######## tc_ram_arbiter_flat ########
tc_ram_arbiter_flat/met1.png
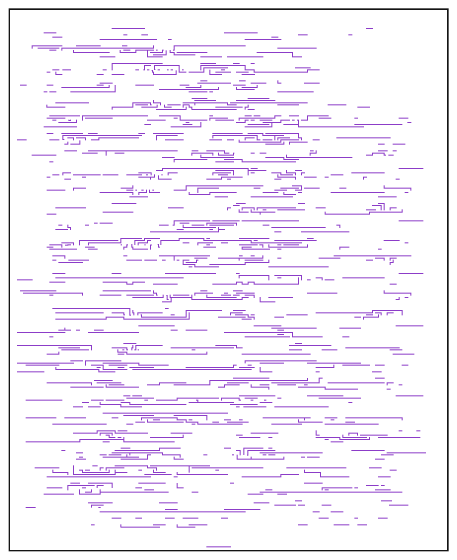

==> config.mk <==
export PLATFORM = sky130hd
export DESIGN_NAME = tc_ram_arbiter_flat
export DESIGN_NICKNAME = d
export VERILOG_FILES = /design/src/rtl/tc_ram_arbiter_pkg.sv /design/src/rtl/tc_ram_arbiter_if.sv /design/src/rtl/tc_arb_prio.sv /design/src/rtl/tc_ram_arbiter.sv /design/src/flat_wrapper.sv
export SDC_FILE = /design/constraint.sdc
export NUM_CORES = 1
export LEC_CHECK = 0
export CORE_ASPECT_RATIO = 1.25
export CORE_MARGIN = 2
export CORE_UTILIZATION = 47
export DETAILED_ROUTE_END_ITERATION = 8
export GPL_ROUTABILITY_DRIVEN = 0
export PLACE_DENSITY_LB_ADDON = 0.12
export RECOVER_POWER = 50
export SYNTH_ARGS = -nofsm -noshare
export SYNTH_HDL_FRONTEND = slang
export SYNTH_SLANG_ARGS = --single-unit
==> constraint.sdc <==
create_clock -name clk -period 2.5 [get_ports clk]
set_input_delay 0.375 -clock clk [delete_from_list [all_inputs] [get_ports clk]]
set_output_delay 0.375 -clock clk [all_outputs]
set_load 0.01 [all_outputs]
==> src/rtl/tc_ram_arbiter_pkg.sv <==
// Shared definitions for the TotalCoeff RAM arbiter: owner tags, FSM
// encoding and the TC address field layout used by nC decode and deblock.
package tc_ram_arbiter_pkg;

   localparam int TC_MBH_W      = 7;
   localparam int TC_MBV_W      = 1;
   localparam int TC_BLK_W      = 5;
   localparam int TC_ADDR_W     = TC_MBH_W + TC_MBV_W + TC_BLK_W;
   localparam int TC_DATA_W     = 5;
   localparam int TC_STARVE_MAX = 4;

   // Who owns the read data returning from the RAM next cycle
   typedef enum logic [1:0] {
      OWN_NONE = 2'd0,
      OWN_NC   = 2'd1,
      OWN_DB   = 2'd2
   } owner_e;

   localparam logic [0:0] ST_SERVE = 1'b0;
   localparam logic [0:0] ST_CLEAR = 1'b1;

   // Pack macroblock column, row parity and block index into a TC address
   function automatic logic [TC_ADDR_W-1:0] tc_addr(
      input logic [TC_MBH_W-1:0] mb_h,
      input logic [TC_MBV_W-1:0] mb_v,
      input logic [TC_BLK_W-1:0] blk
   );
      return {mb_h, mb_v, blk};
   endfunction

endpackage

==> src/rtl/tc_ram_arbiter_if.sv <==
// Requester and RAM-macro bus of the TotalCoeff RAM arbiter.
// slave = arbiter view, master = requester/RAM side view.
interface tc_ram_arbiter_if
   import tc_ram_arbiter_pkg::*;
#(
   parameter int ADDR_W = TC_ADDR_W,
   parameter int DATA_W = TC_DATA_W
);

   logic              init_start;
   logic              init_done;
   logic              wr_req;
   logic [ADDR_W-1:0] wr_addr;
   logic [DATA_W-1:0] wr_data;
   logic              wr_gnt;
   logic              nc_rd_req;
   logic [ADDR_W-1:0] nc_rd_addr;
   logic              nc_rd_gnt;
   logic              nc_rd_valid;
   logic [DATA_W-1:0] nc_rd_data;
   logic              db_rd_req;
   logic [ADDR_W-1:0] db_rd_addr;
   logic              db_rd_gnt;
   logic              db_rd_valid;
   logic [DATA_W-1:0] db_rd_data;
   logic              ram_cs;
   logic              ram_we;
   logic [ADDR_W-1:0] ram_addr;
   logic [DATA_W-1:0] ram_wdata;
   logic [DATA_W-1:0] ram_rdata;

   modport slave (
      input  init_start, wr_req, wr_addr, wr_data,
      input  nc_rd_req, nc_rd_addr, db_rd_req, db_rd_addr, ram_rdata,
      output init_done, wr_gnt, nc_rd_gnt, nc_rd_valid, nc_rd_data,
      output db_rd_gnt, db_rd_valid, db_rd_data,
      output ram_cs, ram_we, ram_addr, ram_wdata
   );

   modport master (
      output init_start, wr_req, wr_addr, wr_data,
      output nc_rd_req, nc_rd_addr, db_rd_req, db_rd_addr, ram_rdata,
      input  init_done, wr_gnt, nc_rd_gnt, nc_rd_valid, nc_rd_data,
      input  db_rd_gnt, db_rd_valid, db_rd_data,
      input  ram_cs, ram_we, ram_addr, ram_wdata
   );

endinterface

==> src/rtl/tc_arb_prio.sv <==
// Combinational fixed-priority grant for the TC RAM: write always wins,
// a starved deblock read jumps ahead of the nC read, otherwise nC beats deblock.
module tc_arb_prio (
   input  logic en,
   input  logic wr_req,
   input  logic nc_req,
   input  logic db_req,
   input  logic db_starved,
   output logic wr_gnt,
   output logic nc_gnt,
   output logic db_gnt
);

   // One-hot grant selection, all grants low while the RAM is not serving
   always_comb begin
      wr_gnt = 1'b0;
      nc_gnt = 1'b0;
      db_gnt = 1'b0;
      if (!en) begin
         wr_gnt = 1'b0;
      end else if (wr_req) begin
         wr_gnt = 1'b1;
      end else if (db_req && db_starved) begin
         db_gnt = 1'b1;
      end else if (nc_req) begin
         nc_gnt = 1'b1;
      end else if (db_req) begin
         db_gnt = 1'b1;
      end else begin
         wr_gnt = 1'b0;
      end
   end

endmodule

==> src/rtl/tc_ram_arbiter.sv <==
// TotalCoeff RAM owner: arbitrates write-back, nC and deblock reads onto the
// single RAM port, sequences the picture-start clear and returns read data.
module tc_ram_arbiter
   import tc_ram_arbiter_pkg::*;
#(
   parameter int ADDR_W     = TC_ADDR_W,
   parameter int DATA_W     = TC_DATA_W,
   parameter int STARVE_MAX = TC_STARVE_MAX
) (
   input logic             clk,
   input logic             reset,
   tc_ram_arbiter_if.slave bus
);

   localparam int              SW         = $clog2(STARVE_MAX + 1);
   localparam logic [SW-1:0]   STARVE_LIM = SW'(STARVE_MAX);
   localparam logic [ADDR_W-1:0] CNT_LAST = {ADDR_W{1'b1}};

   logic [0:0]        state_q, state_d;
   logic [ADDR_W-1:0] cnt_q, cnt_d;
   logic              done_q, done_d;
   logic [SW-1:0]     starve_q, starve_d;
   owner_e            owner_q, owner_d;
   logic [ADDR_W-1:0] addr_q, addr_d;
   logic [DATA_W-1:0] wdata_q, wdata_d;
   logic [DATA_W-1:0] nc_data_q, nc_data_d;
   logic [DATA_W-1:0] db_data_q, db_data_d;

   logic serve_s, wr_gnt_s, nc_gnt_s, db_gnt_s, cs_s, we_s;

   assign serve_s = (state_q == ST_SERVE);

   tc_arb_prio u_prio (
      .en         (serve_s),
      .wr_req     (bus.wr_req),
      .nc_req     (bus.nc_rd_req),
      .db_req     (bus.db_rd_req),
      .db_starved (starve_q == STARVE_LIM),
      .wr_gnt     (wr_gnt_s),
      .nc_gnt     (nc_gnt_s),
      .db_gnt     (db_gnt_s)
   );

   // Clear sequencing: init_start (re)starts the sweep, last address returns to SERVE
   always_comb begin
      state_d = state_q;
      cnt_d   = cnt_q;
      done_d  = 1'b0;
      case (state_q)
         ST_SERVE: begin
            if (bus.init_start) begin
               state_d = ST_CLEAR;
               cnt_d   = {ADDR_W{1'b0}};
            end else begin
               state_d = ST_SERVE;
            end
         end
         ST_CLEAR: begin
            if (bus.init_start) begin
               cnt_d = {ADDR_W{1'b0}};
            end else if (cnt_q == CNT_LAST) begin
               state_d = ST_SERVE;
               cnt_d   = {ADDR_W{1'b0}};
               done_d  = 1'b1;
            end else begin
               cnt_d = cnt_q + {{(ADDR_W-1){1'b0}}, 1'b1};
            end
         end
         default: begin
            state_d = ST_SERVE;
            cnt_d   = {ADDR_W{1'b0}};
         end
      endcase
   end

   // RAM port mux: clear sweep, else the winner, else idle holding address/data
   always_comb begin
      cs_s    = 1'b0;
      we_s    = 1'b0;
      addr_d  = addr_q;
      wdata_d = wdata_q;
      if (!serve_s) begin
         cs_s    = 1'b1;
         we_s    = 1'b1;
         addr_d  = cnt_q;
         wdata_d = {DATA_W{1'b0}};
      end else if (wr_gnt_s) begin
         cs_s    = 1'b1;
         we_s    = 1'b1;
         addr_d  = bus.wr_addr;
         wdata_d = bus.wr_data;
      end else if (nc_gnt_s) begin
         cs_s   = 1'b1;
         addr_d = bus.nc_rd_addr;
      end else if (db_gnt_s) begin
         cs_s   = 1'b1;
         addr_d = bus.db_rd_addr;
      end else begin
         cs_s = 1'b0;
      end
   end

   // Deblock starvation count: grows while db waits, saturates, clears on grant or drop
   always_comb begin
      starve_d = {SW{1'b0}};
      if (bus.db_rd_req && !db_gnt_s) begin
         if (starve_q == STARVE_LIM) begin
            starve_d = starve_q;
         end else begin
            starve_d = starve_q + {{(SW-1){1'b0}}, 1'b1};
         end
      end else begin
         starve_d = {SW{1'b0}};
      end
   end

   // Read return: tag the owner at grant, steer RAM data to it next cycle
   always_comb begin
      owner_d   = OWN_NONE;
      nc_data_d = nc_data_q;
      db_data_d = db_data_q;
      if (nc_gnt_s) begin
         owner_d = OWN_NC;
      end else if (db_gnt_s) begin
         owner_d = OWN_DB;
      end else begin
         owner_d = OWN_NONE;
      end
      if (owner_q == OWN_NC) begin
         nc_data_d = bus.ram_rdata;
      end else if (owner_q == OWN_DB) begin
         db_data_d = bus.ram_rdata;
      end else begin
         nc_data_d = nc_data_q;
      end
   end

   // State registers
   always_ff @(posedge clk or posedge reset) begin
      if (reset) begin
         state_q   <= ST_SERVE;
         cnt_q     <= {ADDR_W{1'b0}};
         done_q    <= 1'b0;
         starve_q  <= {SW{1'b0}};
         owner_q   <= OWN_NONE;
         addr_q    <= {ADDR_W{1'b0}};
         wdata_q   <= {DATA_W{1'b0}};
         nc_data_q <= {DATA_W{1'b0}};
         db_data_q <= {DATA_W{1'b0}};
      end else begin
         state_q   <= state_d;
         cnt_q     <= cnt_d;
         done_q    <= done_d;
         starve_q  <= starve_d;
         owner_q   <= owner_d;
         addr_q    <= addr_d;
         wdata_q   <= wdata_d;
         nc_data_q <= nc_data_d;
         db_data_q <= db_data_d;
      end
   end

   assign bus.init_done   = done_q;
   assign bus.wr_gnt      = wr_gnt_s;
   assign bus.nc_rd_gnt   = nc_gnt_s;
   assign bus.db_rd_gnt   = db_gnt_s;
   assign bus.nc_rd_valid = (owner_q == OWN_NC);
   assign bus.db_rd_valid = (owner_q == OWN_DB);
   assign bus.nc_rd_data  = nc_data_d;
   assign bus.db_rd_data  = db_data_d;
   assign bus.ram_cs      = cs_s;
   assign bus.ram_we      = we_s;
   assign bus.ram_addr    = addr_d;
   assign bus.ram_wdata   = wdata_d;

endmodule

==> src/flat_wrapper.sv <==
// flat-port wrapper written by rule: the top's interface ports become plain ports
module tc_ram_arbiter_flat import tc_ram_arbiter_pkg::*;
#(
   parameter int ADDR_W     = TC_ADDR_W,
   parameter int DATA_W     = TC_DATA_W,
   parameter int STARVE_MAX = TC_STARVE_MAX
)
  (clk, reset, bus_init_start, bus_wr_req, bus_wr_addr, bus_wr_data, bus_nc_rd_req, bus_nc_rd_addr, bus_db_rd_req, bus_db_rd_addr, bus_ram_rdata, bus_init_done, bus_wr_gnt, bus_nc_rd_gnt, bus_nc_rd_valid, bus_nc_rd_data, bus_db_rd_gnt, bus_db_rd_valid, bus_db_rd_data, bus_ram_cs, bus_ram_we, bus_ram_addr, bus_ram_wdata);
  tc_ram_arbiter_if #(.ADDR_W(ADDR_W), .DATA_W(DATA_W)) bus_i ();
  input logic clk;
  input logic reset;
  input wire logic [$bits(bus_i.init_start)-1:0] bus_init_start;
  input wire logic [$bits(bus_i.wr_req)-1:0] bus_wr_req;
  input wire logic [$bits(bus_i.wr_addr)-1:0] bus_wr_addr;
  input wire logic [$bits(bus_i.wr_data)-1:0] bus_wr_data;
  input wire logic [$bits(bus_i.nc_rd_req)-1:0] bus_nc_rd_req;
  input wire logic [$bits(bus_i.nc_rd_addr)-1:0] bus_nc_rd_addr;
  input wire logic [$bits(bus_i.db_rd_req)-1:0] bus_db_rd_req;
  input wire logic [$bits(bus_i.db_rd_addr)-1:0] bus_db_rd_addr;
  input wire logic [$bits(bus_i.ram_rdata)-1:0] bus_ram_rdata;
  output wire logic [$bits(bus_i.init_done)-1:0] bus_init_done;
  output wire logic [$bits(bus_i.wr_gnt)-1:0] bus_wr_gnt;
  output wire logic [$bits(bus_i.nc_rd_gnt)-1:0] bus_nc_rd_gnt;
  output wire logic [$bits(bus_i.nc_rd_valid)-1:0] bus_nc_rd_valid;
  output wire logic [$bits(bus_i.nc_rd_data)-1:0] bus_nc_rd_data;
  output wire logic [$bits(bus_i.db_rd_gnt)-1:0] bus_db_rd_gnt;
  output wire logic [$bits(bus_i.db_rd_valid)-1:0] bus_db_rd_valid;
  output wire logic [$bits(bus_i.db_rd_data)-1:0] bus_db_rd_data;
  output wire logic [$bits(bus_i.ram_cs)-1:0] bus_ram_cs;
  output wire logic [$bits(bus_i.ram_we)-1:0] bus_ram_we;
  output wire logic [$bits(bus_i.ram_addr)-1:0] bus_ram_addr;
  output wire logic [$bits(bus_i.ram_wdata)-1:0] bus_ram_wdata;
  assign bus_i.init_start = bus_init_start;
  assign bus_i.wr_req = bus_wr_req;
  assign bus_i.wr_addr = bus_wr_addr;
  assign bus_i.wr_data = bus_wr_data;
  assign bus_i.nc_rd_req = bus_nc_rd_req;
  assign bus_i.nc_rd_addr = bus_nc_rd_addr;
  assign bus_i.db_rd_req = bus_db_rd_req;
  assign bus_i.db_rd_addr = bus_db_rd_addr;
  assign bus_i.ram_rdata = bus_ram_rdata;
  assign bus_init_done = bus_i.init_done;
  assign bus_wr_gnt = bus_i.wr_gnt;
  assign bus_nc_rd_gnt = bus_i.nc_rd_gnt;
  assign bus_nc_rd_valid = bus_i.nc_rd_valid;
  assign bus_nc_rd_data = bus_i.nc_rd_data;
  assign bus_db_rd_gnt = bus_i.db_rd_gnt;
  assign bus_db_rd_valid = bus_i.db_rd_valid;
  assign bus_db_rd_data = bus_i.db_rd_data;
  assign bus_ram_cs = bus_i.ram_cs;
  assign bus_ram_we = bus_i.ram_we;
  assign bus_ram_addr = bus_i.ram_addr;
  assign bus_ram_wdata = bus_i.ram_wdata;
  tc_ram_arbiter #(.ADDR_W(ADDR_W), .DATA_W(DATA_W), .STARVE_MAX(STARVE_MAX)) u_core (.clk(clk), .reset(reset), .bus(bus_i));
endmodule
######## sum_double_pipe ########
### config.mk
export PLATFORM = sky130hd
export DESIGN_NAME = sum_double_pipe
export DESIGN_NICKNAME = d
export VERILOG_FILES = /design/src/rtl/sum_double_pipe.sv
export SDC_FILE = /design/constraint.sdc
export NUM_CORES = 1
export LEC_CHECK = 0
export ABC_AREA = 1
export CORE_AREA = 3 3 83 85
export DETAILED_ROUTE_END_ITERATION = 8
export DIE_AREA = 0 0 86 88
export HOLD_SLACK_MARGIN = 0.06
export PLACE_DENSITY = 0.73
export SYNTH_ARGS = -nofsm -noshare
export SYNTH_HDL_FRONTEND = slang
export SYNTH_SLANG_ARGS = --single-unit
### constraint.sdc
create_clock -name clk -period 2.1 [get_ports clk]
set_input_delay 0.315 -clock clk [delete_from_list [all_inputs] [get_ports clk]]
set_output_delay 0.315 -clock clk [all_outputs]
set_load 0.02 [all_outputs]
### src/rtl/sum_double_pipe.sv
// Two-stage (x+y)*2 streaming pipeline with a 2-entry output skid buffer and acceptance counter.
// Define SUM_DOUBLE_SAT_EN to saturate each stage to all-ones instead of wrapping.
module sum_double_pipe #(
  parameter int unsigned WIDTH = 8,
  parameter int unsigned CNT_W = 16
) (
  input  logic             clk,
  input  logic             rst,
  input  logic             in_valid,
  output logic             in_ready,
  input  logic [WIDTH-1:0] in_x,
  input  logic [WIDTH-1:0] in_y,
  output logic             out_valid,
  input  logic             out_ready,
  output logic [WIDTH-1:0] out_dbl,
  output logic             out_ovf,
  output logic [CNT_W-1:0] acc_cnt
);

  typedef enum logic [1:0] {
    SKID_EMPTY,
    SKID_ONE,
    SKID_TWO
  } skid_e;

  // Each function returns {overflow, value}.
  function automatic logic [WIDTH:0] f_sum(input logic [WIDTH-1:0] a, input logic [WIDTH-1:0] b);
    logic [WIDTH:0] s;
    s = {1'b0, a} + {1'b0, b};
`ifdef SUM_DOUBLE_SAT_EN
    if (s[WIDTH]) s[WIDTH-1:0] = '1;
`endif
    return s;
  endfunction

  function automatic logic [WIDTH:0] f_dbl(input logic [WIDTH-1:0] v);
    logic [WIDTH:0] d;
    d = {v, 1'b0};
`ifdef SUM_DOUBLE_SAT_EN
    if (d[WIDTH]) d[WIDTH-1:0] = '1;
`endif
    return d;
  endfunction

  function automatic logic [2:0] f_skid_cnt(input skid_e s);
    case (s)
      SKID_ONE: return 3'd1;
      SKID_TWO: return 3'd2;
      default:  return 3'd0;
    endcase
  endfunction

  logic             r_s1_v, r_s2_v;
  logic [WIDTH-1:0] r_s1_val, r_s2_val;
  logic             r_s1_ovf, r_s2_ovf;
  logic [WIDTH-1:0] r_skid_val [2];
  logic             r_skid_ovf [2];
  logic             r_skid_rd, r_skid_wr;
  skid_e            r_skid_st;
  logic             r_in_ready;
  logic [CNT_W-1:0] r_acc_cnt;

  logic             w_skid_ne;
  logic             w_pop, w_pop_skid, w_pop_s2, w_push;
  logic             w_s2_free, w_adv, w_s1_free, w_acc;
  logic             w_s1_v_next, w_s2_v_next;
  logic [2:0]       w_skid_cnt_next, w_occ_next;
  logic [WIDTH:0]   w_sum, w_dbl;

  assign in_ready  = r_in_ready;
  assign acc_cnt   = r_acc_cnt;
  assign w_skid_ne = (r_skid_st != SKID_EMPTY);

  // The skid entries are always older than stage 2, so they are presented first.
  assign out_valid = w_skid_ne | r_s2_v;
  assign out_dbl   = w_skid_ne ? r_skid_val[r_skid_rd] : r_s2_val;
  assign out_ovf   = w_skid_ne ? r_skid_ovf[r_skid_rd] : r_s2_ovf;

  assign w_sum = f_sum(in_x, in_y);
  assign w_dbl = f_dbl(r_s1_val);

  always_comb begin
    w_pop      = out_valid & out_ready;
    w_pop_skid = w_pop & w_skid_ne;
    w_pop_s2   = w_pop & ~w_skid_ne;
    w_push     = r_s2_v & ~w_pop_s2 & ((r_skid_st != SKID_TWO) | w_pop_skid);
    w_s2_free  = ~r_s2_v | w_pop_s2 | w_push;
    w_adv      = r_s1_v & w_s2_free;
    w_s1_free  = ~r_s1_v | w_adv;
    w_acc      = in_valid & r_in_ready;
    w_s1_v_next     = w_acc | (r_s1_v & ~w_adv);
    w_s2_v_next     = w_adv | (r_s2_v & ~w_pop_s2 & ~w_push);
    w_skid_cnt_next = f_skid_cnt(r_skid_st) + {2'b00, w_push} - {2'b00, w_pop_skid};
    w_occ_next      = {2'b00, w_s1_v_next} + {2'b00, w_s2_v_next} + w_skid_cnt_next;
  end

  always_ff @(posedge clk) begin
    if (rst) begin
      r_s1_v     <= 1'b0;
      r_s2_v     <= 1'b0;
      r_s1_val   <= '0;
      r_s2_val   <= '0;
      r_s1_ovf   <= 1'b0;
      r_s2_ovf   <= 1'b0;
      for (int unsigned i = 0; i < 2; i++) begin
        r_skid_val[i] <= '0;
        r_skid_ovf[i] <= 1'b0;
      end
      r_skid_rd  <= 1'b0;
      r_skid_wr  <= 1'b0;
      r_skid_st  <= SKID_EMPTY;
      r_in_ready <= 1'b1;
      r_acc_cnt  <= '0;
    end else begin
      r_s1_v <= w_s1_v_next;
      r_s2_v <= w_s2_v_next;
      if (w_acc) begin
        r_s1_val  <= w_sum[WIDTH-1:0];
        r_s1_ovf  <= w_sum[WIDTH];
        r_acc_cnt <= r_acc_cnt + 1'b1;
      end
      if (w_adv) begin
        r_s2_val <= w_dbl[WIDTH-1:0];
        r_s2_ovf <= r_s1_ovf | w_dbl[WIDTH];
      end
      if (w_push) begin
        r_skid_val[r_skid_wr] <= r_s2_val;
        r_skid_ovf[r_skid_wr] <= r_s2_ovf;
        r_skid_wr             <= ~r_skid_wr;
      end
      if (w_pop_skid) r_skid_rd <= ~r_skid_rd;
      case (r_skid_st)
        SKID_EMPTY: if (w_push && !w_pop_skid) r_skid_st <= SKID_ONE;
        SKID_ONE: begin
          if (w_push && !w_pop_skid)      r_skid_st <= SKID_TWO;
          else if (w_pop_skid && !w_push) r_skid_st <= SKID_EMPTY;
        end
        SKID_TWO: if (w_pop_skid && !w_push) r_skid_st <= SKID_ONE;
        default: r_skid_st <= SKID_EMPTY;
      endcase
      // Registered ready: admit only while total occupancy stays within four slots.
      r_in_ready <= (w_occ_next < 3'd4);
    end
  end

  a_no_overwrite: assert property (@(posedge clk) disable iff (rst) w_acc |-> w_s1_free);
  a_no_skid_ovf:  assert property (@(posedge clk) disable iff (rst)
                                   w_push |-> ((r_skid_st != SKID_TWO) || w_pop_skid));
  a_occ_bound:    assert property (@(posedge clk) disable iff (rst) w_occ_next <= 3'd4);

endmodule

######## updown_counter_param_flat ########
File: src/rtl/updown_counter_param_if.sv
// Bus bundle for updown_counter_param.
// master: drives the controls (en, load, data_in, up, down, step, limit, sat)
//         and receives the status (count, tc_max, tc_min, ovf, unf).
// slave : the counter side of the same signals.
interface updown_counter_param_if #(
  parameter int WIDTH = 8
);
  logic             en;
  logic             load;
  logic [WIDTH-1:0] data_in;
  logic             up;
  logic             down;
  logic [WIDTH-1:0] step;
  logic [WIDTH-1:0] limit;
  logic             sat;
  logic [WIDTH-1:0] count;
  logic             tc_max;
  logic             tc_min;
  logic             ovf;
  logic             unf;

  modport master (
    output en, load, data_in, up, down, step, limit, sat,
    input  count, tc_max, tc_min, ovf, unf
  );

  modport slave (
    input  en, load, data_in, up, down, step, limit, sat,
    output count, tc_max, tc_min, ovf, unf
  );
endinterface

File: src/rtl/updown_counter_param.sv
// WIDTH-bit up/down counter with parallel load, count enable, programmable
// step and inclusive upper limit, wrap or saturate at the bounds.
// Ports:
//   clk   - rising-edge clock
//   rst_n - asynchronous active-low reset (count, ovf, unf -> 0)
//   bus   - updown_counter_param_if.slave:
//           en/load/data_in/up/down/step/limit/sat in,
//           count (registered), tc_max/tc_min (combinational),
//           ovf/unf (registered one-cycle pulses) out
module updown_counter_param #(
  parameter int WIDTH = 8
) (
  input  logic                    clk,
  input  logic                    rst_n,
  updown_counter_param_if.slave   bus
);

  logic [WIDTH-1:0] cnt_q, cnt_d;
  logic             ovf_q, ovf_d;
  logic             unf_q, unf_d;

  // One extra bit so the carry/borrow is never silently dropped.
  logic [WIDTH:0]   sum_w, diff_w;
  logic             do_up, do_dn, step_nz;

  assign sum_w   = {1'b0, cnt_q} + {1'b0, bus.step};
  assign diff_w  = {1'b0, cnt_q} - {1'b0, bus.step};
  assign step_nz = |bus.step;
  assign do_up   = bus.en & bus.up & ~bus.down & step_nz;
  assign do_dn   = bus.en & bus.down & ~bus.up & step_nz;

  always_comb begin
    cnt_d = cnt_q;
    ovf_d = 1'b0;
    unf_d = 1'b0;
    if (bus.load) begin
      cnt_d = (bus.data_in > bus.limit) ? bus.limit : bus.data_in;
    end else if (do_up) begin
      // A count already above a lowered limit always lands here as overflow.
      if (sum_w <= {1'b0, bus.limit}) begin
        cnt_d = sum_w[WIDTH-1:0];
      end else begin
        ovf_d = 1'b1;
        cnt_d = bus.sat ? bus.limit : '0;
      end
    end else if (do_dn) begin
      if (diff_w[WIDTH]) begin
        unf_d = 1'b1;
        cnt_d = bus.sat ? '0 : bus.limit;
      end else if (diff_w[WIDTH-1:0] > bus.limit) begin
        // Count was above a lowered limit: pull back inside the range quietly.
        cnt_d = bus.limit;
      end else begin
        cnt_d = diff_w[WIDTH-1:0];
      end
    end
  end

  always_ff @(posedge clk or negedge rst_n) begin
    if (!rst_n) begin
      cnt_q <= '0;
      ovf_q <= 1'b0;
      unf_q <= 1'b0;
    end else begin
      cnt_q <= cnt_d;
      ovf_q <= ovf_d;
      unf_q <= unf_d;
    end
  end

  assign bus.count  = cnt_q;
  assign bus.ovf    = ovf_q;
  assign bus.unf    = unf_q;
  assign bus.tc_max = (cnt_q == bus.limit);
  assign bus.tc_min = (cnt_q == '0);

endmodule
File: src/flat_wrapper.sv
// flat-port wrapper written by rule: the top's interface ports become plain ports
module updown_counter_param_flat 
#(
  parameter int WIDTH = 8
)
  (clk, rst_n, bus_en, bus_load, bus_data_in, bus_up, bus_down, bus_step, bus_limit, bus_sat, bus_count, bus_tc_max, bus_tc_min, bus_ovf, bus_unf);
  updown_counter_param_if #(.WIDTH(WIDTH)) bus_i ();
  input  logic clk;
  input  logic rst_n;
  input wire logic [$bits(bus_i.en)-1:0] bus_en;
  input wire logic [$bits(bus_i.load)-1:0] bus_load;
  input wire logic [$bits(bus_i.data_in)-1:0] bus_data_in;
  input wire logic [$bits(bus_i.up)-1:0] bus_up;
  input wire logic [$bits(bus_i.down)-1:0] bus_down;
  input wire logic [$bits(bus_i.step)-1:0] bus_step;
  input wire logic [$bits(bus_i.limit)-1:0] bus_limit;
  input wire logic [$bits(bus_i.sat)-1:0] bus_sat;
  output wire logic [$bits(bus_i.count)-1:0] bus_count;
  output wire logic [$bits(bus_i.tc_max)-1:0] bus_tc_max;
  output wire logic [$bits(bus_i.tc_min)-1:0] bus_tc_min;
  output wire logic [$bits(bus_i.ovf)-1:0] bus_ovf;
  output wire logic [$bits(bus_i.unf)-1:0] bus_unf;
  assign bus_i.en = bus_en;
  assign bus_i.load = bus_load;
  assign bus_i.data_in = bus_data_in;
  assign bus_i.up = bus_up;
  assign bus_i.down = bus_down;
  assign bus_i.step = bus_step;
  assign bus_i.limit = bus_limit;
  assign bus_i.sat = bus_sat;
  assign bus_count = bus_i.count;
  assign bus_tc_max = bus_i.tc_max;
  assign bus_tc_min = bus_i.tc_min;
  assign bus_ovf = bus_i.ovf;
  assign bus_unf = bus_i.unf;
  updown_counter_param #(.WIDTH(WIDTH)) u_core (.clk(clk), .rst_n(rst_n), .bus(bus_i));
endmodule
File: config.mk
export PLATFORM = sky130hd
export DESIGN_NAME = updown_counter_param_flat
export DESIGN_NICKNAME = d
export VERILOG_FILES = /design/src/rtl/updown_counter_param_if.sv /design/src/rtl/updown_counter_param.sv /design/src/flat_wrapper.sv
export SDC_FILE = /design/constraint.sdc
export NUM_CORES = 1
export LEC_CHECK = 0
export CORE_AREA = 2 2 68 70
export CTS_CLUSTER_DIAMETER = 50
export DETAILED_ROUTE_END_ITERATION = 8
export DIE_AREA = 0 0 70 72
export PLACE_DENSITY = 0.85
export SYNTH_ARGS = -nofsm -noshare
export SYNTH_HDL_FRONTEND = slang
export SYNTH_SLANG_ARGS = --single-unit
File: constraint.sdc
create_clock -name clk -period 5.1 [get_ports clk]
set_input_delay 1.02 -clock clk [delete_from_list [all_inputs] [get_ports clk]]
set_output_delay 1.02 -clock clk [all_outputs]
set_load 0.03 [all_outputs]
sum_double_pipe/final_placement.png
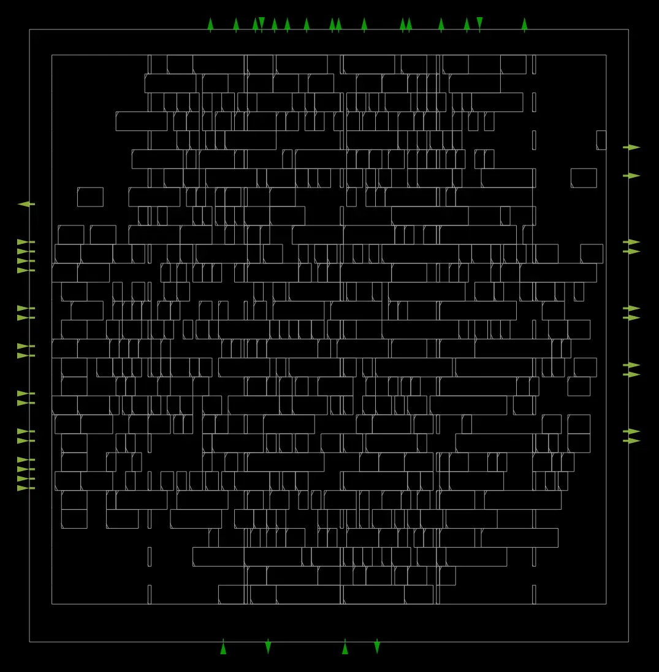
row count: 29
Util after Layout: 60.3%
core area: 0.00628 mm2

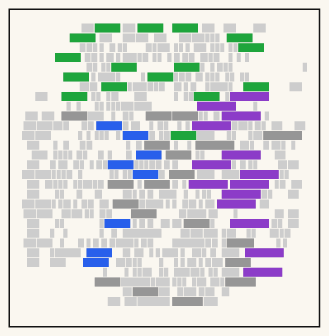
sum_double_pipe/registers.png
Other sequential cells in the stronger gray, the rest of the logic in the fainter gray.
[blue] r_s1_val | placed flops: 8
[green] acc_cnt | placed flops: 16
[purple] r_skid_val | placed flops: 14
sequential portion of the cell area: 34.6%
Register Area: 0.00131 mm2

==> run_results.csv, sum_double_pipe <==
group,metric,value,unit
routing,totalWireLength,5840,um
routing,first_iter_violations,138,
power_and_ir_drop,seq_power_share,47.1,%
clock_network,htree_num_levels,3,
synthesis,mappedNetlistArea,0.00292,mm2
clock_network,clock-root-buffer,"clkbuf_8",
grt,antenna_found_initial,0,
critical_path,crit_path_top_delay_cell,"dfxtp_4",
routing,postRouteAntennaNets,0,
routing,wl_per_cell,11.0,um
placed_design,port_buffers,45,
sta,slew_violations,0,
cells_and_area,mostFrequentLayoutCells,"nand2_1 (63), inv_1 (61), nor2_1 (58), dfxtp_1 (38), clkdlybuf4s50_1 (36)",
cells_and_area,buf_share,15.2,%
cells_and_area,drive_gt1_share,13.3,%
clock_network,cts_hold_buffers,0,
synthesis,top_cell_area_share,28.1,%
power_and_ir_drop,p_leak,1.65,nW
die,die_x,86,um
run,warnings,28,
power_and_ir_drop,clkPwrFrac,39.9,%
critical_path,endpoint,"in_ready",
synthesis,ff_type,"dfxtp_1",
power_and_ir_drop,pwr.group.combinational,0.331,mW
critical_path,r2r-start,"r_skid_st[0]",
placed_design,place_hpwl,4280,um
placed_design,gp_congestion,0.822,
critical_path,reg2reg_slack,0.03,ns
critical_path,crit_buf_inv,3,
critical_path,path_class,"reg2reg",
critical_path,critPathMaxStageDelay,0.36,ns
status,status,"completed",
cells_and_area,clockNetworkAreaShare,5.26,%
cells_and_area,nNetsFinal,482,
power_and_ir_drop,combPwrFrac,13.0,%
grt,grt_overflow,0,
die,io_pins,47,
routing,via_per_inst,4.81,
synthesis,synthArstFlopShare,0,%
cells_and_area,area_growth,29.6,%
critical_path,start_kind,"flip-flop",
==> sum_double_pipe: through the flow <==
step / cell area (um2) / std cells / total power [mW] / hold slack, ns / utilization (%)
6_report: 3780 / 529 / 2.54 / 0.462 / 60.3
5_1_grt: 3780 / 529 / 2.68 / 0.490 / 60.3
4_1_cts: 3760 / 529 / 2.57 / 0.465 / 60.0
3_5_place_dp: 3530 / 509 / 1.56 / 0.449 / 56.2
3_3_place_gp: 3530 / 509 / 1.55 / 0.442 / 56.2
2_1_floorplan: 2940 / 383 / 1.43 / 0.426 / -
==> sum_double_pipe: logic make-up (layout without fill, tap and decap cells) <==
family,Yosys count,count (layout),share of synthesized area (%)
flip-flops,57,57,44.5
AND-OR/OR-AND,66,66,12.6
XOR/XNOR,1,1,0.300
other,1,1,0.128
adder cells (fa/ha/maj),15,15,6.94
AND/OR/NAND/NOR,165,165,24.5
buffers and inverters,78,147,11.0
==> sum_double_pipe: cell usage after synthesis, types with 5 or more instances <==
cell type	count
a21oi_1	23
buf_2	5
dfxtp_1	41
edfxtp_1	16
ha_1	13
inv_1	63
nand2_1	63
nand2_2	5
nand3_1	20
nor2_1	59
o211ai_1	9
o21ai_0	30
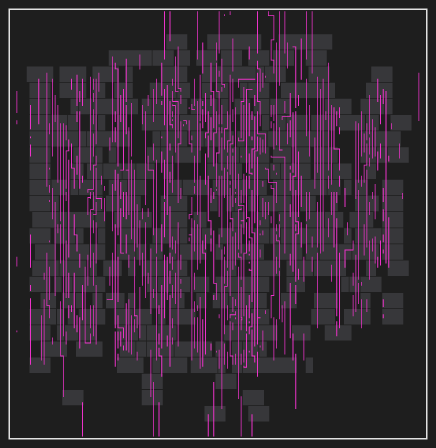
updown_counter_param_flat/met2.png
nets with wire on the layer: 313
share of all routed wire: 48%
routed wire length: 5810 um
met2 usage: 41.0%
vias: 2,145

==> run_results.csv, updown_counter_param_flat <==
group,metric,value,unit
status,status,"completed",
routing,dr.pass1.iters,8,
cells_and_area,mostFrequentLayoutCells,"clkdlybuf4s50_1 (42), ha_1 (40), inv_1 (28), nor2_1 (19)",
run,maxCapViolations,0,
sta,min_period,4.72,ns
cells_and_area,postLayoutCoreUtil,61.0,%
critical_path,r2r-start,"u_core.bus.count[0]",
die,io_pins,43,
synthesis,muxShareOfSynthArea,7.66,%
synthesis,synthCells,258,
synthesis,ys_sh_xor,8.31,%
synthesis,ys_cells,258,
placed_design,numPlacedInstances,343,
power_and_ir_drop,intPower,0.470,mW
clock_network,cts_tree,"done",
min_path,whs_path_depth,2,
synthesis,top_area_cell,"ha_1",
clock_network,post_cts_buffers,0,
placed_design,gp_congestion,0.904,
power_and_ir_drop,total_power,0.908,mW
updown_counter_param_flat: worst max-delay path, stage by stage:
cell	delay, ns
clkdlybuf4s50_1	0.50
ha_1	0.17
inv_1	0.05
fa_1	0.40
o21ba_1	0.22
or4_4	0.42
o211ai_1	0.13
xnor2_1	0.14
ha_1	0.32
nand4_1	0.10
nor2_1	0.10
a211oi_1	0.06
a221oi_2	0.22
buf_4	0.24
mux2_2	0.35
a222oi_1	0.28
nand3_1	0.11
updown_counter_param_flat: cells by family after synthesis:
family,after synthesis
AND/OR/NAND/NOR,68
AND-OR/OR-AND,66
adder cells (fa/ha/maj),42
buffers and inverters,38
XOR/XNOR,20
multiplexers,14
flip-flops,10
updown_counter_param_flat: final cells by class:
cell class / instances / area [um2] / area share (%)
Multi-Input combinational cell: 210 / 1700 / 65.3
Inverter: 28 / 105 / 4.04
Timing Repair Buffer: 43 / 428 / 16.5
Tap cell: 52 / 65.1 / 2.50
Clock buffer: 4 / 55.1 / 2.12
Sequential cell: 10 / 250 / 9.62
updown_counter_param_flat: routing by layer:
layer	part of all wire, %	vias to the layer above
li1	-	1026
met1	42	996
met2	48	109
met3	6.9	14
met4	2.3	0
met5	0	-
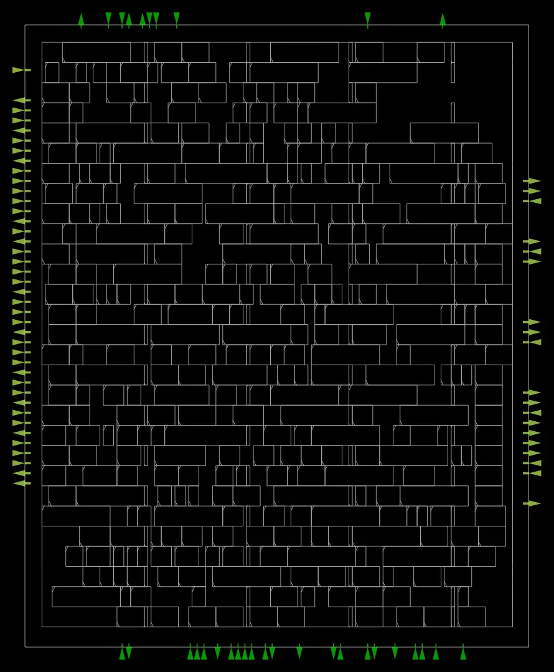
tc_ram_arbiter_flat/final_placement.png
final cell count without fillers: 407
row count: 29
Layout fillers: 392
sequential portion of the cell area: 33.0%
Seq cells: 48

About tc_ram_arbiter_flat/met1.png:
wire length on this layer: 2,550 um
share of all routed wire: 42%
vias: 2,248
GR Layer Usage met1: 29.4%
routed wire length: 6120 um

==> run_results.csv, tc_ram_arbiter_flat <==
group,metric,value,unit
status,status,"completed",
synthesis,enable_flop_cells,0,
min_path,whs_path_depth,2,
routing,first_iter_violations,106,
die,die_x,68.0,um
clock_network,cts_hold_buffers,0,
synthesis,synth_area_per_cell,10.2,um2
die,die_area,0.00571,mm2
critical_path,endpoint_kind,"output pin",
placed_design,post-place-ws,-0.272,ns
grt,grt_usage,23.1,%
clock_network,clock_latency,0.30,ns
power_and_ir_drop,ir_worst_vdd,0.398,mV
cells_and_area,nNonClkBuffers,119,
min_path,hp-start,"u_core.db_data_q[0]",
sta,max_slew_margin,45.4,%
cells_and_area,logic_area,0.00112,mm2
clock_network,clockBufferDepth,2,
cells_and_area,num-nonclk-inverters,7,
power_and_ir_drop,p_sw,0.377,mW
synthesis,ys.flops,48,
synthesis,top_area_cell,"dfrtp_1",
critical_path,reg2reg_depth,8,
min_path,hold_end,"u_core.db_data_q[0]",
synthesis,aoi_share,15.4,%
grt,grt_util_met3,5.94,%
critical_path,crit_required,2.12,ns
critical_path,path_class,"in2out",
tc_ram_arbiter_flat: through the flow:
| step | area (um2) | utilization (%) | hold WS (ns) | power (mW) |
|---|---|---|---|---|
| 2_1_floorplan | 2400 | - | 0.438 | 0.939 |
| 3_3_place_gp | 3520 | 70.3 | 0.459 | 1.10 |
| 3_5_place_dp | 3520 | 70.3 | 0.458 | 1.11 |
| 4_1_cts | 3660 | 73.0 | 0.427 | 1.76 |
| 5_1_grt | 3640 | 72.6 | 0.497 | 1.81 |
| 6_report | 3640 | 72.6 | 0.479 | 1.73 |
tc_ram_arbiter_flat: power by group through the flow:
stage	Combinational [mW]	Sequential (mW)	Clock, mW
floorplan	0.107	0.833	0
global placement	0.266	0.837	0
detailed placement	0.271	0.839	0
CTS	0.271	0.823	0.665
global route	0.294	0.827	0.693
finish	0.264	0.823	0.648
tc_ram_arbiter_flat: cell families (layout without fill, tap and decap cells):
group	count (synthesis)	after routing
muxes	12	12
adders and majority gates	3	3
buffers and inverters	23	133
xor gates and xnor gates	5	5
DFF	48	48
and+or+nand+nor	96	96
AOI/OAI and AO/OA	48	48

######## int_ctrl_flat ########
[config.mk]
export PLATFORM = sky130hd
export DESIGN_NAME = int_ctrl_flat
export DESIGN_NICKNAME = d
export VERILOG_FILES = /design/src/rtl/int_ctrl_pkg.sv /design/src/rtl/int_ctrl_if.sv /design/src/rtl/int_prio_enc.sv /design/src/rtl/int_ctrl.sv /design/src/flat_wrapper.sv
export SDC_FILE = /design/constraint.sdc
export NUM_CORES = 1
export LEC_CHECK = 0
export ABC_AREA = 1
export ABC_CLOCK_PERIOD_IN_PS = 2200
export CORE_MARGIN = 5
export CORE_UTILIZATION = 49
export DETAILED_ROUTE_END_ITERATION = 16
export PLACE_DENSITY = 0.82
export SLEW_MARGIN = 0
export SYNTH_ARGS = -nofsm -noshare
export SYNTH_HDL_FRONTEND = slang
export SYNTH_SLANG_ARGS = --single-unit
[constraint.sdc]
create_clock -name clk -period 2.2 [get_ports clk]
set_input_delay 0.44 -clock clk [delete_from_list [all_inputs] [get_ports clk]]
set_output_delay 0.44 -clock clk [all_outputs]
set_load 0.1 [all_outputs]
[src/rtl/int_ctrl_pkg.sv]
// Shared definitions for the interrupt/exception sequencer: MSR bit positions,
// vector offsets, SPR select codes, FSM and cause encodings.
package int_ctrl_pkg;

  // Architected bit numbers are big-endian (bit 0 = MSB of a 32-bit word).
  function automatic int be_bit(input int n);
    return 31 - n;
  endfunction

  localparam int MSR_EE = be_bit(16);
  localparam int MSR_PR = be_bit(17);
  localparam int MSR_IP = be_bit(25);

  localparam int VEC_W = 12;
  localparam logic [VEC_W-1:0] INT_VEC_EXT  = 12'h500;
  localparam logic [VEC_W-1:0] INT_VEC_PROG = 12'h700;
  localparam logic [VEC_W-1:0] INT_VEC_DEC  = 12'h900;
  localparam logic [VEC_W-1:0] INT_VEC_SC   = 12'hC00;

  localparam logic [1:0] SPR_SEL_SRR0 = 2'b00;
  localparam logic [1:0] SPR_SEL_SRR1 = 2'b01;
  localparam logic [1:0] SPR_SEL_MSR  = 2'b10;

  typedef enum logic [1:0] {
    ST_IDLE  = 2'd0,
    ST_DRAIN = 2'd1,
    ST_TAKE  = 2'd2
  } state_t;

  typedef enum logic [1:0] {
    CAUSE_PROG = 2'd0,
    CAUSE_SC   = 2'd1,
    CAUSE_EXT  = 2'd2,
    CAUSE_DEC  = 2'd3
  } cause_t;

endpackage

[src/rtl/int_ctrl_if.sv]
// Core-side signal bundle of the interrupt sequencer: event inputs, SPR write
// port, next-PC outputs, register read-back and FSM debug state.
interface int_ctrl_if #(
  parameter int PC_WIDTH = 32
);
  import int_ctrl_pkg::*;

  // Handshake: prog_exc/sc_exc/rfi_valid/spr_we are one-cycle qualifiers with
  // no ready; they act only if high in a cycle the sequencer can accept them
  // (otherwise dropped). ext_int is a level, dec_int is latched as pending.
  logic                ext_int;
  logic                dec_int;
  logic                prog_exc;
  logic                sc_exc;
  logic [PC_WIDTH-1:0] exc_pc;
  logic                rfi_valid;
  logic                pipe_empty;
  logic                spr_we;
  logic [1:0]          spr_sel;
  logic [PC_WIDTH-1:0] spr_wd;

  logic                int_flush;
  logic                int_take;
  logic [PC_WIDTH-1:0] intAddr;
  logic [PC_WIDTH-1:0] SRR0rd;
  logic [PC_WIDTH-1:0] SRR1rd;
  logic [PC_WIDTH-1:0] MSRrd;
  logic                rfi_ack;
  state_t              dbg_state;

  modport master (
    output ext_int, dec_int, prog_exc, sc_exc, exc_pc, rfi_valid, pipe_empty,
           spr_we, spr_sel, spr_wd,
    input  int_flush, int_take, intAddr, SRR0rd, SRR1rd, MSRrd, rfi_ack,
           dbg_state
  );

  modport slave (
    input  ext_int, dec_int, prog_exc, sc_exc, exc_pc, rfi_valid, pipe_empty,
           spr_we, spr_sel, spr_wd,
    output int_flush, int_take, intAddr, SRR0rd, SRR1rd, MSRrd, rfi_ack,
           dbg_state
  );

endinterface

[src/rtl/int_prio_enc.sv]
// Combinational cause arbiter: picks the highest-priority enabled cause and
// returns its vector offset. Async causes are masked by MSR[EE].
module int_prio_enc
  import int_ctrl_pkg::*;
(
  input  logic             prog,
  input  logic             sc,
  input  logic             ext,
  input  logic             dec,
  input  logic             ee,
  output logic             valid,
  output cause_t           cause,
  output logic [VEC_W-1:0] vec
);

  always_comb begin
    valid = 1'b0;
    cause = CAUSE_PROG;
    vec   = '0;
    if (prog) begin
      valid = 1'b1;
      cause = CAUSE_PROG;
      vec   = INT_VEC_PROG;
    end else if (sc) begin
      valid = 1'b1;
      cause = CAUSE_SC;
      vec   = INT_VEC_SC;
    end else if (ext && ee) begin
      valid = 1'b1;
      cause = CAUSE_EXT;
      vec   = INT_VEC_EXT;
    end else if (dec && ee) begin
      valid = 1'b1;
      cause = CAUSE_DEC;
      vec   = INT_VEC_DEC;
    end
  end

endmodule

[src/rtl/int_ctrl.sv]
// Interrupt/exception sequencer: arbitrates causes, drains the pipe, issues
// the vector and saves/restores MSR via SRR0/SRR1; also executes rfi.
module int_ctrl
  import int_ctrl_pkg::*;
#(
  parameter int                  PC_WIDTH    = 32,
  parameter logic [PC_WIDTH-1:0] VEC_BASE_HI = 32'hFFF0_0000,
  parameter logic [PC_WIDTH-1:0] MSR_RST     = 32'h0000_0040
) (
  input  logic       clk,
  input  logic       rst_n,
  int_ctrl_if.slave  bus
);

  state_t              state_q, state_d;
  logic [PC_WIDTH-1:0] msr_q, srr0_q, srr1_q;
  logic [PC_WIDTH-1:0] save_pc_q, int_addr_q;
  logic [VEC_W-1:0]    cause_vec_q;
  logic                cause_dec_q;
  logic                dec_pend_q;

  logic                cause_valid;
  cause_t              cause_sel;
  logic [VEC_W-1:0]    cause_vec;
  logic                accept;
  logic                rfi_go;
  logic                take_end;
  logic [PC_WIDTH-1:0] msr_taken;

  int_prio_enc u_prio (
    .prog  (bus.prog_exc),
    .sc    (bus.sc_exc),
    .ext   (bus.ext_int),
    .dec   (dec_pend_q),
    .ee    (msr_q[MSR_EE]),
    .valid (cause_valid),
    .cause (cause_sel),
    .vec   (cause_vec)
  );

  always_ff @(posedge clk or negedge rst_n) begin
    if (!rst_n) state_q <= ST_IDLE;
    else        state_q <= state_d;
  end

  // An accepted cause always beats a same-cycle rfi; the rfi is flushed.
  always_comb begin
    state_d = state_q;
    accept  = 1'b0;
    rfi_go  = 1'b0;
    case (state_q)
      ST_IDLE: begin
        if (cause_valid) begin
          accept  = 1'b1;
          state_d = ST_DRAIN;
        end else if (bus.rfi_valid) begin
          rfi_go = 1'b1;
        end
      end
      ST_DRAIN: if (bus.pipe_empty) state_d = ST_TAKE;
      ST_TAKE:  state_d = ST_IDLE;
      default:  state_d = ST_IDLE;
    endcase
  end

  assign take_end = (state_q == ST_TAKE);

  always_comb begin
    msr_taken         = msr_q;
    msr_taken[MSR_EE] = 1'b0;
    msr_taken[MSR_PR] = 1'b0;
  end

  always_ff @(posedge clk or negedge rst_n) begin
    if (!rst_n) begin
      save_pc_q   <= '0;
      cause_vec_q <= '0;
      cause_dec_q <= 1'b0;
    end else if (accept) begin
      save_pc_q   <= (cause_sel == CAUSE_SC) ? bus.exc_pc + PC_WIDTH'(4) : bus.exc_pc;
      cause_vec_q <= cause_vec;
      cause_dec_q <= (cause_sel == CAUSE_DEC);
    end
  end

  // Vector base is chosen by MSR[IP] as it stands when the drain completes.
  always_ff @(posedge clk or negedge rst_n) begin
    if (!rst_n) begin
      int_addr_q <= '0;
    end else if (state_q == ST_DRAIN && bus.pipe_empty) begin
      int_addr_q <= (msr_q[MSR_IP] ? VEC_BASE_HI : '0)
                  | {{(PC_WIDTH-VEC_W){1'b0}}, cause_vec_q};
    end
  end

  always_ff @(posedge clk or negedge rst_n) begin
    if (!rst_n)                        dec_pend_q <= 1'b0;
    else if (bus.dec_int)              dec_pend_q <= 1'b1;
    else if (take_end && cause_dec_q)  dec_pend_q <= 1'b0;
  end

  // Priority on the architected registers: take > rfi restore > mtspr.
  always_ff @(posedge clk or negedge rst_n) begin
    if (!rst_n) begin
      msr_q  <= MSR_RST;
      srr0_q <= '0;
      srr1_q <= '0;
    end else if (take_end) begin
      srr0_q <= save_pc_q;
      srr1_q <= msr_q;
      msr_q  <= msr_taken;
    end else begin
      if (bus.spr_we) begin
        case (bus.spr_sel)
          SPR_SEL_SRR0: srr0_q <= bus.spr_wd;
          SPR_SEL_SRR1: srr1_q <= bus.spr_wd;
          SPR_SEL_MSR:  msr_q  <= bus.spr_wd;
          default: ;
        endcase
      end
      if (rfi_go) msr_q <= srr1_q;
    end
  end

  assign bus.int_flush = (state_q == ST_DRAIN) || (state_q == ST_TAKE);
  assign bus.int_take  = take_end;
  assign bus.intAddr   = int_addr_q;
  assign bus.SRR0rd    = srr0_q;
  assign bus.SRR1rd    = srr1_q;
  assign bus.MSRrd     = msr_q;
  assign bus.rfi_ack   = rfi_go;
  assign bus.dbg_state = state_q;

endmodule

[src/flat_wrapper.sv]
// flat-port wrapper written by rule: the top's interface ports become plain ports
module int_ctrl_flat import int_ctrl_pkg::*;
#(
  parameter int                  PC_WIDTH    = 32,
  parameter logic [PC_WIDTH-1:0] VEC_BASE_HI = 32'hFFF0_0000,
  parameter logic [PC_WIDTH-1:0] MSR_RST     = 32'h0000_0040
)
  (clk, rst_n, bus_ext_int, bus_dec_int, bus_prog_exc, bus_sc_exc, bus_exc_pc, bus_rfi_valid, bus_pipe_empty, bus_spr_we, bus_spr_sel, bus_spr_wd, bus_int_flush, bus_int_take, bus_intAddr, bus_SRR0rd, bus_SRR1rd, bus_MSRrd, bus_rfi_ack, bus_dbg_state);
  int_ctrl_if #(.PC_WIDTH(PC_WIDTH)) bus_i ();
  input  logic clk;
  input  logic rst_n;
  input wire logic [$bits(bus_i.ext_int)-1:0] bus_ext_int;
  input wire logic [$bits(bus_i.dec_int)-1:0] bus_dec_int;
  input wire logic [$bits(bus_i.prog_exc)-1:0] bus_prog_exc;
  input wire logic [$bits(bus_i.sc_exc)-1:0] bus_sc_exc;
  input wire logic [$bits(bus_i.exc_pc)-1:0] bus_exc_pc;
  input wire logic [$bits(bus_i.rfi_valid)-1:0] bus_rfi_valid;
  input wire logic [$bits(bus_i.pipe_empty)-1:0] bus_pipe_empty;
  input wire logic [$bits(bus_i.spr_we)-1:0] bus_spr_we;
  input wire logic [$bits(bus_i.spr_sel)-1:0] bus_spr_sel;
  input wire logic [$bits(bus_i.spr_wd)-1:0] bus_spr_wd;
  output wire logic [$bits(bus_i.int_flush)-1:0] bus_int_flush;
  output wire logic [$bits(bus_i.int_take)-1:0] bus_int_take;
  output wire logic [$bits(bus_i.intAddr)-1:0] bus_intAddr;
  output wire logic [$bits(bus_i.SRR0rd)-1:0] bus_SRR0rd;
  output wire logic [$bits(bus_i.SRR1rd)-1:0] bus_SRR1rd;
  output wire logic [$bits(bus_i.MSRrd)-1:0] bus_MSRrd;
  output wire logic [$bits(bus_i.rfi_ack)-1:0] bus_rfi_ack;
  output wire logic [$bits(bus_i.dbg_state)-1:0] bus_dbg_state;
  assign bus_i.ext_int = bus_ext_int;
  assign bus_i.dec_int = bus_dec_int;
  assign bus_i.prog_exc = bus_prog_exc;
  assign bus_i.sc_exc = bus_sc_exc;
  assign bus_i.exc_pc = bus_exc_pc;
  assign bus_i.rfi_valid = bus_rfi_valid;
  assign bus_i.pipe_empty = bus_pipe_empty;
  assign bus_i.spr_we = bus_spr_we;
  assign bus_i.spr_sel = bus_spr_sel;
  assign bus_i.spr_wd = bus_spr_wd;
  assign bus_int_flush = bus_i.int_flush;
  assign bus_int_take = bus_i.int_take;
  assign bus_intAddr = bus_i.intAddr;
  assign bus_SRR0rd = bus_i.SRR0rd;
  assign bus_SRR1rd = bus_i.SRR1rd;
  assign bus_MSRrd = bus_i.MSRrd;
  assign bus_rfi_ack = bus_i.rfi_ack;
  assign bus_dbg_state = bus_i.dbg_state;
  int_ctrl #(.PC_WIDTH(PC_WIDTH), .VEC_BASE_HI(VEC_BASE_HI), .MSR_RST(MSR_RST)) u_core (.clk(clk), .rst_n(rst_n), .bus(bus_i));
endmodule
######## mem_arbiter_ctrl ########
File: src/rtl/mem_arbiter_ctrl.sv
// Unified memory port arbiter (data before fetch) and global pipeline advance enable.
// Optional stall counter built only when MEM_ARB_STALL_CNT_EN is defined.
module mem_arbiter_ctrl #(
    parameter int ADDR_W = 16,
    parameter int DATA_W = 16
) (
    input  logic              clk,
    input  logic              rst,
    input  logic [ADDR_W-1:0] pc,
    input  logic              d_rd,
    input  logic              d_wr,
    input  logic [ADDR_W-1:0] d_addr,
    input  logic [DATA_W-1:0] d_wdata,
    output logic              mem_en,
    output logic              mem_wr,
    output logic [ADDR_W-1:0] mem_addr,
    output logic [DATA_W-1:0] mem_wdata,
    input  logic              mem_valid,
    input  logic [DATA_W-1:0] mem_rdata,
    output logic [DATA_W-1:0] instr,
    output logic [DATA_W-1:0] d_rdata,
    output logic              pipe_en,
    output logic              err,
    output logic [15:0]       stall_cnt
);

    typedef enum logic [1:0] {
        ARB   = 2'd0,
        DWAIT = 2'd1,
        IWAIT = 2'd2
    } state_t;

    state_t            state_q, state_d;
    logic              d_done_q, d_done_d;
    logic              i_done_q, i_done_d;
    logic [DATA_W-1:0] instr_q, instr_d;
    logic [DATA_W-1:0] d_rdata_q, d_rdata_d;
    logic              wr_q, wr_d;
    logic [ADDR_W-1:0] addr_q, addr_d;
    logic [DATA_W-1:0] wdata_q, wdata_d;
    logic              err_q, err_d;
    logic              issue;
    logic              advance;
    logic              d_req;

    assign d_req = d_rd | d_wr;

    always_comb begin
        state_d   = state_q;
        d_done_d  = d_done_q;
        i_done_d  = i_done_q;
        instr_d   = instr_q;
        d_rdata_d = d_rdata_q;
        wr_d      = wr_q;
        addr_d    = addr_q;
        wdata_d   = wdata_q;
        issue     = 1'b0;
        advance   = 1'b0;
        err_d     = err_q | (d_rd & d_wr);
        case (state_q)
            ARB: begin
                if (d_req && !d_done_q) begin
                    issue   = 1'b1;
                    wr_d    = d_wr;
                    addr_d  = d_addr;
                    wdata_d = d_wdata;
                    state_d = DWAIT;
                end else if (!i_done_q) begin
                    issue   = 1'b1;
                    wr_d    = 1'b0;
                    addr_d  = pc;
                    state_d = IWAIT;
                end else begin
                    advance  = 1'b1;
                    d_done_d = 1'b0;
                    i_done_d = 1'b0;
                end
            end
            DWAIT: begin
                if (mem_valid) begin
                    // Store acknowledges must not disturb the last load result.
                    if (!wr_q) begin
                        d_rdata_d = mem_rdata;
                    end
                    d_done_d = 1'b1;
                    state_d  = ARB;
                end
            end
            IWAIT: begin
                if (mem_valid) begin
                    instr_d  = mem_rdata;
                    i_done_d = 1'b1;
                    state_d  = ARB;
                end
            end
            default: state_d = ARB;
        endcase
    end

    always_ff @(posedge clk or negedge rst) begin
        if (!rst) begin
            state_q   <= ARB;
            d_done_q  <= 1'b0;
            i_done_q  <= 1'b0;
            instr_q   <= '0;
            d_rdata_q <= '0;
            wr_q      <= 1'b0;
            addr_q    <= '0;
            wdata_q   <= '0;
            err_q     <= 1'b0;
        end else begin
            state_q   <= state_d;
            d_done_q  <= d_done_d;
            i_done_q  <= i_done_d;
            instr_q   <= instr_d;
            d_rdata_q <= d_rdata_d;
            wr_q      <= wr_d;
            addr_q    <= addr_d;
            wdata_q   <= wdata_d;
            err_q     <= err_d;
        end
    end

    // Issue-cycle values go straight out; the held copies cover the wait states.
    assign mem_en    = issue & rst;
    assign pipe_en   = advance & rst;
    assign mem_wr    = mem_en ? wr_d    : wr_q;
    assign mem_addr  = mem_en ? addr_d  : addr_q;
    assign mem_wdata = mem_en ? wdata_d : wdata_q;
    assign instr     = instr_q;
    assign d_rdata   = d_rdata_q;
    assign err       = err_q;

`ifdef MEM_ARB_STALL_CNT_EN
    logic [15:0] stall_cnt_q;

    always_ff @(posedge clk or negedge rst) begin
        if (!rst) begin
            stall_cnt_q <= '0;
        end else if (!advance && stall_cnt_q != 16'hFFFF) begin
            stall_cnt_q <= stall_cnt_q + 16'd1;
        end
    end

    assign stall_cnt = stall_cnt_q;
`else
    assign stall_cnt = 16'h0000;
`endif

endmodule

File: config.mk
export PLATFORM = sky130hd
export DESIGN_NAME = mem_arbiter_ctrl
export DESIGN_NICKNAME = d
export VERILOG_FILES = /design/src/rtl/mem_arbiter_ctrl.sv
export SDC_FILE = /design/constraint.sdc
export NUM_CORES = 1
export LEC_CHECK = 0
export CAP_MARGIN = 0
export CORE_MARGIN = 4
export CORE_UTILIZATION = 48
export CTS_BUF_LIST = sky130_fd_sc_hd__clkbuf_8
export CTS_CLUSTER_SIZE = 8
export DETAILED_ROUTE_END_ITERATION = 10
export PLACE_DENSITY = 0.88
export SETUP_SLACK_MARGIN = 0.3
export SLEW_MARGIN = 5
export SYNTH_ARGS = -nofsm -noshare
export SYNTH_HDL_FRONTEND = slang
export SYNTH_SLANG_ARGS = --single-unit
File: constraint.sdc
create_clock -name clk -period 3.15 [get_ports clk]
set_input_delay 0.315 -clock clk [delete_from_list [all_inputs] [get_ports clk]]
set_output_delay 0.315 -clock clk [all_outputs]
set_load 0.05 [all_outputs]
######## multicycle_ctrl ########
File: src/rtl/multicycle_ctrl.sv
// Multi-cycle control FSM for a shared-ALU / shared-memory MIPS-subset datapath.
// State register, next-state logic and output decode are kept as three separate processes.
module multicycle_ctrl #(
    parameter logic [5:0] OP_RTYPE = 6'h00,
    parameter logic [5:0] OP_ADDI  = 6'h08,
    parameter logic [5:0] OP_SLTI  = 6'h0A,
    parameter logic [5:0] OP_LW    = 6'h23,
    parameter logic [5:0] OP_SW    = 6'h2B,
    parameter logic [5:0] OP_BEQ   = 6'h04
) (
    input  logic       clk_i,
    input  logic       rst_i,
    input  logic [5:0] opcode_i,
    input  logic       mem_ready_i,
    output logic       pc_write_o,
    output logic       pc_write_cond_o,
    output logic [1:0] pc_src_o,
    output logic       ir_write_o,
    output logic       iord_o,
    output logic       mem_read_o,
    output logic       mem_write_o,
    output logic       mem_to_reg_o,
    output logic       reg_dst_o,
    output logic       reg_write_o,
    output logic       alu_src_a_o,
    output logic [1:0] alu_src_b_o,
    output logic [2:0] alu_op_o,
    output logic [3:0] state_o,
    output logic       instr_done_o,
    output logic       illegal_o
);

    typedef enum logic [3:0] {
        S_FETCH    = 4'd0,
        S_DECODE   = 4'd1,
        S_MEM_ADDR = 4'd2,
        S_MEM_RD   = 4'd3,
        S_MEM_WB   = 4'd4,
        S_MEM_WR   = 4'd5,
        S_EXEC_R   = 4'd6,
        S_R_WB     = 4'd7,
        S_EXEC_I   = 4'd8,
        S_I_WB     = 4'd9,
        S_BRANCH   = 4'd10
    } state_e;

    state_e state_q;
    state_e state_d;

    // State register with synchronous reset to FETCH.
    always_ff @(posedge clk_i) begin
        if (rst_i) begin
            state_q <= S_FETCH;
        end else begin
            state_q <= state_d;
        end
    end

    // Next-state selection; unused encodings fall back to FETCH.
    always_comb begin
        state_d = state_q;
        case (state_q)
            S_FETCH:    state_d = mem_ready_i ? S_DECODE : S_FETCH;
            S_DECODE: begin
                case (opcode_i)
                    OP_RTYPE:        state_d = S_EXEC_R;
                    OP_LW, OP_SW:    state_d = S_MEM_ADDR;
                    OP_ADDI, OP_SLTI: state_d = S_EXEC_I;
                    OP_BEQ:          state_d = S_BRANCH;
                    default:         state_d = S_FETCH;
                endcase
            end
            S_MEM_ADDR: begin
                if (opcode_i == OP_LW) begin
                    state_d = S_MEM_RD;
                end else if (opcode_i == OP_SW) begin
                    state_d = S_MEM_WR;
                end else begin
                    state_d = S_FETCH;
                end
            end
            S_MEM_RD:   state_d = mem_ready_i ? S_MEM_WB : S_MEM_RD;
            S_MEM_WB:   state_d = S_FETCH;
            S_MEM_WR:   state_d = mem_ready_i ? S_FETCH : S_MEM_WR;
            S_EXEC_R:   state_d = S_R_WB;
            S_R_WB:     state_d = S_FETCH;
            S_EXEC_I:   state_d = S_I_WB;
            S_I_WB:     state_d = S_FETCH;
            S_BRANCH:   state_d = S_FETCH;
            default:    state_d = S_FETCH;
        endcase
    end

    // Output decode; reset forces every output, including Mealy terms, to zero.
    always_comb begin
        pc_write_o      = 1'b0;
        pc_write_cond_o = 1'b0;
        pc_src_o        = 2'b00;
        ir_write_o      = 1'b0;
        iord_o          = 1'b0;
        mem_read_o      = 1'b0;
        mem_write_o     = 1'b0;
        mem_to_reg_o    = 1'b0;
        reg_dst_o       = 1'b0;
        reg_write_o     = 1'b0;
        alu_src_a_o     = 1'b0;
        alu_src_b_o     = 2'b00;
        alu_op_o        = 3'b000;
        state_o         = 4'd0;
        instr_done_o    = 1'b0;
        illegal_o       = 1'b0;
        if (!rst_i) begin
            state_o = state_q;
            case (state_q)
                S_FETCH: begin
                    mem_read_o  = 1'b1;
                    alu_src_b_o = 2'b01;
                    ir_write_o  = mem_ready_i;
                    pc_write_o  = mem_ready_i;
                end
                S_DECODE: begin
                    alu_src_b_o = 2'b11;
                    case (opcode_i)
                        OP_RTYPE, OP_LW, OP_SW, OP_ADDI, OP_SLTI, OP_BEQ: illegal_o = 1'b0;
                        default: begin
                            illegal_o    = 1'b1;
                            instr_done_o = 1'b1;
                        end
                    endcase
                end
                S_MEM_ADDR: begin
                    alu_src_a_o = 1'b1;
                    alu_src_b_o = 2'b10;
                end
                S_MEM_RD: begin
                    iord_o     = 1'b1;
                    mem_read_o = 1'b1;
                end
                S_MEM_WB: begin
                    mem_to_reg_o = 1'b1;
                    reg_write_o  = 1'b1;
                    instr_done_o = 1'b1;
                end
                S_MEM_WR: begin
                    iord_o       = 1'b1;
                    mem_write_o  = 1'b1;
                    instr_done_o = mem_ready_i;
                end
                S_EXEC_R: begin
                    alu_src_a_o = 1'b1;
                    alu_op_o    = 3'b010;
                end
                S_R_WB: begin
                    reg_dst_o    = 1'b1;
                    reg_write_o  = 1'b1;
                    instr_done_o = 1'b1;
                end
                S_EXEC_I: begin
                    alu_src_a_o = 1'b1;
                    alu_src_b_o = 2'b10;
                    alu_op_o    = (opcode_i == OP_SLTI) ? 3'b111 : 3'b011;
                end
                S_I_WB: begin
                    reg_write_o  = 1'b1;
                    instr_done_o = 1'b1;
                end
                S_BRANCH: begin
                    alu_src_a_o     = 1'b1;
                    alu_op_o        = 3'b001;
                    pc_write_cond_o = 1'b1;
                    pc_src_o        = 2'b01;
                    instr_done_o    = 1'b1;
                end
                default: state_o = state_q;
            endcase
        end
    end

endmodule

File: config.mk
export PLATFORM = sky130hd
export DESIGN_NAME = multicycle_ctrl
export DESIGN_NICKNAME = d
export VERILOG_FILES = /design/src/rtl/multicycle_ctrl.sv
export SDC_FILE = /design/constraint.sdc
export NUM_CORES = 1
export LEC_CHECK = 0
export CORE_MARGIN = 8
export CORE_UTILIZATION = 39
export CTS_CLUSTER_DIAMETER = 120
export DETAILED_ROUTE_END_ITERATION = 7
export PLACE_DENSITY_LB_ADDON = 0.1
export SLEW_MARGIN = 20
export SYNTH_ARGS = -nofsm -noshare
export SYNTH_HDL_FRONTEND = slang
export SYNTH_SLANG_ARGS = --single-unit
File: constraint.sdc
create_clock -name clk_i -period 1.7 [get_ports clk_i]
set_clock_uncertainty 0.05 [all_clocks]
set_input_delay 0.34 -clock clk_i [delete_from_list [all_inputs] [get_ports clk_i]]
set_output_delay 0.34 -clock clk_i [all_outputs]
set_load 0.02 [all_outputs]
######## hazard_controller ########
**config.mk**
```make
export PLATFORM = sky130hd
export DESIGN_NAME = hazard_controller
export DESIGN_NICKNAME = d
export VERILOG_FILES = /design/src/rtl/lc3b_types.sv /design/src/rtl/hazard_controller_detect.sv /design/src/rtl/hazard_controller.sv
export SDC_FILE = /design/constraint.sdc
export NUM_CORES = 1
export LEC_CHECK = 0
export CELL_PAD_IN_SITES_DETAIL_PLACEMENT = 1
export CELL_PAD_IN_SITES_GLOBAL_PLACEMENT = 1
export CORE_ASPECT_RATIO = 1.1
export CORE_MARGIN = 2
export CORE_UTILIZATION = 19
export DETAILED_ROUTE_END_ITERATION = 8
export GPL_TIMING_DRIVEN = 0
export PLACE_DENSITY = 0.9
export SYNTH_ARGS = -nofsm -noshare
export SYNTH_HDL_FRONTEND = slang
export SYNTH_SLANG_ARGS = --single-unit
```
**constraint.sdc**
```tcl
create_clock -name clk -period 2.9 [get_ports clk]
set_clock_uncertainty 0.1 [all_clocks]
set_input_delay 0.58 -clock clk [delete_from_list [all_inputs] [get_ports clk]]
set_output_delay 0.58 -clock clk [all_outputs]
set_load 0.005 [all_outputs]
```
**src/rtl/lc3b_types.sv**
```systemverilog
// lc3b_types: shared LC-3b register/opcode types and hazard FSM state encoding
package lc3b_types;
  typedef logic [2:0] lc3b_reg;
  typedef enum logic [3:0] {
    op_br   = 4'b0000, op_add  = 4'b0001, op_ldb = 4'b0010, op_stb = 4'b0011,
    op_jsr  = 4'b0100, op_and  = 4'b0101, op_ldr = 4'b0110, op_str = 4'b0111,
    op_rti  = 4'b1000, op_not  = 4'b1001, op_ldi = 4'b1010, op_sti = 4'b1011,
    op_jmp  = 4'b1100, op_shf  = 4'b1101, op_lea = 4'b1110, op_trap = 4'b1111
  } lc3b_opcode;
  typedef enum logic [1:0] {RUN = 2'd0, LU_STALL = 2'd1, FLUSH = 2'd2} hazard_state_t;
  function automatic logic [15:0] sat_inc(input logic [15:0] c, input logic en);
    return (en && c != 16'hFFFF) ? c + 16'd1 : c;
  endfunction
endpackage

```
**src/rtl/hazard_controller_detect.sv**
```systemverilog
// hazard_detect: combinational load-use hazard detection between ID and EX
// Ports: id_opcode/id_sr1/id_sr2/id_sr2_used describe the ID instruction;
//        ex_memread/ex_regwrite/ex_destreg describe the EX instruction;
//        lu_hazard is high when ID reads a register the EX load will write.
module hazard_detect
  import lc3b_types::*;
(
  input  lc3b_opcode id_opcode,
  input  lc3b_reg    id_sr1,
  input  lc3b_reg    id_sr2,
  input  logic       id_sr2_used,
  input  logic       ex_memread,
  input  logic       ex_regwrite,
  input  lc3b_reg    ex_destreg,
  output logic       lu_hazard
);
  logic sr1_used;
  // BR, LEA and TRAP carry no sr1 field; their bits [8:6] are not a register
  assign sr1_used = !(id_opcode inside {op_br, op_lea, op_trap});
  assign lu_hazard = ex_memread & ex_regwrite &
                     ((sr1_used & (ex_destreg == id_sr1)) | (id_sr2_used & (ex_destreg == id_sr2)));
endmodule

```
**src/rtl/hazard_controller.sv**
```systemverilog
// hazard_controller: pipeline stall/flush/bubble control for the LC-3b pipeline
// Ports: clk, rst_n (async active-low); ID/EX operand info for load-use detection;
//        imem/dmem request+response for memory stalls; mem_branch_taken from MEM;
//        load_* pipeline-register enables, flush_* NOP injects, bubble_id_ex.
// Optional: define HAZARD_PERF_EN to add saturating stall_cycles, bubble_count
//           and flush_count outputs.
module hazard_controller
  import lc3b_types::*;
(
  input  logic        clk,
  input  logic        rst_n,
  input  lc3b_opcode  id_opcode,
  input  lc3b_reg     id_sr1,
  input  lc3b_reg     id_sr2,
  input  logic        id_sr2_used,
  input  logic        ex_memread,
  input  logic        ex_regwrite,
  input  lc3b_reg     ex_destreg,
  input  logic        imem_read,
  input  logic        imem_resp,
  input  logic        dmem_req,
  input  logic        dmem_resp,
  input  logic        mem_branch_taken,
  output logic        load_pc,
  output logic        load_if_id,
  output logic        load_id_ex,
  output logic        load_ex_mem,
  output logic        load_mem_wb,
  output logic        flush_if_id,
  output logic        flush_id_ex,
  output logic        flush_ex_mem,
`ifdef HAZARD_PERF_EN
  output logic [15:0] stall_cycles,
  output logic [15:0] bubble_count,
  output logic [15:0] flush_count,
`endif
  output logic        bubble_id_ex
);
  hazard_state_t state_q, state_d;
  logic lu_hazard, mem_stall, bubble_evt, flush_evt;

  hazard_detect u_detect (
    .id_opcode  (id_opcode),
    .id_sr1     (id_sr1),
    .id_sr2     (id_sr2),
    .id_sr2_used(id_sr2_used),
    .ex_memread (ex_memread),
    .ex_regwrite(ex_regwrite),
    .ex_destreg (ex_destreg),
    .lu_hazard  (lu_hazard)
  );

  // A response in the same cycle as its request releases the stall immediately
  assign mem_stall = (imem_read & !imem_resp) | (dmem_req & !dmem_resp);
  assign flush_evt = !mem_stall & mem_branch_taken;
  assign bubble_evt = !mem_stall & !mem_branch_taken & (state_q == RUN) & lu_hazard;

  always_comb begin
    state_d = state_q;
    {load_pc, load_if_id, load_id_ex, load_ex_mem, load_mem_wb} = 5'b11111;
    {flush_if_id, flush_id_ex, flush_ex_mem, bubble_id_ex} = 4'b0000;
    if (mem_stall) begin
      {load_pc, load_if_id, load_id_ex, load_ex_mem, load_mem_wb} = 5'b00000;
    end else if (mem_branch_taken) begin
      {flush_if_id, flush_id_ex, flush_ex_mem} = 3'b111;
      state_d = FLUSH;
    end else if (state_q == FLUSH) begin
      // The fetch issued in the flush cycle came from the stale PC
      flush_if_id = 1'b1;
      state_d = RUN;
    end else if (state_q == LU_STALL) begin
      state_d = RUN;
    end else if (lu_hazard) begin
      {load_pc, load_if_id} = 2'b00;
      bubble_id_ex = 1'b1;
      state_d = LU_STALL;
    end
  end

  always_ff @(posedge clk or negedge rst_n) begin
    if (!rst_n) state_q <= RUN;
    else state_q <= state_d;
  end

`ifdef HAZARD_PERF_EN
  logic [15:0] stall_cycles_q, stall_cycles_d, bubble_count_q, bubble_count_d, flush_count_q, flush_count_d;
  always_comb begin
    stall_cycles_d = sat_inc(stall_cycles_q, mem_stall);
    bubble_count_d = sat_inc(bubble_count_q, bubble_evt);
    flush_count_d = sat_inc(flush_count_q, flush_evt);
  end
  always_ff @(posedge clk or negedge rst_n) begin
    if (!rst_n) begin
      stall_cycles_q <= '0;
      bubble_count_q <= '0;
      flush_count_q <= '0;
    end else begin
      stall_cycles_q <= stall_cycles_d;
      bubble_count_q <= bubble_count_d;
      flush_count_q <= flush_count_d;
    end
  end
  assign stall_cycles = stall_cycles_q;
  assign bubble_count = bubble_count_q;
  assign flush_count = flush_count_q;
`else
  logic unused_evt;
  assign unused_evt = bubble_evt ^ flush_evt;
`endif
endmodule

```
hazard_controller/density.png
9 x 9 tiles, from white (low) to dark blue (high), 0 to 100% covered.
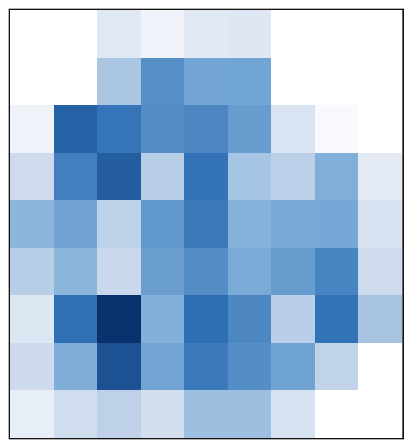
tiles over 75% full: 4.9%
nearly empty tiles: 17%
emptiest ninth of the die: upper right
fullest tile: 100%

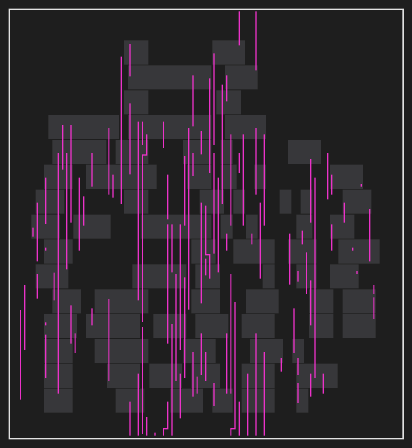
hazard_controller/met2.png
wire length on this layer: 646 um
main direction: vertical
routed wire length: 1060 um
vias: 418
met2 usage: 27.6%

==> run_results.csv, hazard_controller <==
group,metric,value,unit
critical_path,r2r-start,"state_q[0]",
die,die_x,42.9,um
cells_and_area,mostFrequentLayoutCells,"clkdlybuf4s50_1 (19), dlygate4sd2_1 (11), inv_1 (6), xor2_2 (5), buf_4 (5)",
status,status,"completed",
cells_and_area,drive_gt1_share,28.0,%
grt,grt_first_pass_wirelength,1760,um
clock_network,htree_num_levels,1,
synthesis,synthCells,40,
synthesis,top_cell_area_share,15.8,%
synthesis,ys_sh_simple,25.3,%
synthesis,aoi_share,17.8,%
synthesis,muxShareOfSynthArea,0,%
clock_network,path_clk_slew,0.03,ns
critical_path,crit_required,2.22,ns
sta,rsz0062_at_grt,"false",
grt,busiest_layer,"met2",
grt,grt_overflow,0,
synthesis,top_area_cell,"dfrtp_1",
clock_network,clock_latency,0.22,ns
cells_and_area,postLayoutCoreUtil,48.3,%
clock_network,clock_sinks,2,
critical_path,path_class,"in2out",
sta,slew_violations,0,
critical_path,start_kind,"primary input",
sta,setup_viol,0,
die,coreArea,0.00156,mm2
placed_design,gp_congestion,0.611,
cells_and_area,instances_no_fill,92,
grt,use_met1,9.81,%
[hazard_controller: repair_timing]
item                                    CTS  global route
buffers inserted                          1             0
gates resized                            23             1
hold buffers                              0             0
endpoints found under the setup margin    6             1
pin swaps                                 9             0
[hazard_controller: synthesized netlist by cell type (all sizes together)]
cell type and instances:
inv 6, xor2 5, buf 4, a211oi 3, and3 3, nor2 3
nor4 3, a21oi 2, dfrtp 2, ha 2, a211o 1, a21o 1
nand2 1, nand3 1, nor3 1, o22ai 1, xnor2 1
[hazard_controller: cell type report]
class	instances	area (um2)
well taps	17	21.3
clock buffers	3	22.5
flip-flops and latches	2	50.0
multi-input cells	28	299
repair buffers	32	307
inverters	6	22.5
fillers	194	806
plain buffers	4	30.0
[hazard_controller: routing by layer]
metal | up-vias | routed length, um
met5 | - | 0
met4 | 0 | 0
met3 | 0 | 78
met2 | 19 | 645
met1 | 197 | 335
li1 | 202 | -
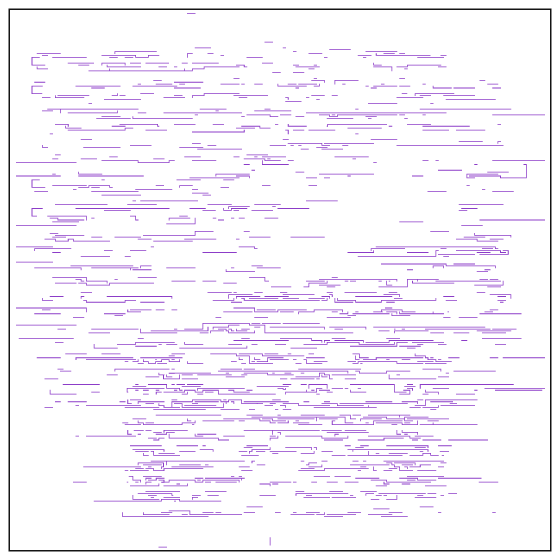
mem_arbiter_ctrl/met1.png
share of all routed wire: 39%
longest straight run: 24.8 um
main direction: horizontal
wire length on this layer: 3,690 um
nets with wire on the layer: 467

==> run_results.csv, mem_arbiter_ctrl <==
group,metric,value,unit
clock_network,clock_sinks,70,
run,maxCapViolations,0,
status,status,"completed",
placed_design,gp_congestion,0.849,
critical_path,reg2reg_slack,1.25,ns
sta,clock_skew,0.0118,ns
die,io_pins,153,
grt,met2_usage,33.8,%
synthesis,top_cells_by_area,"dfrtp_1 (47%), mux2_2 (19%), nor3_1 (6.5%)",
routing,met2_length,4840,um
synthesis,synth_area_per_cell,11.5,um2
sta,period_used_share,85.6,%
sta,hold_viol_final,0,
synthesis,ys_sh_simple,12.6,%
min_path,hp-class,"in2async",
routing,wl_per_cell,17.0,um
cells_and_area,postLayoutCoreUtil,70.4,%
critical_path,crit_required,2.83,ns
synthesis,ys_sh_xor,0,%
synthesis,muxShareOfSynthArea,19.5,%
synthesis,top_cells_by_count,"dfrtp_1 (70), mux2_2 (63), nor3_1 (48), a211oi_1 (31), buf_4 (22)",
sta,rsz0062_at_grt,"false",
-- mem_arbiter_ctrl: per-stage QoR --
step / hold WS [ns] / area, um2 / instances
detailed placement: 0.241 / 4940 / 541
finish: 0.158 / 5190 / 559
global route: 0.172 / 5190 / 559
CTS: 0.162 / 5180 / 558
global placement: 0.245 / 4940 / 541
floorplan: 0.0194 / 3770 / 338
-- mem_arbiter_ctrl: layout make-up --
class                           instances  area [um2]
Sequential cell                        70        1750
Tap cell                               99         124
Timing Repair Buffer                  142        1340
Inverter                               21        78.8
Clock buffer                            9         124
Multi-Input combinational cell        211        1670
Fill cell                             521        2180
Clock inverter                          7         103
-- mem_arbiter_ctrl: timing repair --
| action | CTS | global route |
|---|---|---|
| resized | 0 | 1 |
| endpoints found under the hold margin | 21 | 0 |
| hold buffers | 1 | 0 |
| endpoints found under the setup margin | 0 | 16 |
| setup buffers | 0 | 1 |
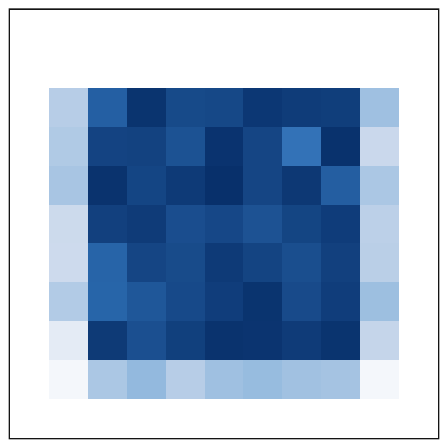
multicycle_ctrl/density.png
11 x 11 tiles, from white (low) to dark blue (high), 0 to 100% covered.
densest ninth of the die: center
nearly empty tiles: 41%
fullest tile: 100%

==> run_results.csv, multicycle_ctrl <==
group,metric,value,unit
routing,met2_length,1720,um
die,tap_cells,16,
synthesis,synth_area_per_cell,6.70,um2
clock_network,clock_latency,0.24,ns
status,status,"complete, but fails checks",
die,die_x,56.6,um
cells_and_area,clockNetworkAreaShare,1.62,%
critical_path,endpoint_kind,"output pin",
sta,setup_ws,-0.134,ns
placed_design,place_hpwl,1900,um
synthesis,top_cell_area_share,12.5,%
clock_network,cts_hold_buffers,0,
routing,drc,0,
sta,setup_viol,13,
cells_and_area,fill_cells,66,
sta,rsz0062_at_grt,"true",
sta,period_used_share,108,%
critical_path,crit_required,1.31,ns
grt,use_met1,17.8,%
cells_and_area,comb.multi_input.count,80,
placed_design,numPlacedInstances,167,
placed_design,gp_congestion,0.775,
cells_and_area,largest_reg_flops,4,
status,violations,"negative setup slack",
synthesis,top_cells_by_area,"dfxtp_1 (12%), nand2b_1 (7.8%), nor2b_1 (6.8%)",
die,coreArea,0.00152,mm2
sta,max_freq,545,MHz
synthesis,top_cells_by_count,"nor2_1 (11), nand2b_1 (8), nor2b_1 (7), clkbuf_1 (6), nand2_1 (6)",
cells_and_area,area_growth,116,%
routing,drt-met1-wl,1420,um
clock_network,path_clk_slew,0.04,ns
critical_path,start_kind,"flip-flop",
routing,via_per_inst,5.95,
grt,grt_max_degree,12,
synthesis,fp_nets,105,
cells_and_area,reg_top3,"state_q x4",
routing,first_iter_violations,33,
[multicycle_ctrl: final timing paths]
check / start / endpoint / slack, ns / cells after the start
max: state_q[2] / instr_done_o / -0.13 / 3
min: state_q[1] / state_q[3] / 0.44 / 1
max reg2reg: state_q[2] / state_q[0] / -0.05 / 6
min reg2reg: state_q[1] / state_q[3] / 0.44 / 1
[multicycle_ctrl: worst max-delay path, cell delays in order, from the launching register on]
cell and delay (ns):
dfxtp_4 0.36, or3_4 0.40, o32ai_2 0.25, buf_4 0.20
[multicycle_ctrl: timing repair]
item                                    4_1_cts  5_1_grt
pin swaps                                     9       15
endpoints found under the setup margin       25       23
gates resized                               124       42
buffers inserted                              2        3
[multicycle_ctrl: metrics by stage]
step	utilization [%]	setup WS, ns	area, um2
finish	91.3	-0.134	1390
global route	91.3	-0.157	1390
CTS	82.1	-0.115	1250
detailed placement	81.2	-0.841	1240
global placement	81.2	-0.817	1240
floorplan	-	-0.0862	748
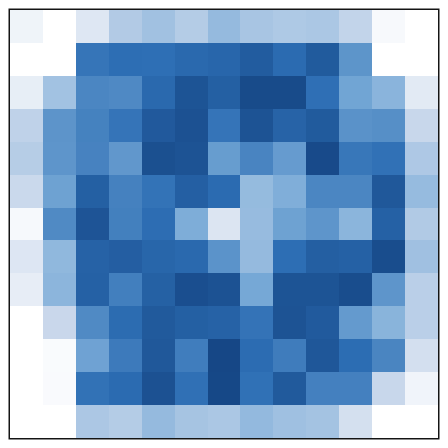
int_ctrl_flat/density.png
13 x 13 tiles, from white (low) to dark blue (high), 0 to 100% covered.
nearly empty tiles: 7.7%
mean over tiles: 54%
emptiest ninth of the die: lower left
tiles over 75% full: 33%
fullest tile: 91%

==> run_results.csv, int_ctrl_flat <==
group,metric,value,unit
critical_path,endpoint,"bus_rfi_ack",
sta,setup_ws,0.0722,ns
synthesis,top_cell_area_share,47.2,%
cells_and_area,mostFrequentLayoutCells,"nand2_1 (294), dfrtp_1 (138), buf_4 (133), o21ai_0 (82), clkdlybuf4s50_1 (73)",
die,tap_cells,188,
critical_path,path_max_fanout,4,
routing,totalWireLength,20700,um
die,io_pins,208,
critical_path,crit_path_start,"u_core.bus.dbg_state[0]",
sta,fin_tns_setup,0,ns
clock_network,clockBufferDepth,2,
synthesis,ys.flops,141,
grt,met2_usage,35.7,%
clock_network,cts_hold_buffers,1,
cells_and_area,instances_no_fill,1312,
die,die_h,133,um
grt,busiest_layer,"met2",
cells_and_area,postLayoutCoreUtil,65.7,%
routing,vias,6702,
cells_and_area,flops,141,
die,fp_util,49.4,%
critical_path,start_kind,"flip-flop",
cells_and_area,antennaDiodeCount,0,
synthesis,ys_area,0.00743,mm2
synthesis,top_cells_by_area,"dfrtp_1 (47%), nand2_1 (15%), o21ai_0 (5.5%)",
critical_path,critPathArrivalTime,1.69,ns
synthesis,yosys.cell_types.count,36,
die,die_area,0.0177,mm2
routing,drt-met1-wl,9290,um
run,maxCapViolations,0,
status,status,"completed",
synthesis,synthCells,930,
routing,drc,0,
cells_and_area,clkbuf_count,19,
clock_network,path_clk_slew,0.06,ns
clock_network,post_cts_buffers,1,
routing,via_per_inst,5.11,
routing,wl_per_cell,15.8,um
clock_network,clock_latency,0.42,ns
cells_and_area,seq_area,0.00353,mm2
die,fp-row-count,45,
placed_design,numPlacedInstances,1280,
cells_and_area,nNonClkBuffers,219,
==> int_ctrl_flat: critical path, stage by stage, from the launching register on <==
cell,delay [ns]
dfrtp_2,0.43
inv_2,0.11
ha_2,0.23
inv_2,0.08
nor2_4,0.21
buf_12,0.21
==> int_ctrl_flat: synth_stat cells, drive strengths merged <==
| library cell | n |
|---|---|
| nor3 | 6 |
| a21oi | 70 |
| a31oi | 1 |
| o21ai | 112 |
| clkbuf | 13 |
| dfstp | 1 |
| dfrtp | 140 |
| mux2 | 3 |
| conb | 1 |
| nand2 | 325 |
| nor2 | 65 |
| nand3 | 37 |
| o31ai | 2 |
| o21bai | 4 |
| xnor2 | 3 |
| ha | 6 |
| nand4 | 6 |
| xor2 | 8 |
| or2 | 3 |
| inv | 66 |
| a21o | 1 |
| buf | 57 |
==> int_ctrl_flat: logic make-up after synthesis <==
logic type                 Yosys count  synth area share [%]
AOI/OAI and AO/OA                  190                  14.5
xor gates and xnor gates            11                  1.30
DFF                                141                  47.5
adders and majority gates            6                  1.01
other                                1                0.0505
muxes                                3                 0.455
and+or+nand+nor                    442                  25.6
buffers and inverters              136                  9.60

==> notes/layouts.md <==
Pictures saved along the way, in no particular order.

Cell outlines without signal wires.
picture 1
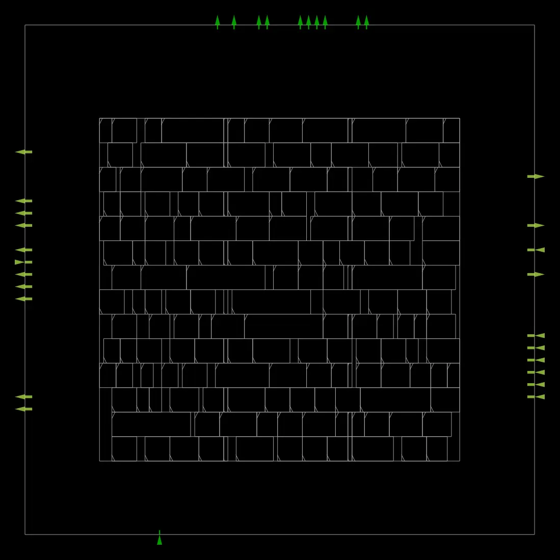
picture 2
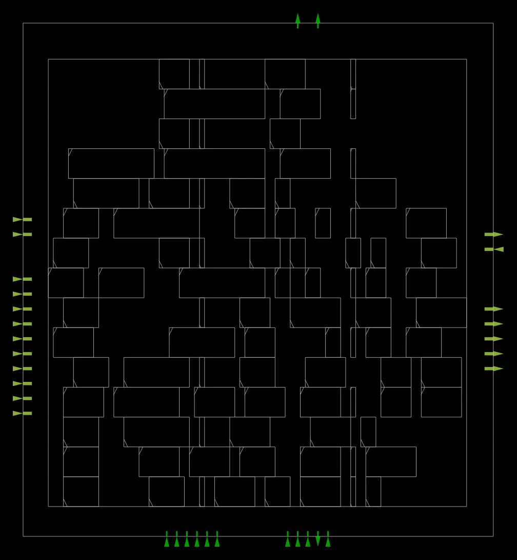
picture 3
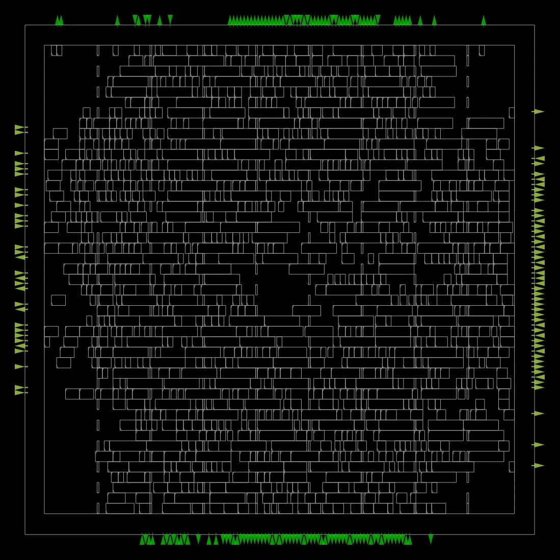
picture 4
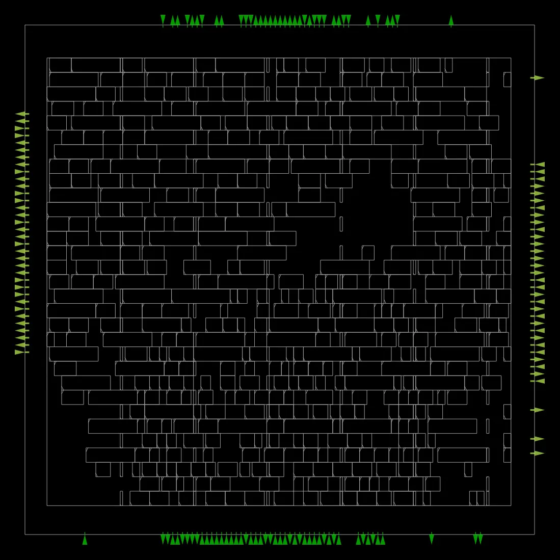
Picture 1 comes from multicycle_ctrl.
Picture 4 comes from mem_arbiter_ctrl.
Picture 2 comes from hazard_controller.
Picture 3 comes from int_ctrl_flat.



==> notes/layouts.md <==
Pictures saved along the way, in no particular order.

Logic cells by family.
Plate I
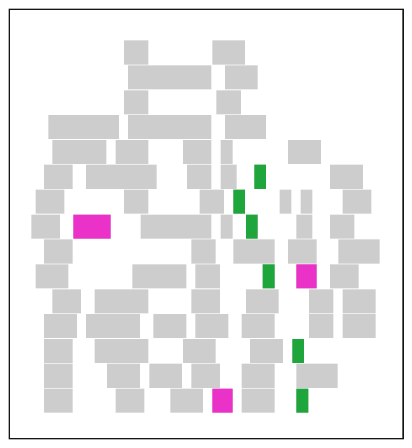
Plate II
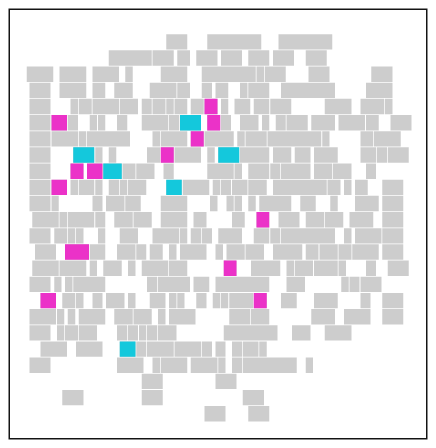
Plate III
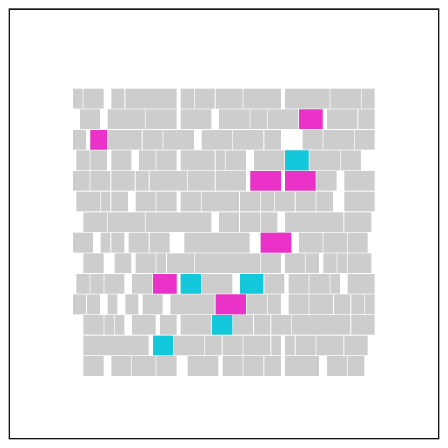
Plate III is multicycle_ctrl.
Plate I is hazard_controller.
Plate II is updown_counter_param_flat.

Key to Plate I:
[green] inverters | cells: 6
[magenta] AND and OR gates | cells: 3


## Gallery

Sequential cells grouped by signal name.
Other sequential cells in the stronger gray, the rest of the logic in the fainter gray.
(a)
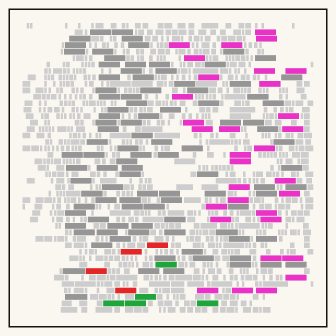
(b)
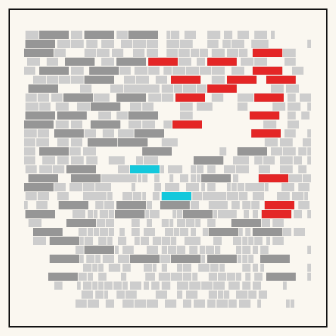
(c)
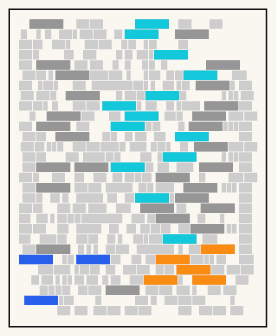
For mem_arbiter_ctrl, see (b).
For tc_ram_arbiter_flat, see (c).
For int_ctrl_flat, see (a).
Of these, fewest cells: (c)
Of these, most cells: (a)

Key to (c):
[orange] u_core.wdata_q | placed flops: 5 | where: lower right
[cyan] u_core.cnt_q | placed flops: 13
[blue] u_core.starve_q | placed flops: 3
not colored: 27

No activity file was given, so power comes from the tool's default toggle rates.
